# vcode_engine

--- config.mk ---
export PLATFORM = sky130hd
export DESIGN_NAME = vcode_engine
export DESIGN_NICKNAME = d
export VERILOG_FILES = /design/src/rtl/vcode_engine.sv
export SDC_FILE = /design/constraint.sdc
export NUM_CORES = 1
export LEC_CHECK = 0
export CORE_ASPECT_RATIO = 0.9
export CORE_MARGIN = 5
export CORE_UTILIZATION = 35
export CTS_BUF_LIST = sky130_fd_sc_hd__clkbuf_2
export DETAILED_ROUTE_END_ITERATION = 16
export GPL_TIMING_DRIVEN = 0
export MAX_ROUTING_LAYER = met4
export REMOVE_ABC_BUFFERS = 1
export SLEW_MARGIN = 20
export SYNTH_ARGS = -nofsm -noshare
export SYNTH_HDL_FRONTEND = slang
export SYNTH_SLANG_ARGS = --single-unit
export TNS_END_PERCENT = 50
--- constraint.sdc ---
create_clock -name clk -period 5.23 [get_ports clk]
set_clock_uncertainty 0.1 [all_clocks]
set_input_delay 0.523 -clock clk [delete_from_list [all_inputs] [get_ports clk]]
set_output_delay 0.523 -clock clk [all_outputs]
set_load 0.1 [all_outputs]
--- src/rtl/vcode_engine.sv ---
// vcode_engine: per-frame CRC insert (MODE=0) or check-and-strip (MODE=1)
// for RIFL beat streams; 1-cycle latency, gap tolerant, abort on early sof.
module vcode_engine #(
   parameter int                   FRAME_WIDTH    = 256,
   parameter int                   DWIDTH         = 64,
   parameter int                   CRC_WIDTH      = 12,
   parameter logic [CRC_WIDTH-1:0] CRC_POLY       = 12'h02f,
   parameter int                   FRAME_ID_WIDTH = 8,
   parameter bit                   MODE           = 1'b0
) (
   input  logic                      clk,
   input  logic                      rst_n,
   input  logic                      in_valid,
   input  logic                      in_sof,
   input  logic [DWIDTH-1:0]         in_data,
   output logic                      out_valid,
   output logic                      out_sof,
   output logic                      out_tail,
   output logic [DWIDTH-1:0]         out_data,
   output logic                      crc_err,
   output logic                      frame_abort,
   output logic [FRAME_ID_WIDTH-1:0] frame_id_o
);

   localparam int BEATS = FRAME_WIDTH / DWIDTH;
   localparam int CNTW  = (BEATS > 1) ? $clog2(BEATS) : 1;
   localparam logic [CNTW-1:0] LAST = CNTW'(BEATS - 1);

   typedef enum logic {
      IDLE,
      IN_FRAME
   } state_e;

   state_e                    state_q, state_d;
   logic [CNTW-1:0]           cnt_q, cnt_d;
   logic [CRC_WIDTH-1:0]      crc_q, crc_d;
   logic [FRAME_ID_WIDTH-1:0] id_q, id_d;
   logic                      dtype_q, dtype_d;
   logic                      vld_q, vld_d;
   logic                      sof_q, sof_d;
   logic                      tail_q, tail_d;
   logic                      err_q, err_d;
   logic                      abort_q, abort_d;
   logic [DWIDTH-1:0]         data_q, data_d;

   logic                      is_data_hdr;
   logic                      in_fr;
   logic                      beat_tail;
   logic                      dtype_cur;
   logic [CRC_WIDTH-1:0]      crc_seed;
   logic [CRC_WIDTH-1:0]      crc_beat;
   logic [CRC_WIDTH-1:0]      code;
   logic [DWIDTH-1:0]         crc_in;

   function automatic logic [CRC_WIDTH-1:0] crc_next(
      input logic [CRC_WIDTH-1:0] c,
      input logic [DWIDTH-1:0]    d
   );
      logic [CRC_WIDTH-1:0] r;
      logic                 fb;
      r = c;
      for (int i = DWIDTH - 1; i >= 0; i--) begin
         fb = r[CRC_WIDTH-1] ^ d[i];
         r  = {r[CRC_WIDTH-2:0], 1'b0} ^ (fb ? CRC_POLY : '0);
      end
      return r;
   endfunction

   assign is_data_hdr = (in_data[DWIDTH-1 -: 2] == 2'b01);

   always_comb begin
      state_d   = state_q;
      cnt_d     = cnt_q;
      crc_d     = crc_q;
      id_d      = id_q;
      dtype_d   = dtype_q;
      vld_d     = in_valid;
      sof_d     = in_valid & in_sof;
      tail_d    = 1'b0;
      err_d     = 1'b0;
      abort_d   = 1'b0;
      data_d    = data_q;
      in_fr     = 1'b0;
      beat_tail = 1'b0;
      dtype_cur = dtype_q;
      crc_seed  = crc_q;
      if (in_valid) begin
         data_d = in_data;
         unique case (1'b1)
            in_sof: begin
               // An early sof drops the old frame and restarts on this beat
               abort_d   = (state_q == IN_FRAME);
               crc_seed  = '0;
               dtype_cur = is_data_hdr;
               dtype_d   = is_data_hdr;
               in_fr     = 1'b1;
               beat_tail = (BEATS == 1);
               cnt_d     = (BEATS == 1) ? '0 : CNTW'(1);
               state_d   = (BEATS == 1) ? IDLE : IN_FRAME;
            end
            (!in_sof && state_q == IN_FRAME): begin
               in_fr     = 1'b1;
               beat_tail = (cnt_q == LAST);
               cnt_d     = cnt_q + CNTW'(1);
            end
            default: ;
         endcase
      end
      crc_in = beat_tail ?
               {in_data[DWIDTH-1:CRC_WIDTH], {CRC_WIDTH{1'b0}}} :
               in_data;
      crc_beat = crc_next(crc_seed, crc_in);
      code     = crc_beat ^ CRC_WIDTH'(id_q);
      if (in_fr) begin
         if (beat_tail) begin
            tail_d  = 1'b1;
            crc_d   = '0;
            cnt_d   = '0;
            state_d = IDLE;
            if (MODE == 1'b0) begin
               data_d = {in_data[DWIDTH-1:CRC_WIDTH], code};
            end else begin
               data_d = crc_in;
               err_d  = (in_data[CRC_WIDTH-1:0] != code);
            end
            // RX counts ids even on bad frames to stay aligned with TX
            if (dtype_cur) begin
               id_d = id_q + FRAME_ID_WIDTH'(1);
            end
         end else begin
            crc_d = crc_beat;
         end
      end
   end

   always_ff @(posedge clk or negedge rst_n) begin
      if (!rst_n) begin
         state_q <= IDLE;
         cnt_q   <= '0;
         crc_q   <= '0;
         id_q    <= '0;
         dtype_q <= 1'b0;
         vld_q   <= 1'b0;
         sof_q   <= 1'b0;
         tail_q  <= 1'b0;
         err_q   <= 1'b0;
         abort_q <= 1'b0;
         data_q  <= '0;
      end else begin
         state_q <= state_d;
         cnt_q   <= cnt_d;
         crc_q   <= crc_d;
         id_q    <= id_d;
         dtype_q <= dtype_d;
         vld_q   <= vld_d;
         sof_q   <= sof_d;
         tail_q  <= tail_d;
         err_q   <= err_d;
         abort_q <= abort_d;
         data_q  <= data_d;
      end
   end

   assign out_valid   = vld_q;
   assign out_sof     = sof_q;
   assign out_tail    = tail_q;
   assign out_data    = data_q;
   assign crc_err     = err_q;
   assign frame_abort = abort_q;
   assign frame_id_o  = id_q;

endmodule
# xadac_vrf_seq_flat

[config.mk]
export PLATFORM = sky130hd
export DESIGN_NAME = xadac_vrf_seq_flat
export DESIGN_NICKNAME = d
export VERILOG_FILES = /design/src/rtl/xadac_vrf_seq_if.sv /design/src/rtl/xadac_vrf_seq.sv /design/src/flat_wrapper.sv
export SDC_FILE = /design/constraint.sdc
export NUM_CORES = 1
export LEC_CHECK = 0
export CAP_MARGIN = 10
export CORE_AREA = 2 2 343 345
export DETAILED_ROUTE_END_ITERATION = 7
export DIE_AREA = 0 0 345 347
export PLACE_DENSITY = 0.47
export SLEW_MARGIN = 25
export SYNTH_ARGS = -nofsm -noshare
export SYNTH_HDL_FRONTEND = slang
export SYNTH_SLANG_ARGS = --single-unit
[constraint.sdc]
create_clock -name clk -period 3.9 [get_ports clk]
set_input_delay 0.975 -clock clk [delete_from_list [all_inputs] [get_ports clk]]
set_output_delay 0.975 -clock clk [all_outputs]
set_load 0.03 [all_outputs]
[src/rtl/xadac_vrf_seq_if.sv]
// Bundle of issue, VRF, exe and completion signals around the xadac VRF sequencer.
// master = sequencer side, slave = issue stage / VRF / exe slave side.
interface xadac_vrf_seq_if #(
  parameter int VecDataWidth = 128,
  parameter int NumVecRegs   = 32,
  parameter int IdWidth      = 4,
  parameter int InstrWidth   = 32
);
  localparam int AddrWidth = $clog2(NumVecRegs);

  logic                    issue_valid;
  logic                    issue_ready;
  logic [IdWidth-1:0]      issue_id;
  logic [InstrWidth-1:0]   issue_instr;

  logic                    vrf_ren;
  logic [AddrWidth-1:0]    vrf_raddr;
  logic [VecDataWidth-1:0] vrf_rdata;
  logic                    vrf_we;
  logic [AddrWidth-1:0]    vrf_waddr;
  logic [VecDataWidth-1:0] vrf_wdata;

  logic                    exe_req_valid;
  logic                    exe_req_ready;
  logic [IdWidth-1:0]      exe_req_id;
  logic [InstrWidth-1:0]   exe_req_instr;
  logic [VecDataWidth-1:0] exe_req_vs0;
  logic [VecDataWidth-1:0] exe_req_vs1;
  logic [VecDataWidth-1:0] exe_req_vs2;

  logic                    exe_rsp_valid;
  logic                    exe_rsp_ready;
  logic [IdWidth-1:0]      exe_rsp_id;
  logic [AddrWidth-1:0]    exe_rsp_vd_addr;
  logic [VecDataWidth-1:0] exe_rsp_vd_data;
  logic                    exe_rsp_vd_write;

  logic                    done_valid;
  logic [IdWidth-1:0]      done_id;
  logic                    id_err;

  modport master (
    input  issue_valid, issue_id, issue_instr, vrf_rdata, exe_req_ready,
           exe_rsp_valid, exe_rsp_id, exe_rsp_vd_addr, exe_rsp_vd_data, exe_rsp_vd_write,
    output issue_ready, vrf_ren, vrf_raddr, vrf_we, vrf_waddr, vrf_wdata,
           exe_req_valid, exe_req_id, exe_req_instr, exe_req_vs0, exe_req_vs1, exe_req_vs2,
           exe_rsp_ready, done_valid, done_id, id_err
  );

  modport slave (
    output issue_valid, issue_id, issue_instr, vrf_rdata, exe_req_ready,
           exe_rsp_valid, exe_rsp_id, exe_rsp_vd_addr, exe_rsp_vd_data, exe_rsp_vd_write,
    input  issue_ready, vrf_ren, vrf_raddr, vrf_we, vrf_waddr, vrf_wdata,
           exe_req_valid, exe_req_id, exe_req_instr, exe_req_vs0, exe_req_vs1, exe_req_vs2,
           exe_rsp_ready, done_valid, done_id, id_err
  );
endinterface

[src/rtl/xadac_vrf_seq.sv]
// Operand-fetch / write-back sequencer in front of the xadac vector exe slaves.
// Optional perf counters are enabled by defining XADAC_VRF_SEQ_PERF_EN.
module xadac_vrf_seq #(
  parameter int VecDataWidth = 128,
  parameter int NumVecRegs   = 32,
  parameter int IdWidth      = 4,
  parameter int InstrWidth   = 32
) (
  input logic clk,
  input logic rstn,
  xadac_vrf_seq_if.master bus
`ifdef XADAC_VRF_SEQ_PERF_EN
  ,
  output logic [31:0] perf_instr_cnt,
  output logic [31:0] perf_stall_cnt
`endif
);
  localparam int AddrWidth = $clog2(NumVecRegs);

  typedef enum logic [2:0] {
    S_IDLE, S_RD0, S_RD1, S_RD2, S_RDL, S_EXE, S_RSP, S_WB
  } state_e;

  state_e state, state_next;

  logic [IdWidth-1:0]      id_q;
  logic [InstrWidth-1:0]   instr_q;
  logic [VecDataWidth-1:0] vs0_q, vs1_q, vs2_q;
  logic [AddrWidth-1:0]    rsp_addr_q;
  logic [VecDataWidth-1:0] rsp_data_q;
  logic                    rsp_write_q;
  logic                    id_err_q;

  logic                    issue_ready, vrf_ren, vrf_we;
  logic                    exe_req_valid, exe_rsp_ready, done_valid;
  logic [AddrWidth-1:0]    vrf_raddr;
  logic                    latch_rsp;

  logic [AddrWidth-1:0]    rs1_addr, rs2_addr, vd_addr;

  // Operand fields: vs0 <- rs1, vs1 <- rs2, vs2 (accumulator) <- vd.
  assign rs1_addr = instr_q[15 +: AddrWidth];
  assign rs2_addr = instr_q[20 +: AddrWidth];
  assign vd_addr  = instr_q[7 +: AddrWidth];

  always_ff @(posedge clk) begin
    if (!rstn) state <= S_IDLE;
    else       state <= state_next;
  end

  always_comb begin
    state_next    = state;
    issue_ready   = 1'b0;
    vrf_ren       = 1'b0;
    vrf_raddr     = '0;
    vrf_we        = 1'b0;
    exe_req_valid = 1'b0;
    exe_rsp_ready = 1'b0;
    done_valid    = 1'b0;
    latch_rsp     = 1'b0;
    case (state)
      S_IDLE: begin
        issue_ready = rstn;
        if (bus.issue_valid) state_next = S_RD0;
      end
      S_RD0: begin
        vrf_ren    = 1'b1;
        vrf_raddr  = rs1_addr;
        state_next = S_RD1;
      end
      S_RD1: begin
        vrf_ren    = 1'b1;
        vrf_raddr  = rs2_addr;
        state_next = S_RD2;
      end
      S_RD2: begin
        vrf_ren    = 1'b1;
        vrf_raddr  = vd_addr;
        state_next = S_RDL;
      end
      S_RDL: state_next = S_EXE;
      S_EXE: begin
        // rsp_ready is offered here too so combinational slaves cannot deadlock.
        exe_req_valid = 1'b1;
        exe_rsp_ready = 1'b1;
        if (bus.exe_req_ready && bus.exe_rsp_valid) begin
          latch_rsp  = 1'b1;
          state_next = S_WB;
        end else if (bus.exe_req_ready) begin
          state_next = S_RSP;
        end
      end
      S_RSP: begin
        exe_rsp_ready = 1'b1;
        if (bus.exe_rsp_valid) begin
          latch_rsp  = 1'b1;
          state_next = S_WB;
        end
      end
      S_WB: begin
        vrf_we     = rsp_write_q;
        done_valid = 1'b1;
        state_next = S_IDLE;
      end
      default: state_next = S_IDLE;
    endcase
  end

  // Operand / response capture; VRF read data arrives one cycle after each read.
  always_ff @(posedge clk) begin
    if (!rstn) begin
      id_q        <= '0;
      instr_q     <= '0;
      vs0_q       <= '0;
      vs1_q       <= '0;
      vs2_q       <= '0;
      rsp_addr_q  <= '0;
      rsp_data_q  <= '0;
      rsp_write_q <= 1'b0;
      id_err_q    <= 1'b0;
    end else begin
      if (state == S_IDLE && bus.issue_valid) begin
        id_q    <= bus.issue_id;
        instr_q <= bus.issue_instr;
      end
      if (state == S_RD1) vs0_q <= bus.vrf_rdata;
      if (state == S_RD2) vs1_q <= bus.vrf_rdata;
      if (state == S_RDL) vs2_q <= bus.vrf_rdata;
      if (latch_rsp) begin
        rsp_addr_q  <= bus.exe_rsp_vd_addr;
        rsp_data_q  <= bus.exe_rsp_vd_data;
        rsp_write_q <= bus.exe_rsp_vd_write;
        if (bus.exe_rsp_id != id_q) id_err_q <= 1'b1;
      end
    end
  end

`ifdef XADAC_VRF_SEQ_PERF_EN
  always_ff @(posedge clk) begin
    if (!rstn) begin
      perf_instr_cnt <= '0;
      perf_stall_cnt <= '0;
    end else begin
      if (done_valid) perf_instr_cnt <= perf_instr_cnt + 32'd1;
      if ((state == S_EXE && !bus.exe_req_ready) || (state == S_RSP && !bus.exe_rsp_valid))
        perf_stall_cnt <= perf_stall_cnt + 32'd1;
    end
  end
`endif

  assign bus.issue_ready   = issue_ready;
  assign bus.vrf_ren       = vrf_ren;
  assign bus.vrf_raddr     = vrf_raddr;
  assign bus.vrf_we        = vrf_we;
  assign bus.vrf_waddr     = rsp_addr_q;
  assign bus.vrf_wdata     = rsp_data_q;
  assign bus.exe_req_valid = exe_req_valid;
  assign bus.exe_req_id    = id_q;
  assign bus.exe_req_instr = instr_q;
  assign bus.exe_req_vs0   = vs0_q;
  assign bus.exe_req_vs1   = vs1_q;
  assign bus.exe_req_vs2   = vs2_q;
  assign bus.exe_rsp_ready = exe_rsp_ready;
  assign bus.done_valid    = done_valid;
  assign bus.done_id       = id_q;
  assign bus.id_err        = id_err_q;
endmodule

[src/flat_wrapper.sv]
// flat-port wrapper written by rule: the top's interface ports become plain ports
module xadac_vrf_seq_flat 
#(
  parameter int VecDataWidth = 128,
  parameter int NumVecRegs   = 32,
  parameter int IdWidth      = 4,
  parameter int InstrWidth   = 32
)
  (clk, rstn, bus_issue_valid, bus_issue_id, bus_issue_instr, bus_vrf_rdata, bus_exe_req_ready, bus_exe_rsp_valid, bus_exe_rsp_id, bus_exe_rsp_vd_addr, bus_exe_rsp_vd_data, bus_exe_rsp_vd_write, bus_issue_ready, bus_vrf_ren, bus_vrf_raddr, bus_vrf_we, bus_vrf_waddr, bus_vrf_wdata, bus_exe_req_valid, bus_exe_req_id, bus_exe_req_instr, bus_exe_req_vs0, bus_exe_req_vs1, bus_exe_req_vs2, bus_exe_rsp_ready, bus_done_valid, bus_done_id, bus_id_err);
  xadac_vrf_seq_if #(.VecDataWidth(VecDataWidth), .NumVecRegs(NumVecRegs), .IdWidth(IdWidth), .InstrWidth(InstrWidth)) bus_i ();
  input logic clk;
  input logic rstn;
  input wire logic [$bits(bus_i.issue_valid)-1:0] bus_issue_valid;
  input wire logic [$bits(bus_i.issue_id)-1:0] bus_issue_id;
  input wire logic [$bits(bus_i.issue_instr)-1:0] bus_issue_instr;
  input wire logic [$bits(bus_i.vrf_rdata)-1:0] bus_vrf_rdata;
  input wire logic [$bits(bus_i.exe_req_ready)-1:0] bus_exe_req_ready;
  input wire logic [$bits(bus_i.exe_rsp_valid)-1:0] bus_exe_rsp_valid;
  input wire logic [$bits(bus_i.exe_rsp_id)-1:0] bus_exe_rsp_id;
  input wire logic [$bits(bus_i.exe_rsp_vd_addr)-1:0] bus_exe_rsp_vd_addr;
  input wire logic [$bits(bus_i.exe_rsp_vd_data)-1:0] bus_exe_rsp_vd_data;
  input wire logic [$bits(bus_i.exe_rsp_vd_write)-1:0] bus_exe_rsp_vd_write;
  output wire logic [$bits(bus_i.issue_ready)-1:0] bus_issue_ready;
  output wire logic [$bits(bus_i.vrf_ren)-1:0] bus_vrf_ren;
  output wire logic [$bits(bus_i.vrf_raddr)-1:0] bus_vrf_raddr;
  output wire logic [$bits(bus_i.vrf_we)-1:0] bus_vrf_we;
  output wire logic [$bits(bus_i.vrf_waddr)-1:0] bus_vrf_waddr;
  output wire logic [$bits(bus_i.vrf_wdata)-1:0] bus_vrf_wdata;
  output wire logic [$bits(bus_i.exe_req_valid)-1:0] bus_exe_req_valid;
  output wire logic [$bits(bus_i.exe_req_id)-1:0] bus_exe_req_id;
  output wire logic [$bits(bus_i.exe_req_instr)-1:0] bus_exe_req_instr;
  output wire logic [$bits(bus_i.exe_req_vs0)-1:0] bus_exe_req_vs0;
  output wire logic [$bits(bus_i.exe_req_vs1)-1:0] bus_exe_req_vs1;
  output wire logic [$bits(bus_i.exe_req_vs2)-1:0] bus_exe_req_vs2;
  output wire logic [$bits(bus_i.exe_rsp_ready)-1:0] bus_exe_rsp_ready;
  output wire logic [$bits(bus_i.done_valid)-1:0] bus_done_valid;
  output wire logic [$bits(bus_i.done_id)-1:0] bus_done_id;
  output wire logic [$bits(bus_i.id_err)-1:0] bus_id_err;
  assign bus_i.issue_valid = bus_issue_valid;
  assign bus_i.issue_id = bus_issue_id;
  assign bus_i.issue_instr = bus_issue_instr;
  assign bus_i.vrf_rdata = bus_vrf_rdata;
  assign bus_i.exe_req_ready = bus_exe_req_ready;
  assign bus_i.exe_rsp_valid = bus_exe_rsp_valid;
  assign bus_i.exe_rsp_id = bus_exe_rsp_id;
  assign bus_i.exe_rsp_vd_addr = bus_exe_rsp_vd_addr;
  assign bus_i.exe_rsp_vd_data = bus_exe_rsp_vd_data;
  assign bus_i.exe_rsp_vd_write = bus_exe_rsp_vd_write;
  assign bus_issue_ready = bus_i.issue_ready;
  assign bus_vrf_ren = bus_i.vrf_ren;
  assign bus_vrf_raddr = bus_i.vrf_raddr;
  assign bus_vrf_we = bus_i.vrf_we;
  assign bus_vrf_waddr = bus_i.vrf_waddr;
  assign bus_vrf_wdata = bus_i.vrf_wdata;
  assign bus_exe_req_valid = bus_i.exe_req_valid;
  assign bus_exe_req_id = bus_i.exe_req_id;
  assign bus_exe_req_instr = bus_i.exe_req_instr;
  assign bus_exe_req_vs0 = bus_i.exe_req_vs0;
  assign bus_exe_req_vs1 = bus_i.exe_req_vs1;
  assign bus_exe_req_vs2 = bus_i.exe_req_vs2;
  assign bus_exe_rsp_ready = bus_i.exe_rsp_ready;
  assign bus_done_valid = bus_i.done_valid;
  assign bus_done_id = bus_i.done_id;
  assign bus_id_err = bus_i.id_err;
  xadac_vrf_seq #(.VecDataWidth(VecDataWidth), .NumVecRegs(NumVecRegs), .IdWidth(IdWidth), .InstrWidth(InstrWidth)) u_core (.clk(clk), .rstn(rstn), .bus(bus_i));
endmodule
# fetch_line_buffer_flat

### config.mk
export PLATFORM = sky130hd
export DESIGN_NAME = fetch_line_buffer_flat
export DESIGN_NICKNAME = d
export VERILOG_FILES = /design/src/rtl/fetch_line_buffer_if.sv /design/src/rtl/fetch_line_buffer.sv /design/src/flat_wrapper.sv
export SDC_FILE = /design/constraint.sdc
export NUM_CORES = 1
export LEC_CHECK = 0
export ABC_AREA = 0
export CORE_ASPECT_RATIO = 0.9
export CORE_UTILIZATION = 50
export DETAILED_ROUTE_END_ITERATION = 8
export GPL_TIMING_DRIVEN = 0
export PLACE_DENSITY = 0.89
export SLEW_MARGIN = 20
export SYNTH_ARGS = -nofsm -noshare
export SYNTH_HDL_FRONTEND = slang
export SYNTH_SLANG_ARGS = --single-unit
### constraint.sdc
create_clock -name clk -period 12.3 [get_ports clk]
set_input_delay 1.23 -clock clk [delete_from_list [all_inputs] [get_ports clk]]
set_output_delay 1.23 -clock clk [all_outputs]
set_load 0.02 [all_outputs]
### src/rtl/fetch_line_buffer_if.sv
// -----------------------------------------------------------------------------
// fetch_line_buffer_if
//
// Purpose: bundles the pipeline-side fetch handshake and the instruction
// memory line bus of fetch_line_buffer into one interface.
//
// Signals:
//   pc         fetch address (bits [3:2] word select, [MEM_ADDR_W-1:4] tag)
//   pc_valid   a fetch is requested this cycle
//   inv        invalidate held line / abort fill
//   inst       returned instruction (0 when inst_valid=0)
//   inst_valid inst belongs to pc this cycle
//   stall      pc_valid && !inst_valid
//   mem_addr   registered, 16-byte aligned line address
//   mem_qdata  128-bit line from memory (word 0 in [127:96])
//   mem_ready  mem_qdata valid for mem_addr
//
// Modports:
//   master  pipeline + memory model side (drives pc, inv, memory response)
//   slave   the line buffer itself
// -----------------------------------------------------------------------------
interface fetch_line_buffer_if #(
  parameter int MEM_ADDR_W = 32
);
  logic [MEM_ADDR_W-1:0] pc;
  logic                  pc_valid;
  logic                  inv;
  logic [31:0]           inst;
  logic                  inst_valid;
  logic                  stall;
  logic [MEM_ADDR_W-1:0] mem_addr;
  logic [127:0]          mem_qdata;
  logic                  mem_ready;

  modport master (
    output pc, pc_valid, inv, mem_qdata, mem_ready,
    input  inst, inst_valid, stall, mem_addr
  );

  modport slave (
    input  pc, pc_valid, inv, mem_qdata, mem_ready,
    output inst, inst_valid, stall, mem_addr
  );
endinterface

### src/rtl/fetch_line_buffer.sv
// -----------------------------------------------------------------------------
// fetch_line_buffer
//
// Purpose: single-line instruction buffer between the PC stage and the
// instruction memory. Holds one 128-bit line (four 32-bit words). A PC that
// hits the held line is answered combinationally in the same cycle; a miss
// stalls the pipeline while the line is fetched with a simple address/ready
// handshake, then the buffer resumes answering.
//
// Ports:
//   clk         rising-edge clock
//   rst         asynchronous active-high reset
//   bus         fetch_line_buffer_if.slave (pc/inst handshake + memory bus)
//   hit_count   cycles with inst_valid=1 (saturating)
//   miss_count  entries into ISSUE (saturating)
//
// Build option:
//   FETCH_PERF_EN  when defined, builds the two saturating performance
//                  counters; otherwise both counter ports read 0.
// -----------------------------------------------------------------------------
module fetch_line_buffer #(
  parameter int MEM_ADDR_W = 32
) (
  input  logic                 clk,
  input  logic                 rst,
  fetch_line_buffer_if.slave   bus,
  output logic [31:0]          hit_count,
  output logic [31:0]          miss_count
);

  localparam int TAG_W = MEM_ADDR_W - 4;

  typedef enum logic [1:0] {
    S_IDLE  = 2'd0,
    S_HIT   = 2'd1,
    S_ISSUE = 2'd2,
    S_WAIT  = 2'd3
  } state_t;

  state_t                state_q, state_d;
  logic [127:0]          line_q, line_d;
  logic [TAG_W-1:0]      tag_q, tag_d;
  logic                  line_valid_q, line_valid_d;
  logic [MEM_ADDR_W-1:0] mem_addr_q, mem_addr_d;

  logic [TAG_W-1:0]      pc_tag;
  logic                  tag_match;
  logic                  hit;
  logic [31:0]           line_word [4];

  // Byte offset bits of pc carry no information for a word fetch.
  logic unused_pc_bits;
  assign unused_pc_bits = ^bus.pc[1:0];

  // Word 0 sits in the most significant slice of the line.
  for (genvar gi = 0; gi < 4; gi++) begin : g_word
    assign line_word[gi] = line_q[127 - 32*gi -: 32];
  end

  assign pc_tag    = bus.pc[MEM_ADDR_W-1:4];
  assign tag_match = (pc_tag == tag_q);

  // Only the HIT state answers; during ISSUE/WAIT the held line may be stale
  // relative to the fill in flight, so nothing is returned.
  assign hit = bus.pc_valid && line_valid_q && (state_q == S_HIT) && tag_match;

  assign bus.inst       = hit ? line_word[bus.pc[3:2]] : 32'h0;
  assign bus.inst_valid = hit;
  assign bus.stall      = bus.pc_valid && !hit;
  assign bus.mem_addr   = mem_addr_q;

  // ---------------------------------------------------------------------------
  // Next-state / datapath
  // ---------------------------------------------------------------------------
  always_comb begin
    state_d      = state_q;
    line_d       = line_q;
    tag_d        = tag_q;
    line_valid_d = line_valid_q;
    mem_addr_d   = mem_addr_q;

    if (bus.inv) begin
      // Invalidate wins over everything, including a capture this cycle.
      state_d      = S_IDLE;
      line_valid_d = 1'b0;
    end else begin
      unique case (state_q)
        S_IDLE: begin
          if (bus.pc_valid) begin
            state_d    = S_ISSUE;
            mem_addr_d = {pc_tag, 4'b0000};
          end
        end
        S_HIT: begin
          if (bus.pc_valid && !tag_match) begin
            state_d    = S_ISSUE;
            mem_addr_d = {pc_tag, 4'b0000};
          end
        end
        S_ISSUE: begin
          // mem_ready here may still belong to the previous line request.
          state_d = S_WAIT;
        end
        S_WAIT: begin
          if (bus.mem_ready) begin
            state_d      = S_HIT;
            line_d       = bus.mem_qdata;
            tag_d        = mem_addr_q[MEM_ADDR_W-1:4];
            line_valid_d = 1'b1;
          end
        end
        default: state_d = S_IDLE;
      endcase
    end
  end

  always_ff @(posedge clk or posedge rst) begin
    if (rst) begin
      state_q      <= S_IDLE;
      line_q       <= '0;
      tag_q        <= '0;
      line_valid_q <= 1'b0;
      mem_addr_q   <= '0;
    end else begin
      state_q      <= state_d;
      line_q       <= line_d;
      tag_q        <= tag_d;
      line_valid_q <= line_valid_d;
      mem_addr_q   <= mem_addr_d;
    end
  end

  // ---------------------------------------------------------------------------
  // Performance counters
  // ---------------------------------------------------------------------------
`ifdef FETCH_PERF_EN
  logic [31:0] hit_count_q, hit_count_d;
  logic [31:0] miss_count_q, miss_count_d;
  logic        issue_entry;

  assign issue_entry = (state_d == S_ISSUE) && (state_q != S_ISSUE);

  always_comb begin
    hit_count_d  = hit_count_q;
    miss_count_d = miss_count_q;
    if (hit && (hit_count_q != 32'hFFFF_FFFF)) begin
      hit_count_d = hit_count_q + 32'd1;
    end
    if (issue_entry && (miss_count_q != 32'hFFFF_FFFF)) begin
      miss_count_d = miss_count_q + 32'd1;
    end
  end

  always_ff @(posedge clk or posedge rst) begin
    if (rst) begin
      hit_count_q  <= '0;
      miss_count_q <= '0;
    end else begin
      hit_count_q  <= hit_count_d;
      miss_count_q <= miss_count_d;
    end
  end

  assign hit_count  = hit_count_q;
  assign miss_count = miss_count_q;
`else
  assign hit_count  = 32'h0;
  assign miss_count = 32'h0;
`endif

endmodule

### src/flat_wrapper.sv
// flat-port wrapper written by rule: the top's interface ports become plain ports
module fetch_line_buffer_flat 
#(
  parameter int MEM_ADDR_W = 32
)
  (clk, rst, hit_count, miss_count, bus_pc, bus_pc_valid, bus_inv, bus_mem_qdata, bus_mem_ready, bus_inst, bus_inst_valid, bus_stall, bus_mem_addr);
  fetch_line_buffer_if #(.MEM_ADDR_W(MEM_ADDR_W)) bus_i ();
  input  logic clk;
  input  logic rst;
  output logic [31:0] hit_count;
  output logic [31:0] miss_count;
  input wire logic [$bits(bus_i.pc)-1:0] bus_pc;
  input wire logic [$bits(bus_i.pc_valid)-1:0] bus_pc_valid;
  input wire logic [$bits(bus_i.inv)-1:0] bus_inv;
  input wire logic [$bits(bus_i.mem_qdata)-1:0] bus_mem_qdata;
  input wire logic [$bits(bus_i.mem_ready)-1:0] bus_mem_ready;
  output wire logic [$bits(bus_i.inst)-1:0] bus_inst;
  output wire logic [$bits(bus_i.inst_valid)-1:0] bus_inst_valid;
  output wire logic [$bits(bus_i.stall)-1:0] bus_stall;
  output wire logic [$bits(bus_i.mem_addr)-1:0] bus_mem_addr;
  assign bus_i.pc = bus_pc;
  assign bus_i.pc_valid = bus_pc_valid;
  assign bus_i.inv = bus_inv;
  assign bus_i.mem_qdata = bus_mem_qdata;
  assign bus_i.mem_ready = bus_mem_ready;
  assign bus_inst = bus_i.inst;
  assign bus_inst_valid = bus_i.inst_valid;
  assign bus_stall = bus_i.stall;
  assign bus_mem_addr = bus_i.mem_addr;
  fetch_line_buffer #(.MEM_ADDR_W(MEM_ADDR_W)) u_core (.clk(clk), .rst(rst), .bus(bus_i), .hit_count(hit_count), .miss_count(miss_count));
endmodule
# riscv_32_fetch_stage

**config.mk**
```make
export PLATFORM = sky130hd
export DESIGN_NAME = riscv_32_fetch_stage
export DESIGN_NICKNAME = d
export VERILOG_FILES = /design/src/rtl/riscv_32_pkg.sv /design/src/rtl/riscv_32_pc_reg.sv /design/src/rtl/riscv_32_fetch_stage.sv
export SDC_FILE = /design/constraint.sdc
export NUM_CORES = 1
export LEC_CHECK = 0
export CAP_MARGIN = 40
export CORE_MARGIN = 5
export CORE_UTILIZATION = 40
export CTS_CLUSTER_DIAMETER = 120
export CTS_CLUSTER_SIZE = 14
export DETAILED_ROUTE_END_ITERATION = 10
export DONT_BUFFER_PORTS = 1
export PLACE_DENSITY = 0.66
export SLEW_MARGIN = 10
export SYNTH_ARGS = -nofsm -noshare
export SYNTH_HDL_FRONTEND = slang
export SYNTH_HIERARCHICAL = 1
export SYNTH_SLANG_ARGS = --single-unit
```
**constraint.sdc**
```tcl
create_clock -name clk -period 2.5 [get_ports clk]
set_clock_uncertainty 0.1 [all_clocks]
set_input_delay 0.5 -clock clk [delete_from_list [all_inputs] [get_ports clk]]
set_output_delay 0.5 -clock clk [all_outputs]
set_load 0.05 [all_outputs]
```
**src/rtl/riscv_32_pkg.sv**
```systemverilog
// Shared constants for the RV32 pipeline: canonical NOP, reset PC and the
// default instruction-memory word-address width.
package riscv_32_pkg;

  // ADDI x0, x0, 0
  localparam logic [31:0] RV32_NOP      = 32'h0000_0013;
  localparam logic [31:0] RV32_RESET_PC = 32'h0000_0000;
  localparam int          IMEM_AW_DEF   = 12;

  // Instruction fetches are word aligned; drop the byte offset.
  function automatic logic [31:0] align_word(input logic [31:0] addr);
    return addr & 32'hFFFF_FFFC;
  endfunction

endpackage

```
**src/rtl/riscv_32_pc_reg.sv**
```systemverilog
// Fetch program counter (pc_F). Reset loads RESET_PC, a redirect loads the
// already-aligned target (and beats stall), stall holds, otherwise +4 with
// natural 32-bit wrap.
import riscv_32_pkg::*;

module riscv_32_pc_reg #(
  parameter logic [31:0] RESET_PC = RV32_RESET_PC
) (
  input  logic        clk,
  input  logic        rst,
  input  logic        stall,
  input  logic        redirect_valid,
  input  logic [31:0] redirect_tgt,
  output logic [31:0] pc_F
);

  // Next-fetch PC with reset > redirect > stall > increment priority.
  always_ff @(posedge clk) begin
    if (rst) begin
      pc_F <= RESET_PC;
    end else if (redirect_valid) begin
      pc_F <= redirect_tgt;
    end else if (!stall) begin
      pc_F <= pc_F + 32'd4;
    end
  end

endmodule

```
**src/rtl/riscv_32_fetch_stage.sv**
```systemverilog
// Instruction-fetch stage of the 3-stage RV32 core. Drives the synchronous
// instruction memory, tracks the PC of the word on imem_rdata, and inserts a
// single NOP bubble after each redirect.
// Optional build macro: FETCH_MISALIGN_TRAP_EN -- when defined, a redirect
// whose target has non-zero low bits sets the sticky misalign_err flag;
// otherwise misalign_err is constant 0. The redirect is aligned either way.
import riscv_32_pkg::*;

module riscv_32_fetch_stage #(
  parameter logic [31:0] RESET_PC = RV32_RESET_PC,
  parameter int          IMEM_AW  = IMEM_AW_DEF
) (
  input  logic               clk,
  input  logic               rst,
  input  logic               stall,
  input  logic               redirect_valid,
  input  logic [31:0]        redirect_pc,
  output logic [IMEM_AW-1:0] imem_addr,
  input  logic [31:0]        imem_rdata,
  output logic [31:0]        instr_D,
  output logic [31:0]        pc_D,
  output logic [31:0]        pc_plus4_D,
  output logic               valid_D,
  output logic               misalign_err
);

  logic [31:0] pc_F;
  logic [31:0] redirect_tgt;

  assign redirect_tgt = align_word(redirect_pc);

  riscv_32_pc_reg #(
    .RESET_PC (RESET_PC)
  ) u_pc_reg (
    .clk            (clk),
    .rst            (rst),
    .stall          (stall),
    .redirect_valid (redirect_valid),
    .redirect_tgt   (redirect_tgt),
    .pc_F           (pc_F)
  );

  // While stalled the memory re-reads pc_D so imem_rdata stays put.
  assign imem_addr = stall ? pc_D[IMEM_AW+1:2] : pc_F[IMEM_AW+1:2];

  // Decode-side PC and bubble flag; pc_D is simply held across a redirect.
  always_ff @(posedge clk) begin
    if (rst) begin
      pc_D    <= 32'h0000_0000;
      valid_D <= 1'b0;
    end else if (redirect_valid) begin
      valid_D <= 1'b0;
    end else if (!stall) begin
      pc_D    <= pc_F;
      valid_D <= 1'b1;
    end
  end

  // Bubble mux and link value are combinational off the decode registers.
  assign instr_D    = valid_D ? imem_rdata : RV32_NOP;
  assign pc_plus4_D = pc_D + 32'd4;

`ifdef FETCH_MISALIGN_TRAP_EN
  // Sticky flag: any misaligned redirect target sets it until reset.
  always_ff @(posedge clk) begin
    if (rst) begin
      misalign_err <= 1'b0;
    end else if (redirect_valid && (redirect_pc[1:0] != 2'b00)) begin
      misalign_err <= 1'b1;
    end
  end
`else
  assign misalign_err = 1'b0;
`endif

endmodule

```
riscv_32_fetch_stage/clock_wires.png
Scale bar: 20 um.
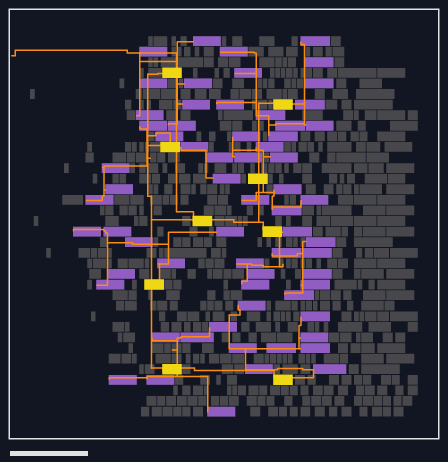
[orange] clock wires | length: 813 um
[yellow] clock-net drivers | count: 9
[purple] flip-flops | count: 65
routed clock nets	10
clock latency of the later-clocked register in the worst-skew pair: 0.35 ns

==> flow_metrics.tcl, riscv_32_fetch_stage <==
# metrics dict for downstream scripts
set metrics [dict create \
    setup_violations 8 \
    post-route-worst-setup-slack_ns -0.0348 \
    fin_crit_ns 2.53 \
    synth.yosys.seq_area_share_pct 32.5 \
    die-area_mm2 0.0121 \
    first_global_vias 3990 \
    reg2reg_slack_ns 0.22 \
    max-cap-violations 0 \
    num_rows 36 \
    crit-reg2reg-launch "u_pc_reg/pc_F[12]" \
    cts_tree "yes" \
    setup_total_negative_slack_ns -0.138 \
    synth-async-reset-ratio_pct 0 \
    syn_inst 513 \
    critPathLaunchType "flop" \
    violations "negative setup slack" \
    status "complete, but fails checks" \
    syn_area_mm2 0.00400 \
]
## riscv_32_fetch_stage: final cells by class
cell class	count	area [um2]	area share [%]
clock inverters	6	82.6	1.46
clock buffers	10	128	2.26
multi-input cells	406	2810	49.7
repair buffers	113	1100	19.5
well taps	133	166	2.94
flip-flops and latches	65	1330	23.5
inverters	9	33.8	0.597
## riscv_32_fetch_stage: per-layer routing
| layer | GRT usage [%] | vias up |
|---|---|---|
| met3 | 5.82 | 18 |
| met1 | 26.8 | 1905 |
| met5 | 0 | - |
| met2 | 35.6 | 147 |
| li1 | - | 2015 |
| met4 | 8.28 | 0 |
fetch_line_buffer_flat/class_map.png
Scale bar: 50 um.
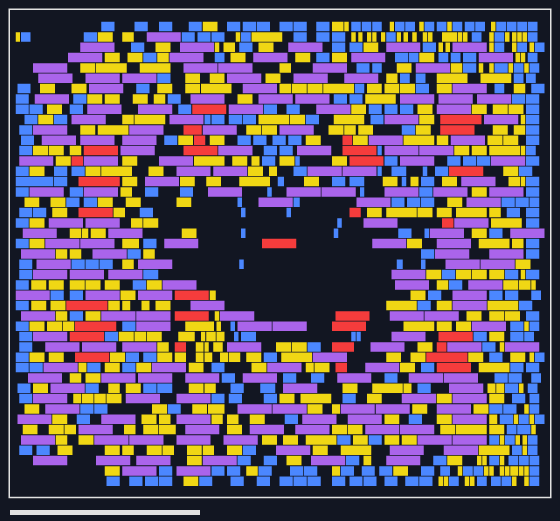
colour	class	cells
red	clock drivers and dummy loads	32
yellow	remaining logic cells	370
blue	remaining buffers and delay cells	322
purple	sequential cells	187
core region area: 0.0171 mm2
post-route cell area: 0.0123 mm2
flop share of the area: 38.0%
Final Util: 72.2%
row count: 45

fetch_line_buffer_flat/floorplan.png
Scale bar: 50 um. Pins as bars on the die edge.
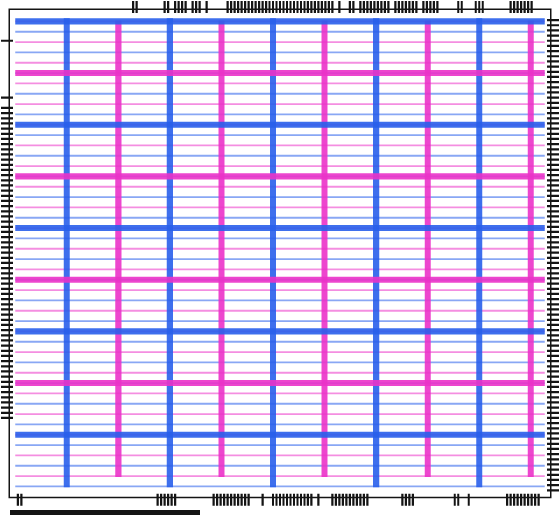
colour	net
blue	VSS
magenta	VDD
met4 straps	10
signal pins	295
die span in y: 128 um
die outline width: 142 um

==> flow_metrics.tcl, fetch_line_buffer_flat <==
# metrics dict for downstream scripts
set metrics [dict create \
    synthesized_area_fraction_occupied_by_and_or_nand_nor_cells_pct 4.23 \
    signal_buffers 322 \
    synthTopCellsByCount "187 x dfrtp_1, 182 x mux2_2, 68 x buf_4" \
    layout_top_cells_excl_fill_tap "223 x clkdlybuf4s50_1, 187 x dfrtp_1, 182 x mux2_2, 68 x buf_4, 68 x conb_1" \
    drc_errors 0 \
    die-area_mm2 0.0182 \
    fin_crit_ns 5.34 \
    status "completed" \
    mostFrequentLayoutCell "clkdlybuf4s50_1" \
    cts_buffers 17 \
    comb_area_share_pct 30.2 \
    crit_path_end_kind "output pin" \
    post-dp-hpwl_um 15900 \
    globalRouteMet1Util_pct 29.9 \
    clock_tree.htree_level_count 4 \
    route.final.wire_length_um 21500 \
    post-route-worst-setup-slack_ns 6.96 \
    routability_congestion_estimate_from_global_placement 0.767 \
    non_filler_instances 1146 \
    top_area_cell "dfrtp_1" \
    global_route.usage.met3_pct 8.26 \
    rsz0062_at_grt "false" \
    ff_type "dfrtp_1" \
    synth_xor_xnor_area_share_pct 2.78 \
    hold-path-cell-count 1 \
    setup.worst_path.end "bus_inst[15]" \
    numClockSinks 187 \
    max-cap-violations 0 \
    final_hold_viol_count 0 \
    cts_tree "yes" \
    fillers 1157 \
    numSequentialCells 187 \
    final_min_period_over_clock_period_pct 43.4 \
    tapCellCount 235 \
    gr-total-overflow 0 \
    yosys-top-cells-area "dfrtp_1 53%, mux2_2 23%, mux4_2 8.2%" \
    setup_total_negative_slack_ns 0 \
    antenna_violations_before_repair 0 \
]
## fetch_line_buffer_flat: critical path: stages
cell,delay [ns]
clkdlybuf4s50_1,0.45
xor2_1,0.16
nor4_1,0.43
nand4_1,0.30
or3_1,0.44
buf_6,0.16
buf_6,0.16
nor2b_2,0.12
clkdlybuf4s50_1,0.66
## fetch_line_buffer_flat: sequential cells by signal (all words and copies together), names as in the netlist
register and count:
u_core.state_q 2, u_core.bus.mem_addr 28, u_core.tag_q 28, u_core.line_valid_q 1, u_core.line_q 128
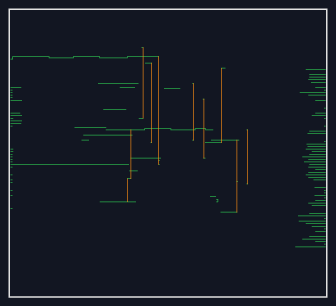
vcode_engine/layers.png
Only two layers are drawn.
colour	layer	wire length
orange	M4	342 um
green	M3	820 um
detailed-route wire length per cell: 19.1 um
GRT Overall Usage: 16.8%
total via count in the routed design: 5220
detailed-route wire length: 21800 um

vcode_engine/floorplan.png
Scale bar: 50 um. Pins as bars on the die edge.
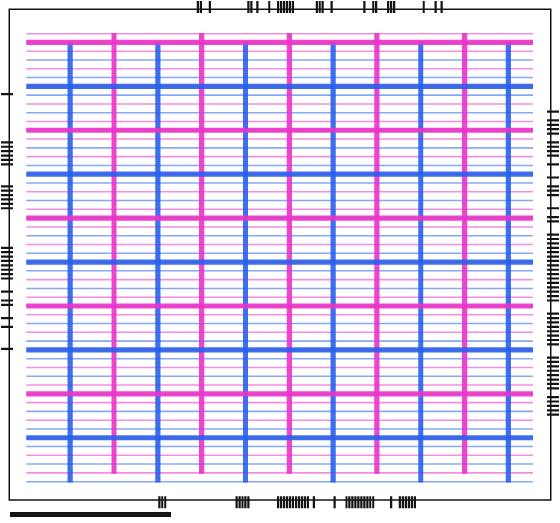
colour	net
magenta	VDD
blue	VSS
rows	51
met4 straps	11
met1 rails	52
met5 straps	10
core region area: 0.0218 mm2
die outline width: 167 um
die span in y: 151 um

==> flow_metrics.tcl, vcode_engine <==
# metrics dict for downstream scripts
set metrics [dict create \
    status "complete, but fails checks" \
    yosys_area_mm2 0.00778 \
    violations "negative setup slack" \
    crit_path_end_kind "flop" \
    comb_area_share_pct 54.2 \
    gr-total-overflow 0 \
    routed_via_density 4.57 \
    post-route-worst-setup-slack_ns -0.337 \
    final_hold_viol_count 0 \
    setup_violations 21 \
    numClockSinks 92 \
    drt.antenna.violating_nets 0 \
    clockRootBuffer "clkbuf_2" \
    max_freq_mhz 180 \
    finish.net_count 913 \
    tapCellCount 291 \
    clockBufferCount 10 \
    signal_buffers 273 \
]
-- vcode_engine: worst max-delay path, delay by kind of cell (launching register included) --
family / cells / cell delay (ns)
AOI/OAI and AO/OA: 1 / 0.13
DFF: 1 / 0.50
muxes: 1 / 0.33
xor gates and xnor gates: 13 / 4.01
buffers and inverters: 3 / 0.42
-- vcode_engine: metal layers --
metal	wire length (um)	share of wire (%)
met1	9750	45
met2	10900	50
met3	819	3.8
met4	342	1.6
met5	0	0
xadac_vrf_seq_flat/class_map.png
Scale bar: 100 um.
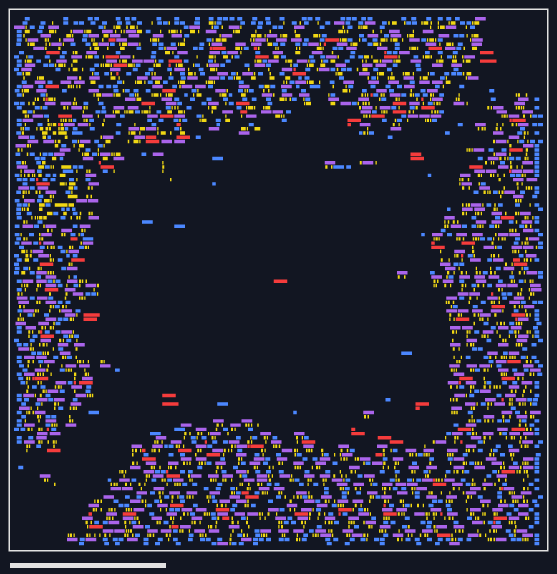
colour	class	cells
blue	remaining buffers and delay cells	914
purple	sequential cells	558
yellow	remaining logic cells	1718
red	clock drivers and dummy loads	129
row count: 125
post-route cell area: 0.0327 mm2
Final Util: 28.2%

xadac_vrf_seq_flat/clock_wires.png
Scale bar: 100 um.
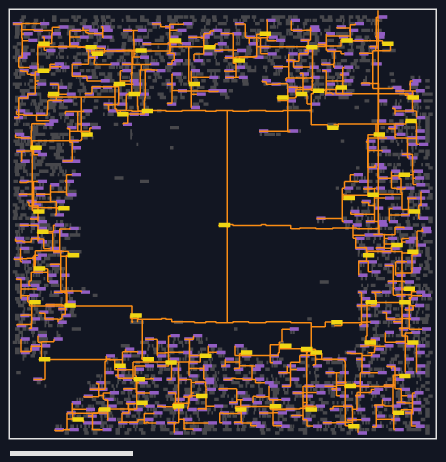
[yellow] clock-net drivers | count: 72
[purple] flip-flops | count: 558
[orange] clock wires | length: 9200 um
flops lie	all over the die
final worst clock skew: 0.0205 ns
clock latency of the later-clocked register in the worst-skew pair: 0.62 ns

==> flow_metrics.tcl, xadac_vrf_seq_flat <==
# metrics dict for downstream scripts
set metrics [dict create \
    crit_arrival_ns 2.64 \
    grtUsageMet2_pct 24.6 \
    drc_errors 0 \
    reg2reg_slack_ns 1.52 \
    cp-startpoint "u_core.state[1]" \
    antenna_violations_before_repair 14 \
    status "completed" \
    top_usage_layer "met2" \
    finish.net_count 3571 \
    reg2reg_depth 6 \
    critical-path-top-delay-family "buffers and inverters" \
    yosysWarningCount 0 \
    crit_path_end_kind "output pin" \
    synth.area.mux_share_pct 6.90 \
    dp.cells 4714 \
]
xadac_vrf_seq_flat: flip-flops by register name, indices dropped and copies added (netlist names):
| name | cells |
|---|---|
| u_core.bus.done_id | 4 |
| u_core.rsp_write_q | 1 |
| u_core.bus.vrf_waddr | 5 |
| u_core.bus.exe_req_vs0 | 128 |
| u_core.bus.vrf_wdata | 128 |
| u_core.bus.id_err | 1 |
| u_core.bus.exe_req_vs1 | 128 |
| u_core.state | 3 |
| u_core.bus.exe_req_vs2 | 128 |
| u_core.bus.exe_req_instr | 32 |

# rf_wb_arbiter

==> src/rtl/rf_pkg.sv <==
// Shared register-file definitions for the write-back path.
// Optional feature macro used by the arbiter: RF_WB_RR_EN (round-robin tie-break).
package rf_pkg;

    localparam int RF_AW   = 5;
    localparam int RF_DW   = 32;
    localparam int RF_NREG = 32;

    // One register-file write: destination and payload.
    typedef struct packed {
        logic [RF_AW-1:0] addr;
        logic [RF_DW-1:0] data;
    } rf_wr_t;

    // Identifies a requester slot (used by the round-robin history bit).
    typedef enum logic {
        SLOT_A = 1'b0,
        SLOT_B = 1'b1
    } rf_slot_e;

endpackage

==> src/rtl/rf_wb_slot.sv <==
// One-entry holding slot for a write-back requester.
// Handshake: ready_o = !held | grant_i and never looks at valid_i; a transfer
// happens on a rising edge when valid_i & ready_o. Writes to register 0 are
// accepted but dropped. age_o = 1 marks this entry as younger than the other
// slot's entry.
module rf_wb_slot #(
    parameter int AW = 5,
    parameter int DW = 32
) (
    input  logic          clk_i,
    input  logic          rst_i,
    input  logic          valid_i,
    input  logic [AW-1:0] addr_i,
    input  logic [DW-1:0] data_i,
    input  logic          grant_i,
    input  logic          other_stays_i,
    output logic          ready_o,
    output logic          occ_o,
    output logic [AW-1:0] addr_o,
    output logic [DW-1:0] data_o,
    output logic          age_o
);

    logic          valid_q, valid_d;
    logic [AW-1:0] addr_q, addr_d;
    logic [DW-1:0] data_q, data_d;
    logic          age_q, age_d;
    logic          accept;
    logic          load;

    assign ready_o = ~valid_q | grant_i;
    assign accept  = valid_i & ready_o;
    assign load    = accept & (addr_i != '0);

    // Next-state: free on grant, reload on a non-zero accept; a held entry
    // becomes the older one as soon as the other slot empties.
    always_comb begin
        valid_d = valid_q;
        addr_d  = addr_q;
        data_d  = data_q;
        age_d   = age_q & other_stays_i;
        if (grant_i) begin
            valid_d = 1'b0;
        end
        if (load) begin
            valid_d = 1'b1;
            addr_d  = addr_i;
            data_d  = data_i;
            age_d   = other_stays_i;
        end
    end

    // Slot state register.
    always_ff @(posedge clk_i or posedge rst_i) begin
        if (rst_i) begin
            valid_q <= 1'b0;
            addr_q  <= '0;
            data_q  <= '0;
            age_q   <= 1'b0;
        end else begin
            valid_q <= valid_d;
            addr_q  <= addr_d;
            data_q  <= data_d;
            age_q   <= age_d;
        end
    end

    assign occ_o  = valid_q;
    assign addr_o = addr_q;
    assign data_o = data_q;
    assign age_o  = age_q;

endmodule

==> src/rtl/rf_wb_arbiter.sv <==
// Write-back arbiter: two requesters share the register file's write port.
// Each requester fills a one-entry slot through valid/ready; one slot per
// cycle is granted and driven out through registered writeaddr/writedata/
// regwrite. Same-address contention always goes to the older entry.
// Optional macro RF_WB_RR_EN: round-robin between different-address slots;
// without it A always wins different-address contention.
module rf_wb_arbiter
    import rf_pkg::*;
#(
    parameter int AW = RF_AW,
    parameter int DW = RF_DW,
    parameter int CW = 16
) (
    input  logic               clk,
    input  logic               rst,
    input  logic               a_valid,
    input  logic [AW-1:0]      a_addr,
    input  logic [DW-1:0]      a_data,
    output logic               a_ready,
    input  logic               b_valid,
    input  logic [AW-1:0]      b_addr,
    input  logic [DW-1:0]      b_data,
    output logic               b_ready,
    output logic [AW-1:0]      writeaddr,
    output logic [DW-1:0]      writedata,
    output logic               regwrite,
    output logic [(1<<AW)-1:0] pending,
    output logic [CW-1:0]      stall_cnt
);

    logic          occ_a, occ_b;
    logic [AW-1:0] hold_a_addr, hold_b_addr;
    logic [DW-1:0] hold_a_data, hold_b_data;
    logic          age_a, age_b;
    logic          gnt_a, gnt_b;

    logic          regwrite_q, regwrite_d;
    logic [AW-1:0] writeaddr_q, writeaddr_d;
    logic [DW-1:0] writedata_q, writedata_d;
    logic [CW-1:0] stall_q, stall_d;
    logic [1:0]    stall_inc;
    logic [CW:0]   stall_sum;

`ifdef RF_WB_RR_EN
    rf_slot_e      last_q, last_d;
`endif

    rf_wb_slot #(.AW(AW), .DW(DW)) u_slot_a (
        .clk_i         (clk),
        .rst_i         (rst),
        .valid_i       (a_valid),
        .addr_i        (a_addr),
        .data_i        (a_data),
        .grant_i       (gnt_a),
        .other_stays_i (occ_b & ~gnt_b),
        .ready_o       (a_ready),
        .occ_o         (occ_a),
        .addr_o        (hold_a_addr),
        .data_o        (hold_a_data),
        .age_o         (age_a)
    );

    rf_wb_slot #(.AW(AW), .DW(DW)) u_slot_b (
        .clk_i         (clk),
        .rst_i         (rst),
        .valid_i       (b_valid),
        .addr_i        (b_addr),
        .data_i        (b_data),
        .grant_i       (gnt_b),
        .other_stays_i (occ_a & ~gnt_a),
        .ready_o       (b_ready),
        .occ_o         (occ_b),
        .addr_o        (hold_b_addr),
        .data_o        (hold_b_data),
        .age_o         (age_b)
    );

    // Grant at most one occupied slot; same address keeps program order.
    always_comb begin
        gnt_a = 1'b0;
        gnt_b = 1'b0;
        if (occ_a && occ_b) begin
            if (hold_a_addr == hold_b_addr) begin
                if (age_a && !age_b) begin
                    gnt_b = 1'b1;
                end else begin
                    gnt_a = 1'b1;
                end
            end else begin
`ifdef RF_WB_RR_EN
                if (last_q == SLOT_A) begin
                    gnt_b = 1'b1;
                end else begin
                    gnt_a = 1'b1;
                end
`else
                gnt_a = 1'b1;
`endif
            end
        end else if (occ_a) begin
            gnt_a = 1'b1;
        end else if (occ_b) begin
            gnt_b = 1'b1;
        end
    end

`ifdef RF_WB_RR_EN
    // Remember the winner of every two-slot grant so the other slot wins next.
    always_comb begin
        last_d = last_q;
        if (occ_a && occ_b) begin
            last_d = gnt_b ? SLOT_B : SLOT_A;
        end
    end

    // Round-robin history register; starts at B so A wins the first tie.
    always_ff @(posedge clk or posedge rst) begin
        if (rst) begin
            last_q <= SLOT_B;
        end else begin
            last_q <= last_d;
        end
    end
`endif

    // Output port and saturating stall counter next-state.
    always_comb begin
        regwrite_d  = gnt_a | gnt_b;
        writeaddr_d = writeaddr_q;
        writedata_d = writedata_q;
        if (gnt_a) begin
            writeaddr_d = hold_a_addr;
            writedata_d = hold_a_data;
        end else if (gnt_b) begin
            writeaddr_d = hold_b_addr;
            writedata_d = hold_b_data;
        end
        stall_inc = {1'b0, occ_a & ~gnt_a} + {1'b0, occ_b & ~gnt_b};
        stall_sum = {1'b0, stall_q} + {{(CW - 1){1'b0}}, stall_inc};
        stall_d   = stall_sum[CW] ? {CW{1'b1}} : stall_sum[CW-1:0];
    end

    // Register-file port and stall counter registers.
    always_ff @(posedge clk or posedge rst) begin
        if (rst) begin
            regwrite_q  <= 1'b0;
            writeaddr_q <= '0;
            writedata_q <= '0;
            stall_q     <= '0;
        end else begin
            regwrite_q  <= regwrite_d;
            writeaddr_q <= writeaddr_d;
            writedata_q <= writedata_d;
            stall_q     <= stall_d;
        end
    end

    // Pending bitmap: held entries plus the write currently on the port.
    always_comb begin
        pending = '0;
        if (occ_a) begin
            pending[hold_a_addr] = 1'b1;
        end
        if (occ_b) begin
            pending[hold_b_addr] = 1'b1;
        end
        if (regwrite_q) begin
            pending[writeaddr_q] = 1'b1;
        end
        pending[0] = 1'b0;
    end

    assign regwrite  = regwrite_q;
    assign writeaddr = writeaddr_q;
    assign writedata = writedata_q;
    assign stall_cnt = stall_q;

endmodule

==> config.mk <==
export PLATFORM = sky130hd
export DESIGN_NAME = rf_wb_arbiter
export DESIGN_NICKNAME = d
export VERILOG_FILES = /design/src/rtl/rf_pkg.sv /design/src/rtl/rf_wb_slot.sv /design/src/rtl/rf_wb_arbiter.sv
export SDC_FILE = /design/constraint.sdc
export NUM_CORES = 1
export LEC_CHECK = 0
export ABC_AREA = 1
export CAP_MARGIN = 0
export CORE_MARGIN = 2
export CORE_UTILIZATION = 54
export DETAILED_ROUTE_END_ITERATION = 10
export PLACE_DENSITY = 0.86
export RECOVER_POWER = 50
export SYNTH_ARGS = -nofsm -noshare
export SYNTH_HDL_FRONTEND = slang
export SYNTH_SLANG_ARGS = --single-unit
==> constraint.sdc <==
create_clock -name clk -period 8.9 [get_ports clk]
set_input_delay 1.335 -clock clk [delete_from_list [all_inputs] [get_ports clk]]
set_output_delay 1.335 -clock clk [all_outputs]
set_load 0.05 [all_outputs]
# delay_scan_ctrl

--- src/rtl/delay_scan_ctrl.sv ---
// delay_scan_ctrl: sweeps the delay_chain tap select, counts sample/reference
// mismatches per tap, and programs the centre of the longest passing run.
// Optional build macro DELAY_SCAN_MAP_EN adds the per-tap pass_map output.
module delay_scan_ctrl #(
    parameter int unsigned NUM_TAPS   = 256,
    parameter int unsigned SETTLE_CYC = 16,
    parameter int unsigned SAMPLE_CYC = 1024,
    parameter int unsigned ERR_TH     = 0
) (
    input  logic                clk,
    input  logic                rst_n,
    input  logic                start,
    input  logic                abort,
    input  logic                sample_in,
    input  logic                ref_in,
    output logic [7:0]          delay_line_rx,
    output logic                busy,
    output logic                done,
    output logic                found,
    output logic [7:0]          win_start,
    output logic [7:0]          win_end,
    output logic [7:0]          best_tap
`ifdef DELAY_SCAN_MAP_EN
    ,
    output logic [NUM_TAPS-1:0] pass_map
`endif
);

    localparam int unsigned CNT_MAX = (SETTLE_CYC > SAMPLE_CYC) ? SETTLE_CYC : SAMPLE_CYC;
    localparam int unsigned CNT_W   = $clog2(CNT_MAX + 1);
    localparam int unsigned TAP_W   = 9;
    localparam int unsigned ERR_W   = 16;
    localparam int unsigned IDX_W   = (NUM_TAPS > 1) ? $clog2(NUM_TAPS) : 1;

    localparam logic [CNT_W-1:0] SETTLE_LAST = CNT_W'(SETTLE_CYC - 1);
    localparam logic [CNT_W-1:0] SAMPLE_LAST = CNT_W'(SAMPLE_CYC - 1);
    localparam logic [ERR_W-1:0] ERR_LIM     = ERR_W'(ERR_TH);
    localparam logic [TAP_W-1:0] LAST_TAP    = TAP_W'(NUM_TAPS - 1);

    typedef enum logic [2:0] {
        S_IDLE,
        S_SETTLE,
        S_SAMPLE,
        S_EVAL,
        S_APPLY
    } state_t;

    state_t             state_q;
    logic [CNT_W-1:0]   cnt_q;
    logic [ERR_W-1:0]   err_q;
    logic [TAP_W-1:0]   tap_q;
    logic [TAP_W-1:0]   run_start_q;
    logic [TAP_W-1:0]   run_len_q;
    logic [TAP_W-1:0]   best_start_q;
    logic [TAP_W-1:0]   best_len_q;
    logic [7:0]         hold_q;
    logic [7:0]         dl_q;
    logic               busy_q;
    logic               done_q;
    logic               found_q;
    logic [7:0]         win_start_q;
    logic [7:0]         win_end_q;
    logic [7:0]         best_tap_q;
`ifdef DELAY_SCAN_MAP_EN
    logic [NUM_TAPS-1:0] pass_map_q;
`endif

    logic               pass_c;
    logic               close_c;
    logic               take_c;
    logic [TAP_W-1:0]   run_len_d;
    logic [TAP_W-1:0]   run_start_d;
    logic [TAP_W-1:0]   cand_len_c;
    logic [TAP_W-1:0]   win_end_c;
    logic [TAP_W-1:0]   best_tap_c;

    // Run tracking for the EVAL cycle and centre computation for APPLY.
    always_comb begin
        pass_c      = (err_q <= ERR_LIM);
        run_len_d   = pass_c ? (run_len_q + TAP_W'(1)) : '0;
        run_start_d = (pass_c && (run_len_q == '0)) ? tap_q : run_start_q;
        close_c     = !pass_c || (tap_q == LAST_TAP);
        cand_len_c  = pass_c ? run_len_d : run_len_q;
        take_c      = close_c && (cand_len_c > best_len_q);
        win_end_c   = best_start_q + best_len_q - TAP_W'(1);
        best_tap_c  = best_start_q + ((best_len_q - TAP_W'(1)) >> 1);
    end

    // Scan sequencer: state, counters, window trackers and registered outputs.
    always_ff @(posedge clk) begin
        if (!rst_n) begin
            state_q      <= S_IDLE;
            cnt_q        <= '0;
            err_q        <= '0;
            tap_q        <= '0;
            run_start_q  <= '0;
            run_len_q    <= '0;
            best_start_q <= '0;
            best_len_q   <= '0;
            hold_q       <= '0;
            dl_q         <= '0;
            busy_q       <= 1'b0;
            done_q       <= 1'b0;
            found_q      <= 1'b0;
            win_start_q  <= '0;
            win_end_q    <= '0;
            best_tap_q   <= '0;
`ifdef DELAY_SCAN_MAP_EN
            pass_map_q   <= '0;
`endif
        end else begin
            done_q <= 1'b0;
            if ((state_q != S_IDLE) && abort) begin
                state_q <= S_IDLE;
                busy_q  <= 1'b0;
                dl_q    <= hold_q;
            end else begin
                case (state_q)
                    S_IDLE: begin
                        if (start) begin
                            hold_q       <= dl_q;
                            dl_q         <= '0;
                            tap_q        <= '0;
                            cnt_q        <= '0;
                            err_q        <= '0;
                            run_start_q  <= '0;
                            run_len_q    <= '0;
                            best_start_q <= '0;
                            best_len_q   <= '0;
                            busy_q       <= 1'b1;
                            state_q      <= S_SETTLE;
`ifdef DELAY_SCAN_MAP_EN
                            pass_map_q   <= '0;
`endif
                        end
                    end
                    S_SETTLE: begin
                        if (cnt_q == SETTLE_LAST) begin
                            cnt_q   <= '0;
                            state_q <= S_SAMPLE;
                        end else begin
                            cnt_q <= cnt_q + CNT_W'(1);
                        end
                    end
                    S_SAMPLE: begin
                        if ((sample_in != ref_in) && (err_q != '1)) begin
                            err_q <= err_q + ERR_W'(1);
                        end
                        if (cnt_q == SAMPLE_LAST) begin
                            cnt_q   <= '0;
                            state_q <= S_EVAL;
                        end else begin
                            cnt_q <= cnt_q + CNT_W'(1);
                        end
                    end
                    S_EVAL: begin
                        run_len_q   <= run_len_d;
                        run_start_q <= run_start_d;
                        if (take_c) begin
                            best_len_q   <= cand_len_c;
                            best_start_q <= run_start_d;
                        end
                        err_q <= '0;
`ifdef DELAY_SCAN_MAP_EN
                        pass_map_q[tap_q[IDX_W-1:0]] <= pass_c;
`endif
                        if (tap_q != LAST_TAP) begin
                            tap_q   <= tap_q + TAP_W'(1);
                            dl_q    <= 8'(tap_q + TAP_W'(1));
                            state_q <= S_SETTLE;
                        end else begin
                            state_q <= S_APPLY;
                        end
                    end
                    S_APPLY: begin
                        if (best_len_q != '0) begin
                            found_q     <= 1'b1;
                            win_start_q <= best_start_q[7:0];
                            win_end_q   <= 8'(win_end_c);
                            best_tap_q  <= 8'(best_tap_c);
                            dl_q        <= 8'(best_tap_c);
                        end else begin
                            found_q     <= 1'b0;
                            win_start_q <= '0;
                            win_end_q   <= '0;
                            best_tap_q  <= '0;
                            dl_q        <= hold_q;
                        end
                        done_q  <= 1'b1;
                        busy_q  <= 1'b0;
                        state_q <= S_IDLE;
                    end
                    default: state_q <= S_IDLE;
                endcase
            end
        end
    end

    assign delay_line_rx = dl_q;
    assign busy          = busy_q;
    assign done          = done_q;
    assign found         = found_q;
    assign win_start     = win_start_q;
    assign win_end       = win_end_q;
    assign best_tap      = best_tap_q;
`ifdef DELAY_SCAN_MAP_EN
    assign pass_map      = pass_map_q;
`endif

endmodule

--- config.mk ---
export PLATFORM = sky130hd
export DESIGN_NAME = delay_scan_ctrl
export DESIGN_NICKNAME = d
export VERILOG_FILES = /design/src/rtl/delay_scan_ctrl.sv
export SDC_FILE = /design/constraint.sdc
export NUM_CORES = 1
export LEC_CHECK = 0
export CORE_MARGIN = 2
export CORE_UTILIZATION = 60
export CTS_CLUSTER_DIAMETER = 200
export DETAILED_ROUTE_END_ITERATION = 12
export PLACE_DENSITY_LB_ADDON = 0.2
export SYNTH_ARGS = -nofsm -noshare
export SYNTH_HDL_FRONTEND = slang
export SYNTH_SLANG_ARGS = --single-unit
--- constraint.sdc ---
create_clock -name clk -period 3.7 [get_ports clk]
set_input_delay 0.925 -clock clk [delete_from_list [all_inputs] [get_ports clk]]
set_output_delay 0.925 -clock clk [all_outputs]
set_load 0.02 [all_outputs]
# spi_arb

===== config.mk =====
export PLATFORM = sky130hd
export DESIGN_NAME = spi_arb
export DESIGN_NICKNAME = d
export VERILOG_FILES = /design/src/rtl/spi_arb.sv
export SDC_FILE = /design/constraint.sdc
export NUM_CORES = 1
export LEC_CHECK = 0
export ABC_CLOCK_PERIOD_IN_PS = 2170
export CAP_MARGIN = 20
export CORE_MARGIN = 3
export CORE_UTILIZATION = 44
export CTS_CLUSTER_SIZE = 8
export DETAILED_ROUTE_END_ITERATION = 8
export GPL_TIMING_DRIVEN = 0
export PLACE_DENSITY = 0.8
export SLEW_MARGIN = 40
export SYNTH_ARGS = -nofsm -noshare
export SYNTH_HDL_FRONTEND = slang
export SYNTH_SLANG_ARGS = --single-unit

===== constraint.sdc =====
create_clock -name clk -period 2.17 [get_ports clk]
set_input_delay 0.5425 -clock clk [delete_from_list [all_inputs] [get_ports clk]]
set_output_delay 0.5425 -clock clk [all_outputs]
set_load 0.02 [all_outputs]

===== src/rtl/spi_arb.sv =====
// Arbitrates one shared SPI master between the inertial interface (req 0) and the
// battery A2D (req 1): inertial priority, streak-limited so battery reads cannot starve.
module spi_arb #(
  parameter int unsigned MAX_STREAK = 4,
  parameter int unsigned GAP_CYC    = 2,
  parameter int unsigned TIMEOUT    = 1024
) (
  input  logic        clk,
  input  logic        rst_n,
  input  logic        inert_req,
  input  logic [15:0] inert_cmd,
  output logic        inert_done,
  input  logic        batt_req,
  input  logic [15:0] batt_cmd,
  output logic        batt_done,
  output logic [15:0] rd_data,
  output logic        err,
  output logic        spi_wrt,
  output logic [15:0] spi_cmd,
  input  logic        spi_done,
  input  logic [15:0] spi_rd,
  input  logic        ss_mstr_n,
  output logic        ss_inert_n,
  output logic        ss_a2d_n
);

  localparam int unsigned SW = $clog2(MAX_STREAK + 1);
  localparam int unsigned TW = $clog2(TIMEOUT + 1);
  localparam int unsigned GW = (GAP_CYC > 1) ? $clog2(GAP_CYC) : 1;

  localparam logic [SW-1:0] STREAK_MAX = SW'(MAX_STREAK);
  localparam logic [TW-1:0] TMO_LAST   = TW'(TIMEOUT - 1);
  localparam logic [GW-1:0] GAP_LAST   = GW'(GAP_CYC - 1);

  typedef enum logic [1:0] {IDLE, LAUNCH, BUSY, GAP} state_t;

  state_t        state;
  logic          sel;
  logic [SW-1:0] streak;
  logic [TW-1:0] timer;
  logic [GW-1:0] gap_cnt;

  logic active;
  logic any_req;
  logic batt_win;
  logic finish;

  // Slave selects only follow the master while a transaction owns the bus.
  assign active     = (state == LAUNCH) || (state == BUSY);
  assign ss_inert_n = (active && !sel) ? ss_mstr_n : 1'b1;
  assign ss_a2d_n   = (active && sel)  ? ss_mstr_n : 1'b1;

  assign any_req  = inert_req | batt_req;
  assign batt_win = batt_req && (!inert_req || (streak >= STREAK_MAX));
  assign finish   = (state == BUSY) && (spi_done || (timer == TMO_LAST));

  always_ff @(posedge clk or negedge rst_n) begin
    if (!rst_n) begin
      state      <= IDLE;
      sel        <= 1'b0;
      streak     <= '0;
      timer      <= '0;
      gap_cnt    <= '0;
      spi_wrt    <= 1'b0;
      spi_cmd    <= '0;
      inert_done <= 1'b0;
      batt_done  <= 1'b0;
      err        <= 1'b0;
      rd_data    <= '0;
    end else begin
      spi_wrt    <= 1'b0;
      inert_done <= 1'b0;
      batt_done  <= 1'b0;
      err        <= 1'b0;
      unique case (state)
        IDLE: begin
          if (any_req) begin
            sel     <= batt_win;
            spi_cmd <= batt_win ? batt_cmd : inert_cmd;
            timer   <= '0;
            spi_wrt <= 1'b1;
            state   <= LAUNCH;
            // Streak counts inertial wins taken while battery was left waiting.
            if (!batt_win && batt_req) begin
              if (streak != STREAK_MAX) streak <= streak + SW'(1);
            end else begin
              streak <= '0;
            end
          end
        end
        LAUNCH: begin
          timer <= timer + TW'(1);
          state <= BUSY;
        end
        BUSY: begin
          timer <= timer + TW'(1);
          if (finish) begin
            rd_data    <= spi_done ? spi_rd : 16'h0000;
            err        <= !spi_done;
            inert_done <= !sel;
            batt_done  <= sel;
            gap_cnt    <= '0;
            state      <= (GAP_CYC == 0) ? IDLE : GAP;
          end
        end
        GAP: begin
          gap_cnt <= gap_cnt + GW'(1);
          if (gap_cnt == GAP_LAST) state <= IDLE;
        end
        default: state <= IDLE;
      endcase
    end
  end

endmodule

rf_wb_arbiter/placed.png
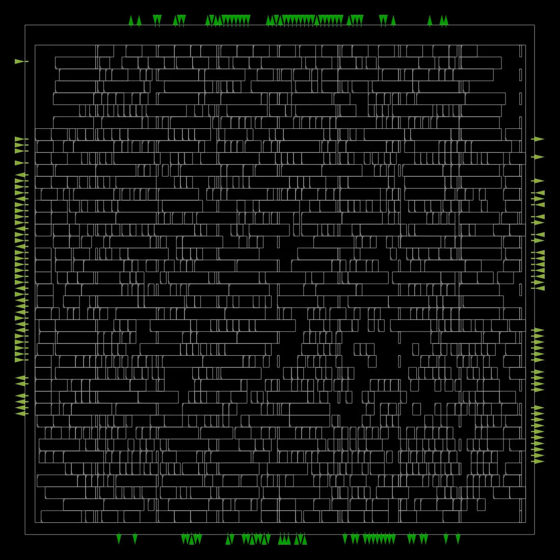
flop share of the area: 36.5%
Non-Filler Instances: 1250
Well Taps: 168

==> flow_metrics.tcl, rf_wb_arbiter <==
# metrics dict for downstream scripts
set metrics [dict create \
    clk_latency_ns 0.42 \
    fin_worst_hold_slack_ns 0.470 \
    grtUsageMet2_pct 48.7 \
    cts-hold-fix-buffers 0 \
    route.vias.total 6918 \
    violations "max-capacitance violations, max-slew violations" \
    status "complete, but fails checks" \
    capture_point_of_the_worst_reg_to_reg_path "stall_cnt[15]" \
    p_switching_uw 729 \
    syn_area_mm2 0.00679 \
    drtIter0Drc 799 \
    yosysWarningCount 0 \
    synth_to_layout_area_growth_pct 33.3 \
    power.ir.vdd_worst_v 0.000149 \
    max-cap-violations 4 \
    post-route-worst-setup-slack_ns 2.65 \
    reg2reg_slack_ns 3.44 \
    critPathKind "flop to output pin" \
    clockBufferCount 23 \
    average_cell_area_after_synthesis_um2 7.30 \
    finalMaxSlewViolations 171 \
    crit_arrival_ns 4.92 \
    mostFrequentLayoutCell "nand2_1" \
    final_min_period_over_clock_period_pct 70.2 \
]
-- rf_wb_arbiter: power by group through the flow --
stage          clock network (mW)  logic (mW)  registers, mW
6_report                    0.696       0.595          0.759
5_1_grt                     0.729       0.640          0.770
4_1_cts                     0.701       0.605          0.759
3_5_place_dp                    0       0.602          0.767
3_3_place_gp                    0       0.591          0.765
2_1_floorplan                   0       0.252          0.901
delay_scan_ctrl/placed.png
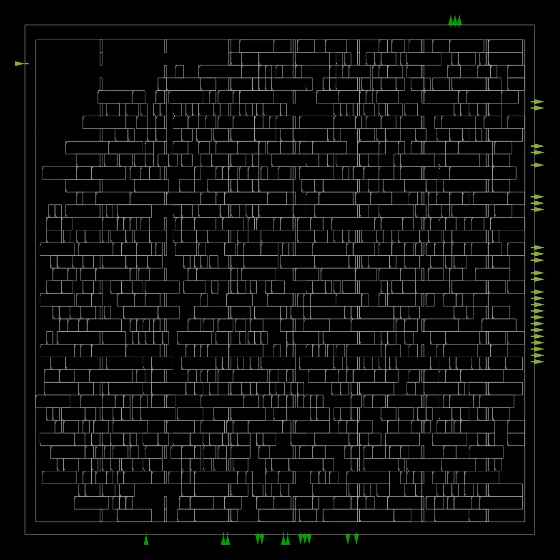
core region area: 0.0108 mm2
fill cell instance count of the final layout: 861
flop share of the area: 30.3%
Well Taps: 140

==> flow_metrics.tcl, delay_scan_ctrl <==
# metrics dict for downstream scripts
set metrics [dict create \
    dp.cells 960 \
    critical-path-top-delay-family "simple AND/OR/NAND/NOR gates" \
    yosys.area_share.adder_pct 7.75 \
    die_span_in_y_um 109 \
    clkTransAtPathRegs_ns 0.05 \
    ys_cells 812 \
    worst_path_maximum_fanout 15 \
    biggestRegsByFlops "err_q x16, cnt_q x11" \
    diodes 0 \
    synth-async-reset-ratio_pct 0 \
    highest_layer "met4" \
    power.ir.vdd_worst_v 0.000467 \
    ys_ff 116 \
    cp-startpoint "err_q[0]" \
    yosys-top-cells-area "dfxtp_1 35%, ha_1 7.2%, nand2_1 5.5%" \
    fin_crit_ns 3.38 \
    drtIter0Drc 571 \
    mostFrequentLayoutCell "dfxtp_1" \
    pre_cts_ws_ns 0.276 \
    clock_net_power_mw 1.51 \
    max-cap-violations 0 \
    critical_path.slowest_cell "or4_1" \
    status "completed" \
    tool_warnings 28 \
    initial_utilization_pct 61.3 \
    path_cells "inv_1 -> ha_1 -> nor4b_1 -> and4_2 -> nand2_1 -> xnor2_1 -> ha_1 -> nand4_1 -> nor2_1 -> a222oi_1 -> nor2_1 -> or4_1 -> o31ai_1" \
    critPathKind "flop to flop" \
    path_buffers 1 \
    min-delay-path-class "flop to flop" \
    setup_total_negative_slack_ns 0 \
    yosys_area_mm2 0.00665 \
    cts-hold-fix-buffers 0 \
    synth_nets 858 \
]
==> delay_scan_ctrl: metal layers <==
layer  track usage, %  vias up
met5                0        -
met4             12.0        0
met3             7.83       49
met2             49.9      180
met1             35.7     2897
li1                 -     2913
==> delay_scan_ctrl: cell type report <==
type                    count  area, um2  area share, %
multi-input cells         610       3960           51.6
flip-flops and latches    116       2320           30.3
clock inverters             3       15.0          0.196
well taps                 140        175           2.29
inverters                  45        169           2.20
clock buffers              28        536           6.99
repair buffers             50        488           6.37
spi_arb/class_map.png
Scale bar: 20 um.
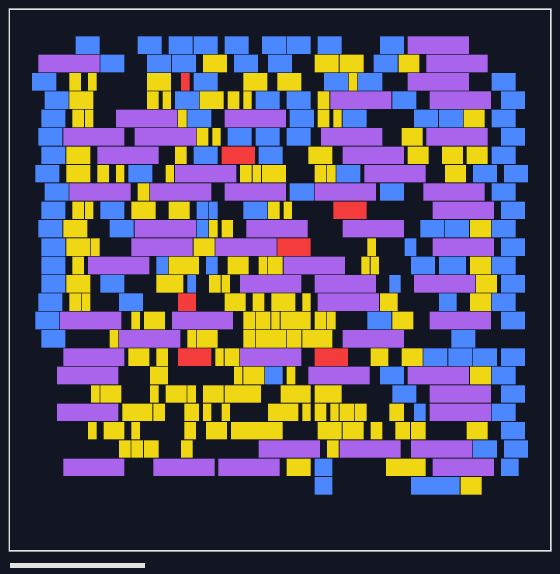
colour	class	cells
red	clock drivers and dummy loads	7
purple	sequential cells	54
blue	remaining buffers and delay cells	104
yellow	remaining logic cells	146
post-route cell area: 0.00352 mm2
Final Util: 67.7%
flop share of the area: 38.4%

spi_arb/clock_wires.png
Scale bar: 20 um.
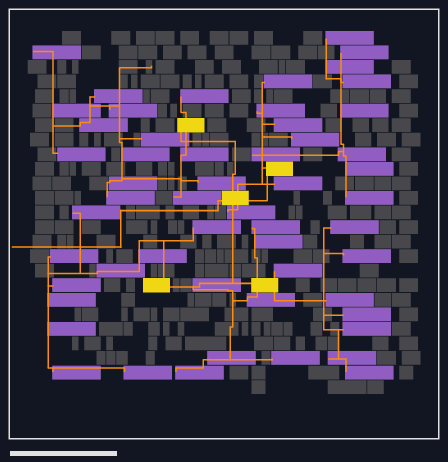
[orange] clock wires | length: 564 um
[yellow] clock-net drivers | count: 5
[purple] flip-flops | count: 54
routed clock nets	6
clock latency of the later-clocked register in the worst-skew pair: 0.30 ns
clock-net power: 524 uW
final worst clock skew: 0.00760 ns
clock network fraction of total power: 11.6%

==> flow_metrics.tcl, spi_arb <==
# metrics dict for downstream scripts
set metrics [dict create \
    power.combinational.total_mw 2.29 \
    tapCellCount 70 \
    critical_path.slowest_cell "dfrtp_1" \
    crit_path_end_kind "output pin" \
    boundaryPins 92 \
    tool_warnings 29 \
    yosysWarningCount 0 \
    power_density_mw_per_mm2 1280 \
    status "completed" \
    setup_total_negative_slack_ns 0 \
    numClockSinks 54 \
    max-cap-violations 0 \
    biggestRegsByFlops "rd_data x16, spi_cmd x16, timer x11" \
    post-synth-top-count-cell "dfrtp_1" \
    drtIter0Drc 94 \
    synth_to_layout_area_growth_pct 46.2 \
    diodes 0 \
    critPathKind "flop to output pin" \
    met3_length_um 418 \
    average_cell_area_after_synthesis_um2 11.5 \
    die-area_mm2 0.00640 \
    inverters_excl_clock 8 \
    clockNetworkAreaShare_pct 2.27 \
    drc_errors 0 \
    bufAreaShareNonClock_pct 28.2 \
    largest_class "sequential cells" \
    synth_nets 270 \
    grt_overall_usage_pct 17.4 \
    drive_gt1_share_pct 9.00 \
    power.ir.vdd_worst_v 0.000603 \
    detail_route.first_pass.iterations 4 \
]
spi_arb: placed cells by master, fill, tap and decap left out, drive strengths merged, types with 2 or more instances in the layout:
master         Yosys  routed
clkdlybuf4s50      0      88
nor2b              3       3
inv                8       8
nand3              2       2
ha                 6       6
o21ai             27      27
dfrtp             54      54
or3                2       2
nand3b             2       2
mux2i             16      16
nor2              11      11
xnor2              4       4
a22o              18      18
nand2             21      21
nand2b             2       2
xor2               3       3
buf                6      11
a2111oi            2       2
mux2               2       2
clkbuf             4      11
a21oi              3       3

==> layout pictures side by side <==
Metal layers overlaid.
Only two layers are drawn.
Plate I
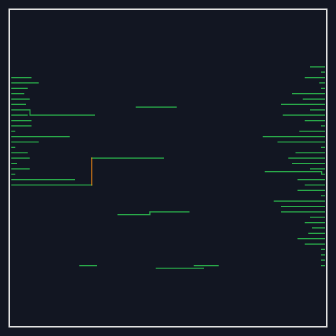
Plate II
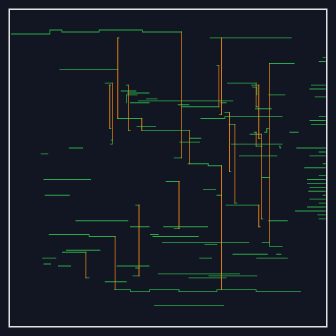
Plate III
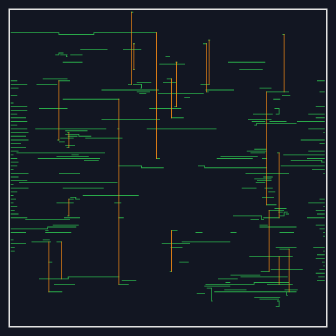
rf_wb_arbiter: Plate III
delay_scan_ctrl: Plate II
spi_arb: Plate I
- least wire: Plate I

Key to Plate III:
colour	layer	wire length
green	M3	1460 um
orange	M4	430 um


# mbist_fault_sweeper

mbist_fault_sweeper/class_map.png
Scale bar: 20 um.
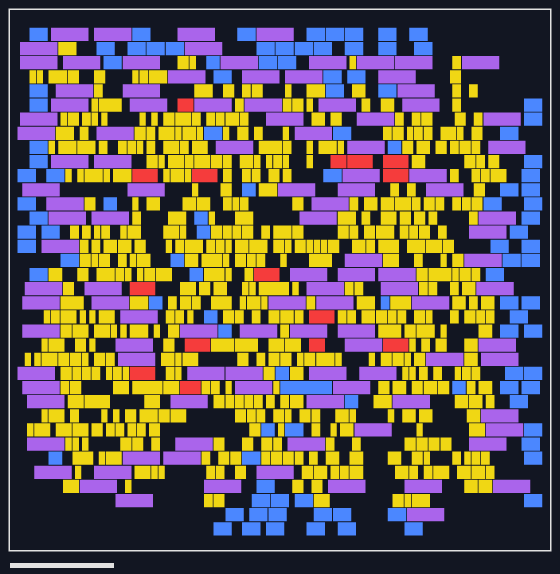

$ cat config.mk
export PLATFORM = sky130hd
export DESIGN_NAME = mbist_fault_sweeper
export DESIGN_NICKNAME = d
export VERILOG_FILES = /design/src/rtl/mbist_fault_sweeper.sv
export SDC_FILE = /design/constraint.sdc
export NUM_CORES = 1
export LEC_CHECK = 0
export CAP_MARGIN = 20
export CORE_UTILIZATION = 54
export DETAILED_ROUTE_END_ITERATION = 12
export PLACE_DENSITY_LB_ADDON = 0.3
export SYNTH_ARGS = -nofsm -noshare
export SYNTH_HDL_FRONTEND = slang
export SYNTH_SLANG_ARGS = --single-unit
$ cat constraint.sdc
create_clock -name clk -period 3.7 [get_ports clk]
set_clock_uncertainty 0.15 [all_clocks]
set_input_delay 0.925 -clock clk [delete_from_list [all_inputs] [get_ports clk]]
set_output_delay 0.925 -clock clk [all_outputs]
set_load 0.05 [all_outputs]
$ cat src/rtl/mbist_fault_sweeper.sv
// Fault-coverage sequencer: for every fault kind x address it injects the fault, resets the
// memory/controller, runs one MBIST pass and tallies detected, missed and timed-out runs.
module mbist_fault_sweeper #(
  parameter int unsigned ADDR_WIDTH     = 8,
  parameter int unsigned FK_FIRST       = 1,
  parameter int unsigned FK_LAST        = 7,
  parameter int unsigned RST_CYCLES     = 4,
  parameter int unsigned SETTLE_CYCLES  = 4,
  parameter int unsigned TIMEOUT_CYCLES = 200000,
  parameter int unsigned CNT_WIDTH      = 16
) (
  input  logic                  clk,
  input  logic                  reset,
  input  logic                  sweep_start,
  input  logic                  sweep_abort,
  output logic                  dut_rst,
  output logic                  fault_enable,
  output logic [ADDR_WIDTH-1:0] fault_addr,
  output logic [2:0]            fault_type,
  output logic [ADDR_WIDTH-1:0] fault_target,
  output logic                  bist_start,
  input  logic                  bist_done,
  input  logic                  bist_fail,
  output logic                  sweep_busy,
  output logic                  sweep_done,
  output logic                  res_valid,
  output logic [2:0]            res_kind,
  output logic [ADDR_WIDTH-1:0] res_addr,
  output logic                  res_detected,
  output logic                  res_timeout,
  output logic [CNT_WIDTH-1:0]  total_cnt,
  output logic [CNT_WIDTH-1:0]  detect_cnt,
  output logic [CNT_WIDTH-1:0]  timeout_cnt
);

  localparam int unsigned PH_MAX = (RST_CYCLES > SETTLE_CYCLES) ? RST_CYCLES : SETTLE_CYCLES;
  localparam int unsigned PH_W   = (PH_MAX > 1) ? $clog2(PH_MAX) : 1;
  localparam int unsigned TMR_W  = (TIMEOUT_CYCLES > 1) ? $clog2(TIMEOUT_CYCLES) : 1;

  localparam logic [PH_W-1:0]       RST_LAST    = PH_W'(RST_CYCLES - 1);
  localparam logic [PH_W-1:0]       SETTLE_LAST = PH_W'(SETTLE_CYCLES - 1);
  localparam logic [TMR_W-1:0]      TMR_LAST    = TMR_W'(TIMEOUT_CYCLES - 1);
  localparam logic [2:0]            KIND_FIRST  = 3'(FK_FIRST);
  localparam logic [2:0]            KIND_LAST   = 3'(FK_LAST);
  localparam logic [ADDR_WIDTH-1:0] ADDR_MAX    = '1;
  localparam logic [CNT_WIDTH-1:0]  CNT_MAX     = '1;

  typedef enum logic [2:0] {
    S_IDLE, S_APPLY, S_SETTLE, S_START, S_WAIT, S_RECORD, S_NEXT, S_DONE
  } state_t;

  state_t                state_q, state_nxt;
  logic [PH_W-1:0]       phase_q, phase_nxt;
  logic [TMR_W-1:0]      timer_q, timer_nxt;
  logic [2:0]            kind_q, kind_nxt;
  logic [ADDR_WIDTH-1:0] addr_q, addr_nxt;
  logic [2:0]            res_kind_nxt;
  logic [ADDR_WIDTH-1:0] res_addr_nxt;
  logic                  res_det_nxt, res_tmo_nxt;
  logic [CNT_WIDTH-1:0]  total_nxt, detect_nxt, timeout_nxt;
  logic                  abort_rst;
  logic                  run_active;

  function automatic logic [CNT_WIDTH-1:0] sat_inc(input logic [CNT_WIDTH-1:0] v);
    return (v == CNT_MAX) ? v : v + CNT_WIDTH'(1);
  endfunction

  // Next-state, sweep position and result/counter updates
  always_comb begin
    state_nxt    = state_q;
    phase_nxt    = phase_q;
    timer_nxt    = timer_q;
    kind_nxt     = kind_q;
    addr_nxt     = addr_q;
    res_kind_nxt = res_kind;
    res_addr_nxt = res_addr;
    res_det_nxt  = res_detected;
    res_tmo_nxt  = res_timeout;
    total_nxt    = total_cnt;
    detect_nxt   = detect_cnt;
    timeout_nxt  = timeout_cnt;
    abort_rst    = 1'b0;

    if (sweep_abort && (state_q != S_IDLE) && (state_q != S_DONE)) begin
      state_nxt = S_IDLE;
      abort_rst = 1'b1;
    end else begin
      case (state_q)
        S_IDLE, S_DONE: begin
          if (sweep_start) begin
            state_nxt   = S_APPLY;
            phase_nxt   = '0;
            kind_nxt    = KIND_FIRST;
            addr_nxt    = '0;
            total_nxt   = '0;
            detect_nxt  = '0;
            timeout_nxt = '0;
          end
        end
        S_APPLY: begin
          if (phase_q == RST_LAST) begin
            phase_nxt = '0;
            state_nxt = S_SETTLE;
          end else begin
            phase_nxt = phase_q + PH_W'(1);
          end
        end
        S_SETTLE: begin
          if (phase_q == SETTLE_LAST) begin
            phase_nxt = '0;
            state_nxt = S_START;
          end else begin
            phase_nxt = phase_q + PH_W'(1);
          end
        end
        S_START: begin
          timer_nxt = '0;
          state_nxt = S_WAIT;
        end
        S_WAIT: begin
          // Counters bump on WAIT exit so they already include the run being strobed
          if (bist_done || (timer_q == TMR_LAST)) begin
            state_nxt    = S_RECORD;
            res_kind_nxt = kind_q;
            res_addr_nxt = addr_q;
            res_det_nxt  = bist_done & bist_fail;
            res_tmo_nxt  = ~bist_done;
            total_nxt    = sat_inc(total_cnt);
            if (bist_done && bist_fail) detect_nxt = sat_inc(detect_cnt);
            if (!bist_done) timeout_nxt = sat_inc(timeout_cnt);
          end else begin
            timer_nxt = timer_q + TMR_W'(1);
          end
        end
        S_RECORD: state_nxt = S_NEXT;
        S_NEXT: begin
          phase_nxt = '0;
          if (addr_q != ADDR_MAX) begin
            addr_nxt  = addr_q + ADDR_WIDTH'(1);
            state_nxt = S_APPLY;
          end else if (kind_q != KIND_LAST) begin
            addr_nxt  = '0;
            kind_nxt  = kind_q + 3'(1);
            state_nxt = S_APPLY;
          end else begin
            state_nxt = S_DONE;
          end
        end
        default: state_nxt = S_IDLE;
      endcase
    end
  end

  assign run_active = (state_nxt != S_IDLE) && (state_nxt != S_DONE);

  // State, datapath and outputs, all registered from the next-state values
  always_ff @(posedge clk) begin
    if (reset) begin
      state_q      <= S_IDLE;
      phase_q      <= '0;
      timer_q      <= '0;
      kind_q       <= KIND_FIRST;
      addr_q       <= '0;
      dut_rst      <= 1'b0;
      fault_enable <= 1'b0;
      fault_addr   <= '0;
      fault_type   <= '0;
      fault_target <= '0;
      bist_start   <= 1'b0;
      sweep_busy   <= 1'b0;
      sweep_done   <= 1'b0;
      res_valid    <= 1'b0;
      res_kind     <= '0;
      res_addr     <= '0;
      res_detected <= 1'b0;
      res_timeout  <= 1'b0;
      total_cnt    <= '0;
      detect_cnt   <= '0;
      timeout_cnt  <= '0;
    end else begin
      state_q      <= state_nxt;
      phase_q      <= phase_nxt;
      timer_q      <= timer_nxt;
      kind_q       <= kind_nxt;
      addr_q       <= addr_nxt;
      dut_rst      <= (state_nxt == S_APPLY) | abort_rst;
      fault_enable <= run_active;
      fault_addr   <= run_active ? addr_nxt : '0;
      fault_type   <= run_active ? kind_nxt : '0;
      fault_target <= run_active ? (addr_nxt ^ ADDR_WIDTH'(1)) : '0;
      bist_start   <= (state_nxt == S_START);
      sweep_busy   <= run_active;
      sweep_done   <= (state_nxt == S_DONE);
      res_valid    <= (state_nxt == S_RECORD);
      res_kind     <= res_kind_nxt;
      res_addr     <= res_addr_nxt;
      res_detected <= res_det_nxt;
      res_timeout  <= res_tmo_nxt;
      total_cnt    <= total_nxt;
      detect_cnt   <= detect_nxt;
      timeout_cnt  <= timeout_nxt;
    end
  end

endmodule

# multi_button_pulser

File: config.mk
export PLATFORM = sky130hd
export DESIGN_NAME = multi_button_pulser
export DESIGN_NICKNAME = d
export VERILOG_FILES = /design/src/rtl/multi_button_pulser.sv
export SDC_FILE = /design/constraint.sdc
export NUM_CORES = 1
export LEC_CHECK = 0
export ABC_AREA = 1
export CORE_AREA = 2 2 67 69
export DETAILED_ROUTE_END_ITERATION = 10
export DIE_AREA = 0 0 69 71
export HOLD_SLACK_MARGIN = 0.15
export PLACE_DENSITY = 0.75
export SLEW_MARGIN = 25
export SYNTH_ARGS = -nofsm -noshare
export SYNTH_HDL_FRONTEND = slang
export SYNTH_SLANG_ARGS = --single-unit
File: constraint.sdc
create_clock -name iClk -period 2.95 [get_ports iClk]
set_clock_uncertainty 0.05 [all_clocks]
set_input_delay 0.4425 -clock iClk [delete_from_list [all_inputs] [get_ports iClk]]
set_output_delay 0.4425 -clock iClk [all_outputs]
set_load 0.01 [all_outputs]
File: src/rtl/multi_button_pulser.sv
// multi_button_pulser: per-channel 2-FF sync, counter debounce, press/release pulses and debounced level.
// Define AUTO_REPEAT_EN to add held-button repeat pulses on oSP.
module multi_button_pulser #(
  parameter int N          = 5,
  parameter int DB_CNT     = 16,
  parameter int DB_W       = 5,
  parameter int RPT_DELAY  = 1000,
  parameter int RPT_PERIOD = 250
) (
  input  logic         iClk,
  input  logic         iRst,
  input  logic [N-1:0] iX,
  output logic [N-1:0] oSP,
  output logic [N-1:0] oRel,
  output logic [N-1:0] oB,
  output logic         oAny
);
`ifdef AUTO_REPEAT_EN
  localparam int RPT_MAX = RPT_DELAY > RPT_PERIOD ? RPT_DELAY : RPT_PERIOD;
  localparam int RW      = $clog2(RPT_MAX);
`endif
  for (genvar i = 0; i < N; i++) begin : g_ch
    logic            s1_q, s2_q, b_q, sp_q, rel_q;
    logic            acc, rise, fall, rpt;
    logic [DB_W-1:0] c_q, c_d;
    assign acc  = s2_q != b_q && c_q == DB_W'(DB_CNT - 1);
    assign rise = acc && s2_q;
    assign fall = acc && !s2_q;
    assign c_d  = (s2_q == b_q || acc) ? '0 : c_q + 1'b1;
    always_ff @(posedge iClk) begin
      if (iRst) begin
        {s1_q, s2_q, b_q, sp_q, rel_q} <= '0;
        c_q <= '0;
      end else begin
        s1_q  <= iX[i];
        s2_q  <= s1_q;
        c_q   <= c_d;
        b_q   <= acc ? s2_q : b_q;
        sp_q  <= rise || rpt;
        rel_q <= fall;
      end
    end
`ifdef AUTO_REPEAT_EN
    // r_q counts cycles since the last press/repeat pulse; rep_q selects delay vs period
    logic [RW-1:0] r_q;
    logic          rep_q;
    assign rpt = b_q && !fall && r_q == (rep_q ? RW'(RPT_PERIOD - 1) : RW'(RPT_DELAY - 1));
    always_ff @(posedge iClk) begin
      r_q   <= (iRst || !b_q || fall || rpt) ? '0 : r_q + 1'b1;
      rep_q <= (iRst || !b_q || fall) ? 1'b0 : (rpt ? 1'b1 : rep_q);
    end
`else
    assign rpt = 1'b0;
`endif
    assign oSP[i]  = sp_q;
    assign oRel[i] = rel_q;
    assign oB[i]   = b_q;
  end
  assign oAny = |oB;
endmodule

# cpu_alu_ctrl

$ cat config.mk
export PLATFORM = sky130hd
export DESIGN_NAME = cpu_alu_ctrl
export DESIGN_NICKNAME = d
export VERILOG_FILES = /design/src/rtl/cpu_alu_pkg.sv /design/src/rtl/cpu_rr_arb2.sv /design/src/rtl/cpu_alu_ctrl.sv
export SDC_FILE = /design/constraint.sdc
export NUM_CORES = 1
export LEC_CHECK = 0
export ABC_CLOCK_PERIOD_IN_PS = 1560
export CAP_MARGIN = 20
export CORE_MARGIN = 5
export CORE_UTILIZATION = 39
export DETAILED_ROUTE_END_ITERATION = 16
export HOLD_SLACK_MARGIN = 0.02
export PLACE_DENSITY = 0.88
export SKIP_CTS_REPAIR_TIMING = 1
export SYNTH_ARGS = -nofsm -noshare
export SYNTH_HDL_FRONTEND = slang
export SYNTH_SLANG_ARGS = --single-unit
$ cat constraint.sdc
create_clock -name clk -period 1.56 [get_ports clk]
set_clock_uncertainty 0.1 [all_clocks]
set_input_delay 0.312 -clock clk [delete_from_list [all_inputs] [get_ports clk]]
set_output_delay 0.312 -clock clk [all_outputs]
set_load 0.01 [all_outputs]
$ cat src/rtl/cpu_alu_pkg.sv
// Shared types and constants for the CPU ALU scheduler.
// Covers the opcode bit positions, the FSM state encoding and the exec-counter sizing.
package cpu_alu_pkg;

  localparam int unsigned DATA_W_DEF = 32;
  localparam int unsigned FLAG_W_DEF = 32;

  localparam int unsigned OP_MUL_BIT = 2;
  localparam int unsigned OP_SUB_BIT = 1;

  typedef enum logic [1:0] {
    IDLE,
    EXEC,
    RESP
  } aluState_t;

  // Counter only ever reaches maxLat-1, so $clog2(maxLat) bits suffice (min 1).
  function automatic int unsigned latCntW(input int unsigned addLat,
                                          input int unsigned mulLat);
    int unsigned maxLat;
    maxLat = (addLat > mulLat) ? addLat : mulLat;
    return (maxLat <= 2) ? 1 : $clog2(maxLat);
  endfunction

endpackage

$ cat src/rtl/cpu_rr_arb2.sv
// Two-request round-robin arbiter, purely combinational.
// On a tie it grants the port that did not win last time.
module cpu_rr_arb2 (
  input  logic [1:0] req,
  input  logic       lastGrant,
  output logic [1:0] grant
);

  always_comb begin
    grant = '0;
    case (req)
      2'b01:   grant = 2'b01;
      2'b10:   grant = 2'b10;
      2'b11:   grant = lastGrant ? 2'b01 : 2'b10;
      default: grant = '0;
    endcase
  end

endmodule

$ cat src/rtl/cpu_alu_ctrl.sv
// Shares the CPU ALU between the execute stage (port 0) and the mining engine (port 1).
// Accepts one op at a time, holds the operands for the op latency, and returns the tagged result.
module cpu_alu_ctrl
  import cpu_alu_pkg::*;
#(
  parameter int unsigned DATA_W  = DATA_W_DEF,
  parameter int unsigned FLAG_W  = FLAG_W_DEF,
  parameter int unsigned ADD_LAT = 1,
  parameter int unsigned MUL_LAT = 3
) (
  input  logic              clk,
  input  logic              rst,
  input  logic              req0_valid,
  output logic              req0_ready,
  input  logic [7:0]        req0_op,
  input  logic [DATA_W-1:0] req0_a,
  input  logic [DATA_W-1:0] req0_b,
  input  logic              req1_valid,
  output logic              req1_ready,
  input  logic [7:0]        req1_op,
  input  logic [DATA_W-1:0] req1_a,
  input  logic [DATA_W-1:0] req1_b,
  output logic              resp_valid,
  input  logic              resp_ready,
  output logic              resp_id,
  output logic [DATA_W-1:0] resp_out,
  output logic [FLAG_W-1:0] resp_flags,
  output logic [DATA_W-1:0] alu_a,
  output logic [DATA_W-1:0] alu_b,
  output logic [7:0]        alu_op,
  input  logic [DATA_W-1:0] alu_out,
  input  logic [FLAG_W-1:0] alu_flags,
  output logic              busy
);

  localparam int unsigned     CNT_W    = latCntW(ADD_LAT, MUL_LAT);
  localparam logic [CNT_W-1:0] ADD_LAST = CNT_W'(ADD_LAT - 1);
  localparam logic [CNT_W-1:0] MUL_LAST = CNT_W'(MUL_LAT - 1);

  aluState_t        state;
  aluState_t        stateNext;
  logic             lastGrant;
  logic [CNT_W-1:0] execCnt;
  logic [1:0]       grant;
  logic             grantId;
  logic             accept;
  logic             execDone;

  cpu_rr_arb2 uArb (
    .req       ({req1_valid, req0_valid}),
    .lastGrant (lastGrant),
    .grant     (grant)
  );

  assign grantId    = grant[1];
  assign resp_valid = (state == RESP);
  assign busy       = (state != IDLE);

  always_comb begin
    stateNext  = state;
    req0_ready = 1'b0;
    req1_ready = 1'b0;
    accept     = 1'b0;
    execDone   = 1'b0;
    case (state)
      IDLE: begin
        req0_ready = grant[0];
        req1_ready = grant[1];
        accept     = |grant;
        if (accept) stateNext = EXEC;
      end
      EXEC: begin
        // Latency is taken from the already-latched opcode, which is stable here.
        execDone = (execCnt == (alu_op[OP_MUL_BIT] ? MUL_LAST : ADD_LAST));
        if (execDone) stateNext = RESP;
      end
      RESP: begin
        if (resp_ready) stateNext = IDLE;
      end
      default: stateNext = IDLE;
    endcase
  end

  always_ff @(posedge clk) begin
    if (rst) begin
      state      <= IDLE;
      lastGrant  <= 1'b1;
      execCnt    <= '0;
      alu_a      <= '0;
      alu_b      <= '0;
      alu_op     <= '0;
      resp_id    <= 1'b0;
      resp_out   <= '0;
      resp_flags <= '0;
    end else begin
      state <= stateNext;
      if (accept) begin
        alu_a     <= grantId ? req1_a  : req0_a;
        alu_b     <= grantId ? req1_b  : req0_b;
        alu_op    <= grantId ? req1_op : req0_op;
        resp_id   <= grantId;
        lastGrant <= grantId;
        execCnt   <= '0;
      end else if (state == EXEC) begin
        execCnt <= execCnt + CNT_W'(1);
      end
      if (execDone) begin
        resp_out   <= alu_out;
        resp_flags <= alu_flags;
      end
    end
  end

endmodule

# seg_bcd_conv

[src/rtl/seg_bcd_conv.sv]
// Sequential binary-to-packed-BCD converter (shift-add-3), start/busy/done handshake.
// Inputs above 10^DIGITS-1 saturate to all nines and raise ovf.
module seg_bcd_conv #(
    parameter int IN_W   = 16,
    parameter int DIGITS = 4
) (
    input  logic                  clk,
    input  logic                  rst,
    input  logic [IN_W-1:0]       bin_in,
    input  logic                  start,
    output logic                  busy,
    output logic                  done,
    output logic [4*DIGITS-1:0]   bcd_out,
    output logic                  ovf
);

    localparam int BCD_W = 4 * DIGITS;
    localparam int CNT_W = $clog2(IN_W + 1);
    localparam int CMP_W = (IN_W > 32) ? IN_W : 32;

    function automatic logic [CMP_W-1:0] max_bcd_val(input int n);
        logic [CMP_W-1:0] p;
        p = CMP_W'(1);
        for (int i = 0; i < n; i++) p = p * CMP_W'(10);
        return p - CMP_W'(1);
    endfunction

    localparam logic [CMP_W-1:0] MAX_VAL = max_bcd_val(DIGITS);

    typedef enum logic [1:0] {S_IDLE, S_SHIFT, S_DONE} state_t;

    state_t            state_q, state_d;
    logic [IN_W-1:0]   bin_q, bin_d;
    logic [BCD_W-1:0]  scr_q, scr_d;
    logic [CNT_W-1:0]  cnt_q, cnt_d;
    logic              pend_q, pend_d;
    logic              busy_q, busy_d;
    logic              done_q, done_d;
    logic [BCD_W-1:0]  bcd_q, bcd_d;
    logic              ovf_q, ovf_d;

    logic [BCD_W-1:0]  adj;
    logic [BCD_W-1:0]  scr_sh;
    logic [IN_W-1:0]   bin_sh;
    logic              sat;

    always_comb begin
        adj = scr_q;
        for (int i = 0; i < DIGITS; i++) begin
            if (scr_q[4*i +: 4] >= 4'd5) adj[4*i +: 4] = scr_q[4*i +: 4] + 4'd3;
        end
        // Top scratch bit is always zero here because the input is saturated.
        scr_sh = {adj[BCD_W-2:0], bin_q[IN_W-1]};
        bin_sh = {bin_q[IN_W-2:0], 1'b0};
        sat    = (CMP_W'(bin_in) > MAX_VAL);
    end

    always_comb begin
        state_d = state_q;
        bin_d   = bin_q;
        scr_d   = scr_q;
        cnt_d   = cnt_q;
        pend_d  = pend_q;
        busy_d  = busy_q;
        done_d  = 1'b0;
        bcd_d   = bcd_q;
        ovf_d   = ovf_q;
        case (state_q)
            S_IDLE: begin
                if (start) begin
                    bin_d   = sat ? IN_W'(MAX_VAL) : bin_in;
                    pend_d  = sat;
                    scr_d   = '0;
                    cnt_d   = '0;
                    busy_d  = 1'b1;
                    state_d = S_SHIFT;
                end
            end
            S_SHIFT: begin
                scr_d = scr_sh;
                bin_d = bin_sh;
                cnt_d = cnt_q + CNT_W'(1);
                // Result is registered on the final shift so it appears alongside done.
                if (cnt_q == CNT_W'(IN_W - 1)) begin
                    state_d = S_DONE;
                    done_d  = 1'b1;
                    bcd_d   = scr_sh;
                    ovf_d   = pend_q;
                end
            end
            S_DONE: begin
                busy_d  = 1'b0;
                state_d = S_IDLE;
            end
            default: begin
                busy_d  = 1'b0;
                state_d = S_IDLE;
            end
        endcase
    end

    always_ff @(posedge clk) begin
        if (rst) begin
            state_q <= S_IDLE;
            bin_q   <= '0;
            scr_q   <= '0;
            cnt_q   <= '0;
            pend_q  <= 1'b0;
            busy_q  <= 1'b0;
            done_q  <= 1'b0;
            bcd_q   <= '0;
            ovf_q   <= 1'b0;
        end else begin
            state_q <= state_d;
            bin_q   <= bin_d;
            scr_q   <= scr_d;
            cnt_q   <= cnt_d;
            pend_q  <= pend_d;
            busy_q  <= busy_d;
            done_q  <= done_d;
            bcd_q   <= bcd_d;
            ovf_q   <= ovf_d;
        end
    end

    assign busy    = busy_q;
    assign done    = done_q;
    assign bcd_out = bcd_q;
    assign ovf     = ovf_q;

endmodule

[config.mk]
export PLATFORM = sky130hd
export DESIGN_NAME = seg_bcd_conv
export DESIGN_NICKNAME = d
export VERILOG_FILES = /design/src/rtl/seg_bcd_conv.sv
export SDC_FILE = /design/constraint.sdc
export NUM_CORES = 1
export LEC_CHECK = 0
export CAP_MARGIN = 20
export CORE_MARGIN = 5
export CORE_UTILIZATION = 40
export DETAILED_ROUTE_END_ITERATION = 12
export GPL_ROUTABILITY_DRIVEN = 0
export PLACE_DENSITY = 0.69
export SLEW_MARGIN = 40
export SYNTH_ARGS = -nofsm -noshare
export SYNTH_HDL_FRONTEND = slang
export SYNTH_SLANG_ARGS = --single-unit
[constraint.sdc]
create_clock -name clk -period 1.9 [get_ports clk]
set_clock_uncertainty 0.2 [all_clocks]
set_input_delay 0.19 -clock clk [delete_from_list [all_inputs] [get_ports clk]]
set_output_delay 0.19 -clock clk [all_outputs]
set_load 0.02 [all_outputs]
seg_bcd_conv/layers.png
Only two layers are drawn.
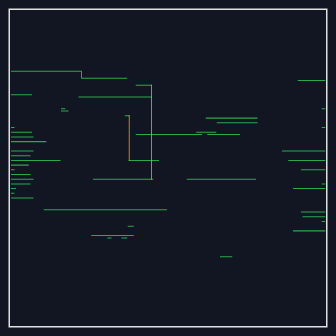
colour	layer	wire length
orange	M4	40.1 um
green	M3	378 um
detailed-route wire length per cell: 14.1 um
total via count in the routed design: 2306
GRT Overall Usage: 15.3%
detailed-route wire length: 6050 um

seg_bcd_conv/placed.png
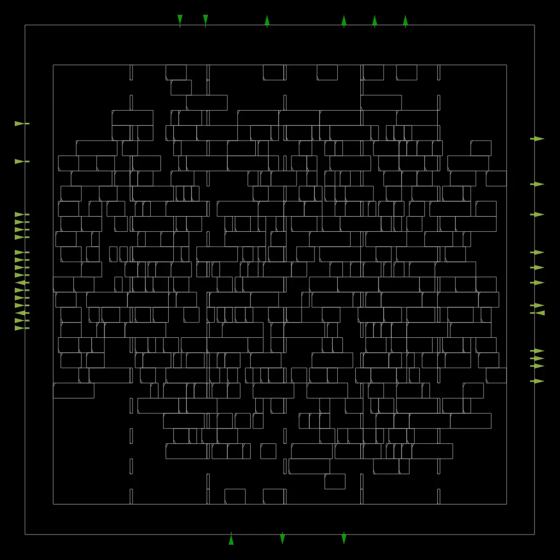
core region area: 0.00642 mm2
fill cell instance count of the final layout: 621
Final Util: 53.0%

==> flow_metrics.tcl, seg_bcd_conv <==
# metrics dict for downstream scripts
set metrics [dict create \
    status "completed" \
    synth.yosys.seq_area_share_pct 44.5 \
    syn_area_mm2 0.00266 \
    timing.critical_path.mode_cell "ha_2" \
    comb_area_share_pct 40.8 \
    bufAreaShareNonClock_pct 16.4 \
    dp.cells 417 \
    port_buffers 37 \
    critical-path-top-delay-family "simple AND/OR/NAND/NOR gates" \
    post-cts-setup-buffers 0 \
    clock_network_fraction_of_total_power_pct 36.4 \
    max-cap-violations 0 \
    largest_class "logic gates" \
    path_cells "ha_2 -> and3_1 -> ha_2 -> nand2_2 -> or4_1 -> nand3_1" \
    clkTransAtPathRegs_ns 0.06 \
    fraction_of_post_synthesis_cell_area_in_the_top_cell_type_by_area_pct 44.5 \
    synth_nets 324 \
    inverters_excl_clock 12 \
    antenna_violations_before_repair 0 \
    final_hold_viol_count 0 \
    min-delay-path-class "input port to flop" \
    clockNetworkAreaShare_pct 4.00 \
    crit-reg2reg-launch "cnt_q[1]" \
    clockRootBuffer "clkbuf_8" \
]
[seg_bcd_conv: cell families (layout without fill, tap and decap cells)]
logic type               Yosys count  in the layout  share of synthesized area (%)
AND-OR/OR-AND                     77             77                           20.2
XOR/XNOR                           4              4                           1.32
adder cells (fa/ha/maj)           10             10                           4.71
multiplexers                       4              4                           1.55
flip-flops                        59             59                           44.5
buffers and inverters             28             85                           4.90
AND/OR/NAND/NOR                  113            113                           22.9
[seg_bcd_conv: sequential cells by signal, indices dropped and copies added (netlist names)]
name     cells
bcd_out     16
bin_q       16
busy         1
cnt_q        5
done         1
ovf          1
pend_q       1
scr_q       16
state_q      2
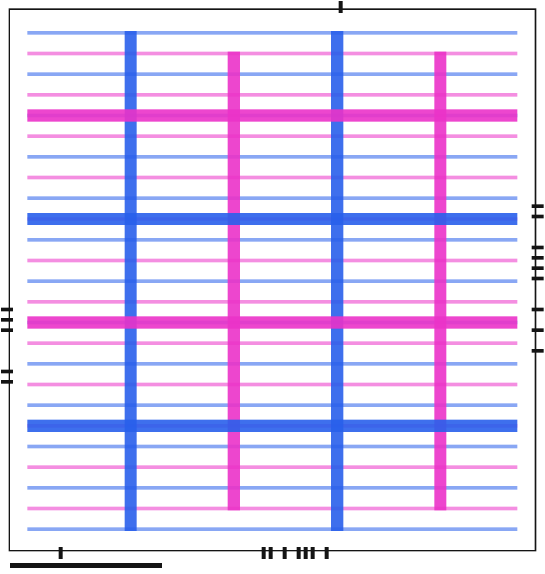
multi_button_pulser/floorplan.png
Scale bar: 20 um. Pins as bars on the die edge.
colour	net
blue	VSS
magenta	VDD
met5 straps	4
rows	24
signal pins	23
met4 straps	4
die outline width: 69 um
core region area: 0.00420 mm2
Peak VDD IR: 0.000304 V
die span in y: 71 um

==> flow_metrics.tcl, multi_button_pulser <==
# metrics dict for downstream scripts
set metrics [dict create \
    critical_path.slowest_cell "clkdlybuf4s50_1" \
    die-area_mm2 0.00490 \
    clk_latency_ns 0.30 \
    n_multi_input_combinational_cell 127 \
    antenna_violations_before_repair 0 \
    average_cell_area_after_synthesis_um2 8.58 \
    clockRootBuffer "clkbuf_8" \
    finish.net_count 265 \
    setup_violations 0 \
    placed_area_mm2 0.00218 \
    crit_path_end_kind "output pin" \
    post-dp-hpwl_um 2150 \
    post-route-worst-setup-slack_ns 0.959 \
    hold-path-cell-count 2 \
    synthesized_area_fraction_occupied_by_and_or_nand_nor_cells_pct 25.2 \
    clkTransAtPathRegs_ns 0.09 \
    status "completed" \
    inverters_excl_clock 41 \
    ff_type "dfxtp_1" \
]
multi_button_pulser: layout by cell type, fill, tap and decap left out, drive strengths merged:
| master | n |
|---|---|
| a21oi | 5 |
| buf | 1 |
| bufinv | 1 |
| clkbuf | 6 |
| clkdlybuf4s50 | 22 |
| clkinvlp | 1 |
| dfxtp | 50 |
| ha | 10 |
| inv | 41 |
| nand2 | 25 |
| nand3 | 16 |
| nand4 | 10 |
| nor2 | 50 |
| nor3 | 1 |
| o21ai | 5 |
| xnor2 | 5 |
cpu_alu_ctrl/floorplan.png
Scale bar: 50 um. Pins as bars on the die edge.
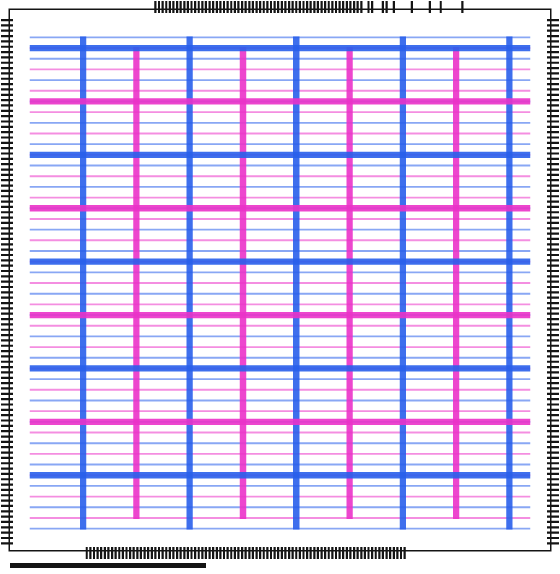
colour	net
blue	VSS
magenta	VDD
signal pins	354
rows	46
met1 rails	47
met5 straps	9
die span in y: 138 um
die outline width: 138 um

==> flow_metrics.tcl, cpu_alu_ctrl <==
# metrics dict for downstream scripts
set metrics [dict create \
    status "complete, but fails checks" \
    violations "negative setup slack" \
    worst_ep_required_time_ns 1.15 \
    boundaryPins 354 \
    yosys-top-cells-area "dfxtp_1 45%, nand2b_1 13%, mux2i_1 10%" \
    post-route-worst-setup-slack_ns -0.245 \
    synth.yosys.seq_area_share_pct 44.8 \
    logic_family_by_area "simple AND/OR/NAND/NOR gates" \
    synthesized_area_fraction_occupied_by_and_or_nand_nor_cells_pct 22.7 \
    signal_buffers 414 \
    power_mw 12.5 \
    tapCellCount 216 \
    fin_crit_ns 1.80 \
    tool_warnings 27 \
    final_hold_viol_count 0 \
    synthTopCellsByCount "145 x nand2_1, 142 x dfxtp_1, 128 x nand2b_1" \
    grt_overall_usage_pct 22.1 \
    worst_max_slew_margin_expressed_relative_to_the_limit_pct 77.2 \
    final_util_pct 75.4 \
    drc_errors 0 \
    final_min_period_over_clock_period_pct 116 \
    route.vias.total 6996 \
    clockNetworkAreaShare_pct 4.75 \
    worstMarginPinSlew_ns 0.342 \
    post-dp-hpwl_um 16500 \
    gr-total-overflow 0 \
    dp.cells 1255 \
    hold-path-cell-count 3 \
    drt.antenna.violating_nets 0 \
    setup_violations 68 \
    capture_point_of_the_worst_reg_to_reg_path "resp_flags[4]" \
    post_synth_num_cell_types 29 \
    max_freq_mhz 554 \
]
-- cpu_alu_ctrl: metal layers --
| layer | vias up | wire [um] | GRT usage [%] |
|---|---|---|---|
| li1 | 3226 | - | - |
| met1 | 3259 | 9880 | 24.1 |
| met2 | 407 | 13200 | 37.2 |
| met3 | 102 | 3120 | 9.09 |
| met4 | 2 | 1440 | 10.6 |
| met5 | - | 13 | 0 |
-- cpu_alu_ctrl: report_power, final --
part | internal (mW) | total (mW) | switching (mW)
sequential | 4.10 | 4.36 | 0.260
clock | 2.35 | 3.97 | 1.62
combinational | 2.30 | 4.18 | 1.88
total | 8.75 | 12.5 | 3.76
mbist_fault_sweeper/placed.png
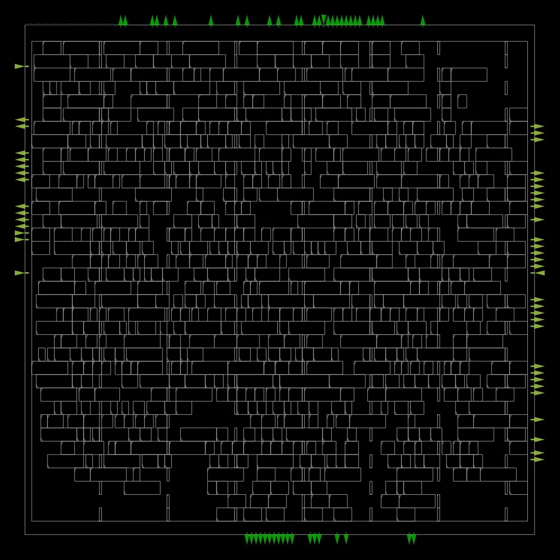
Flop Count: 112
Non-Filler Instances: 881
fill cell instance count of the final layout: 822

## Picture notes: mbist_fault_sweeper/class_map.png
colour	class	cells
red	clock drivers and dummy loads	15
yellow	remaining logic cells	512
purple	sequential cells	112
blue	remaining buffers and delay cells	109
Final Util: 68.4%
post-route cell area: 0.00678 mm2
core region area: 0.00991 mm2
row count: 36

==> flow_metrics.tcl, mbist_fault_sweeper <==
# metrics dict for downstream scripts
set metrics [dict create \
    p_comb_share_pct 7.1 \
    status "completed" \
    cts.repair.resized 0 \
    power.ir.vdd_worst_v 0.000220 \
    worstSetupPathDepth 6 \
    global_route.usage.met3_pct 4.51 \
    average_cell_area_after_synthesis_um2 8.28 \
    worst_path_maximum_fanout 25 \
    setup_violations 0 \
    crit_path_end_kind "flop" \
    cts_buffers 9 \
    antenna_violations_before_repair 0 \
    grt_max_degree 59 \
    comb_area_share_pct 45.5 \
    dp.cells 864 \
]
mbist_fault_sweeper: power groups by stage:
stage | Sequential, mW | Clock, mW | Combinational [mW]
detailed placement | 1.24 | 0 | 0.137
CTS | 1.22 | 0.719 | 0.137
global placement | 1.24 | 0 | 0.134
finish | 1.22 | 0.700 | 0.147
global route | 1.22 | 0.768 | 0.157
floorplan | 1.25 | 0 | 0.0902


==> gallery <==
Placement by cell class.
picture 1
Scale bar: 20 um.
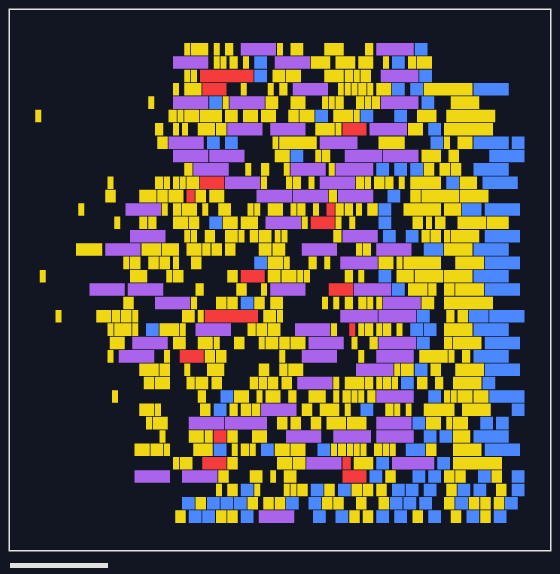
picture 2
Scale bar: 20 um.
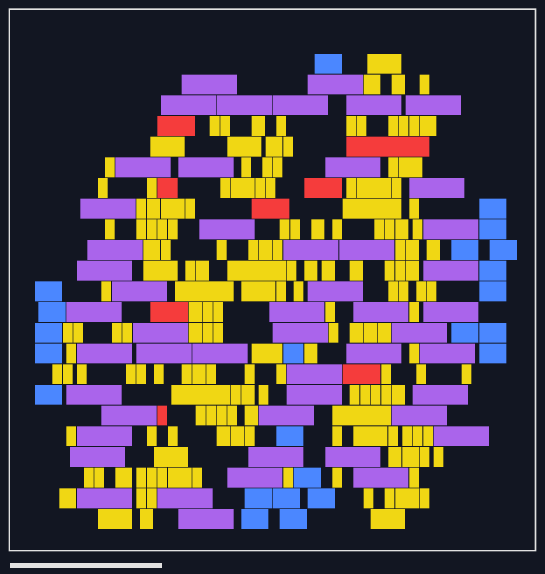
picture 3
Scale bar: 50 um.
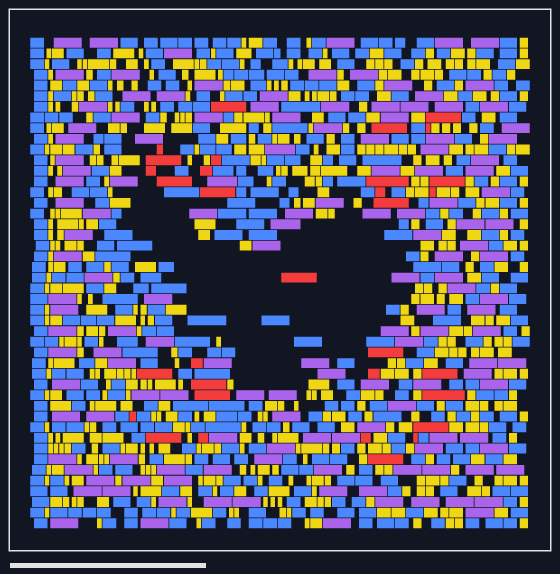
picture 4
Scale bar: 20 um.
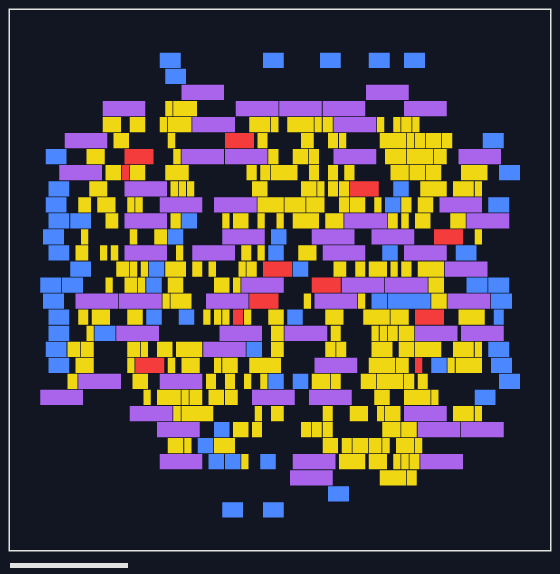
picture 5
Scale bar: 20 um.
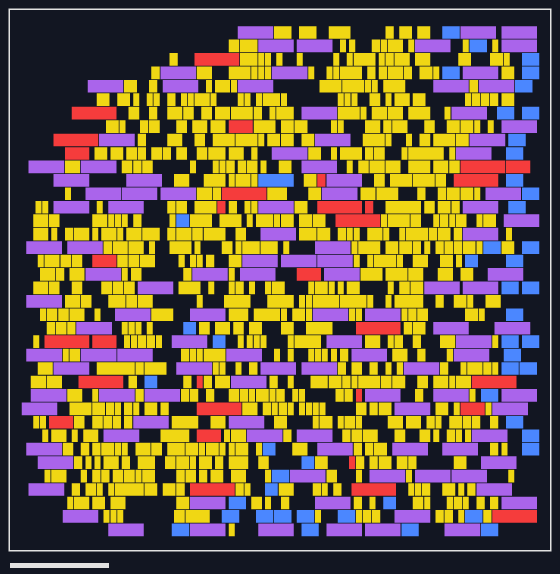
picture 6
Scale bar: 20 um.
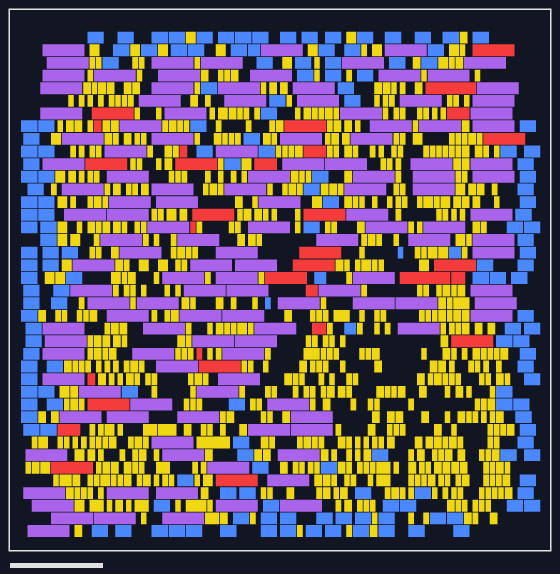
Of these, largest die: picture 3
Of these, fewest cells: picture 2
| from | picture |
|---|---|
| cpu_alu_ctrl | picture 3 |
| rf_wb_arbiter | picture 6 |
| seg_bcd_conv | picture 4 |
| riscv_32_fetch_stage | picture 1 |
| delay_scan_ctrl | picture 5 |
| multi_button_pulser | picture 2 |


## Gallery

Supply network.
(a)
Scale bar: 20 um. Pins as bars on the die edge.
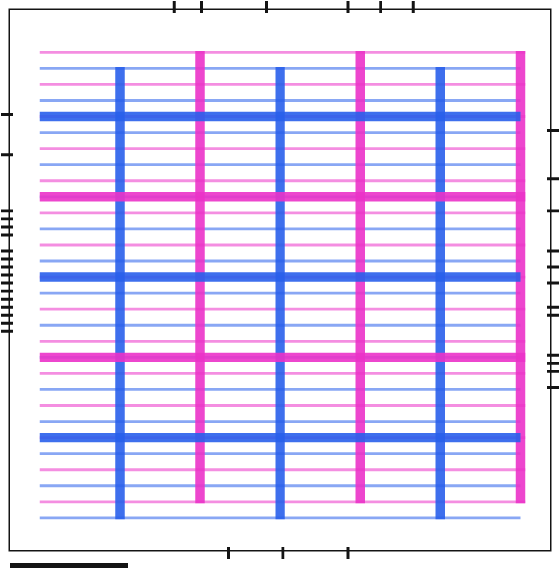
(b)
Scale bar: 20 um. Pins as bars on the die edge.
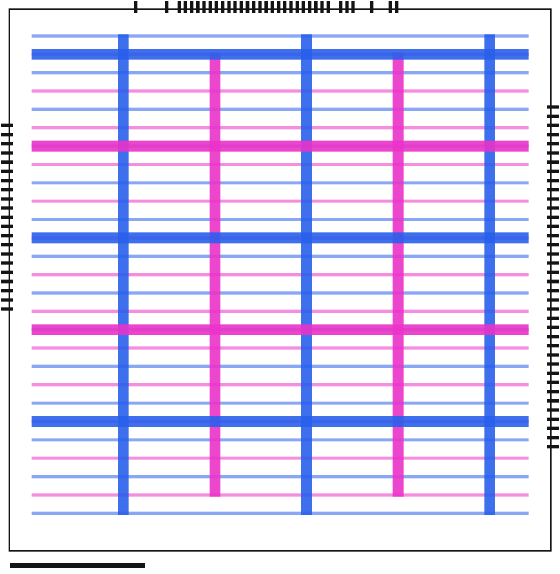
(c)
Scale bar: 100 um. Pins as bars on the die edge.
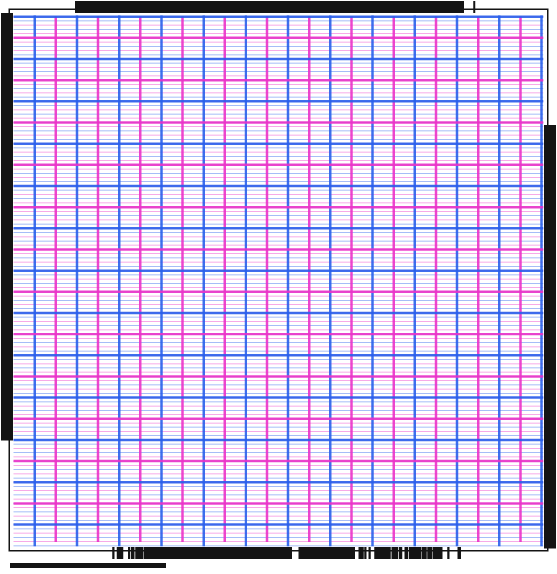
(d)
Scale bar: 20 um. Pins as bars on the die edge.
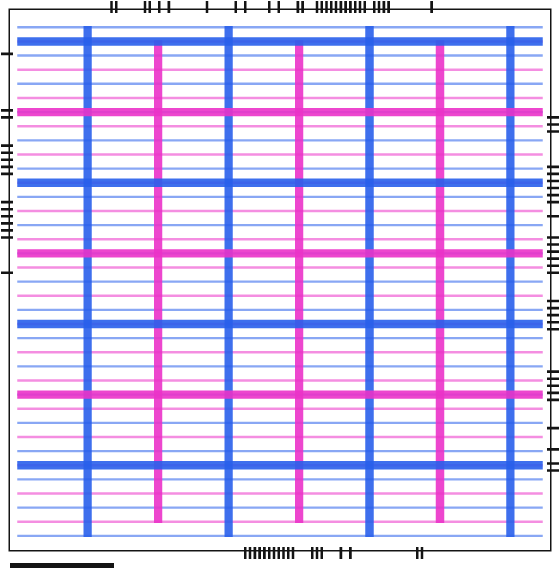
(e)
Scale bar: 20 um. Pins as bars on the die edge.
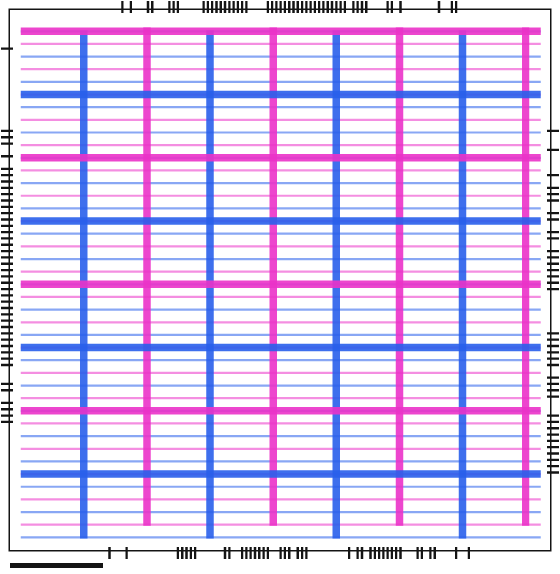
(f)
Scale bar: 20 um. Pins as bars on the die edge.
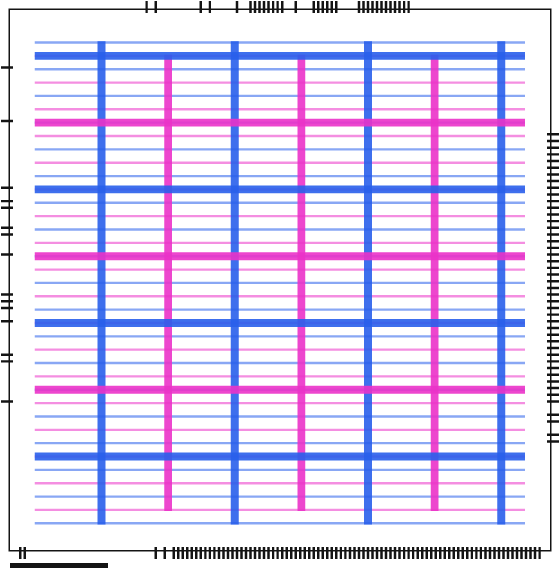
spi_arb: (b)
seg_bcd_conv: (a)
mbist_fault_sweeper: (d)
rf_wb_arbiter: (e)
riscv_32_fetch_stage: (f)
xadac_vrf_seq_flat: (c)

Power and IR drop assume default switching activity.
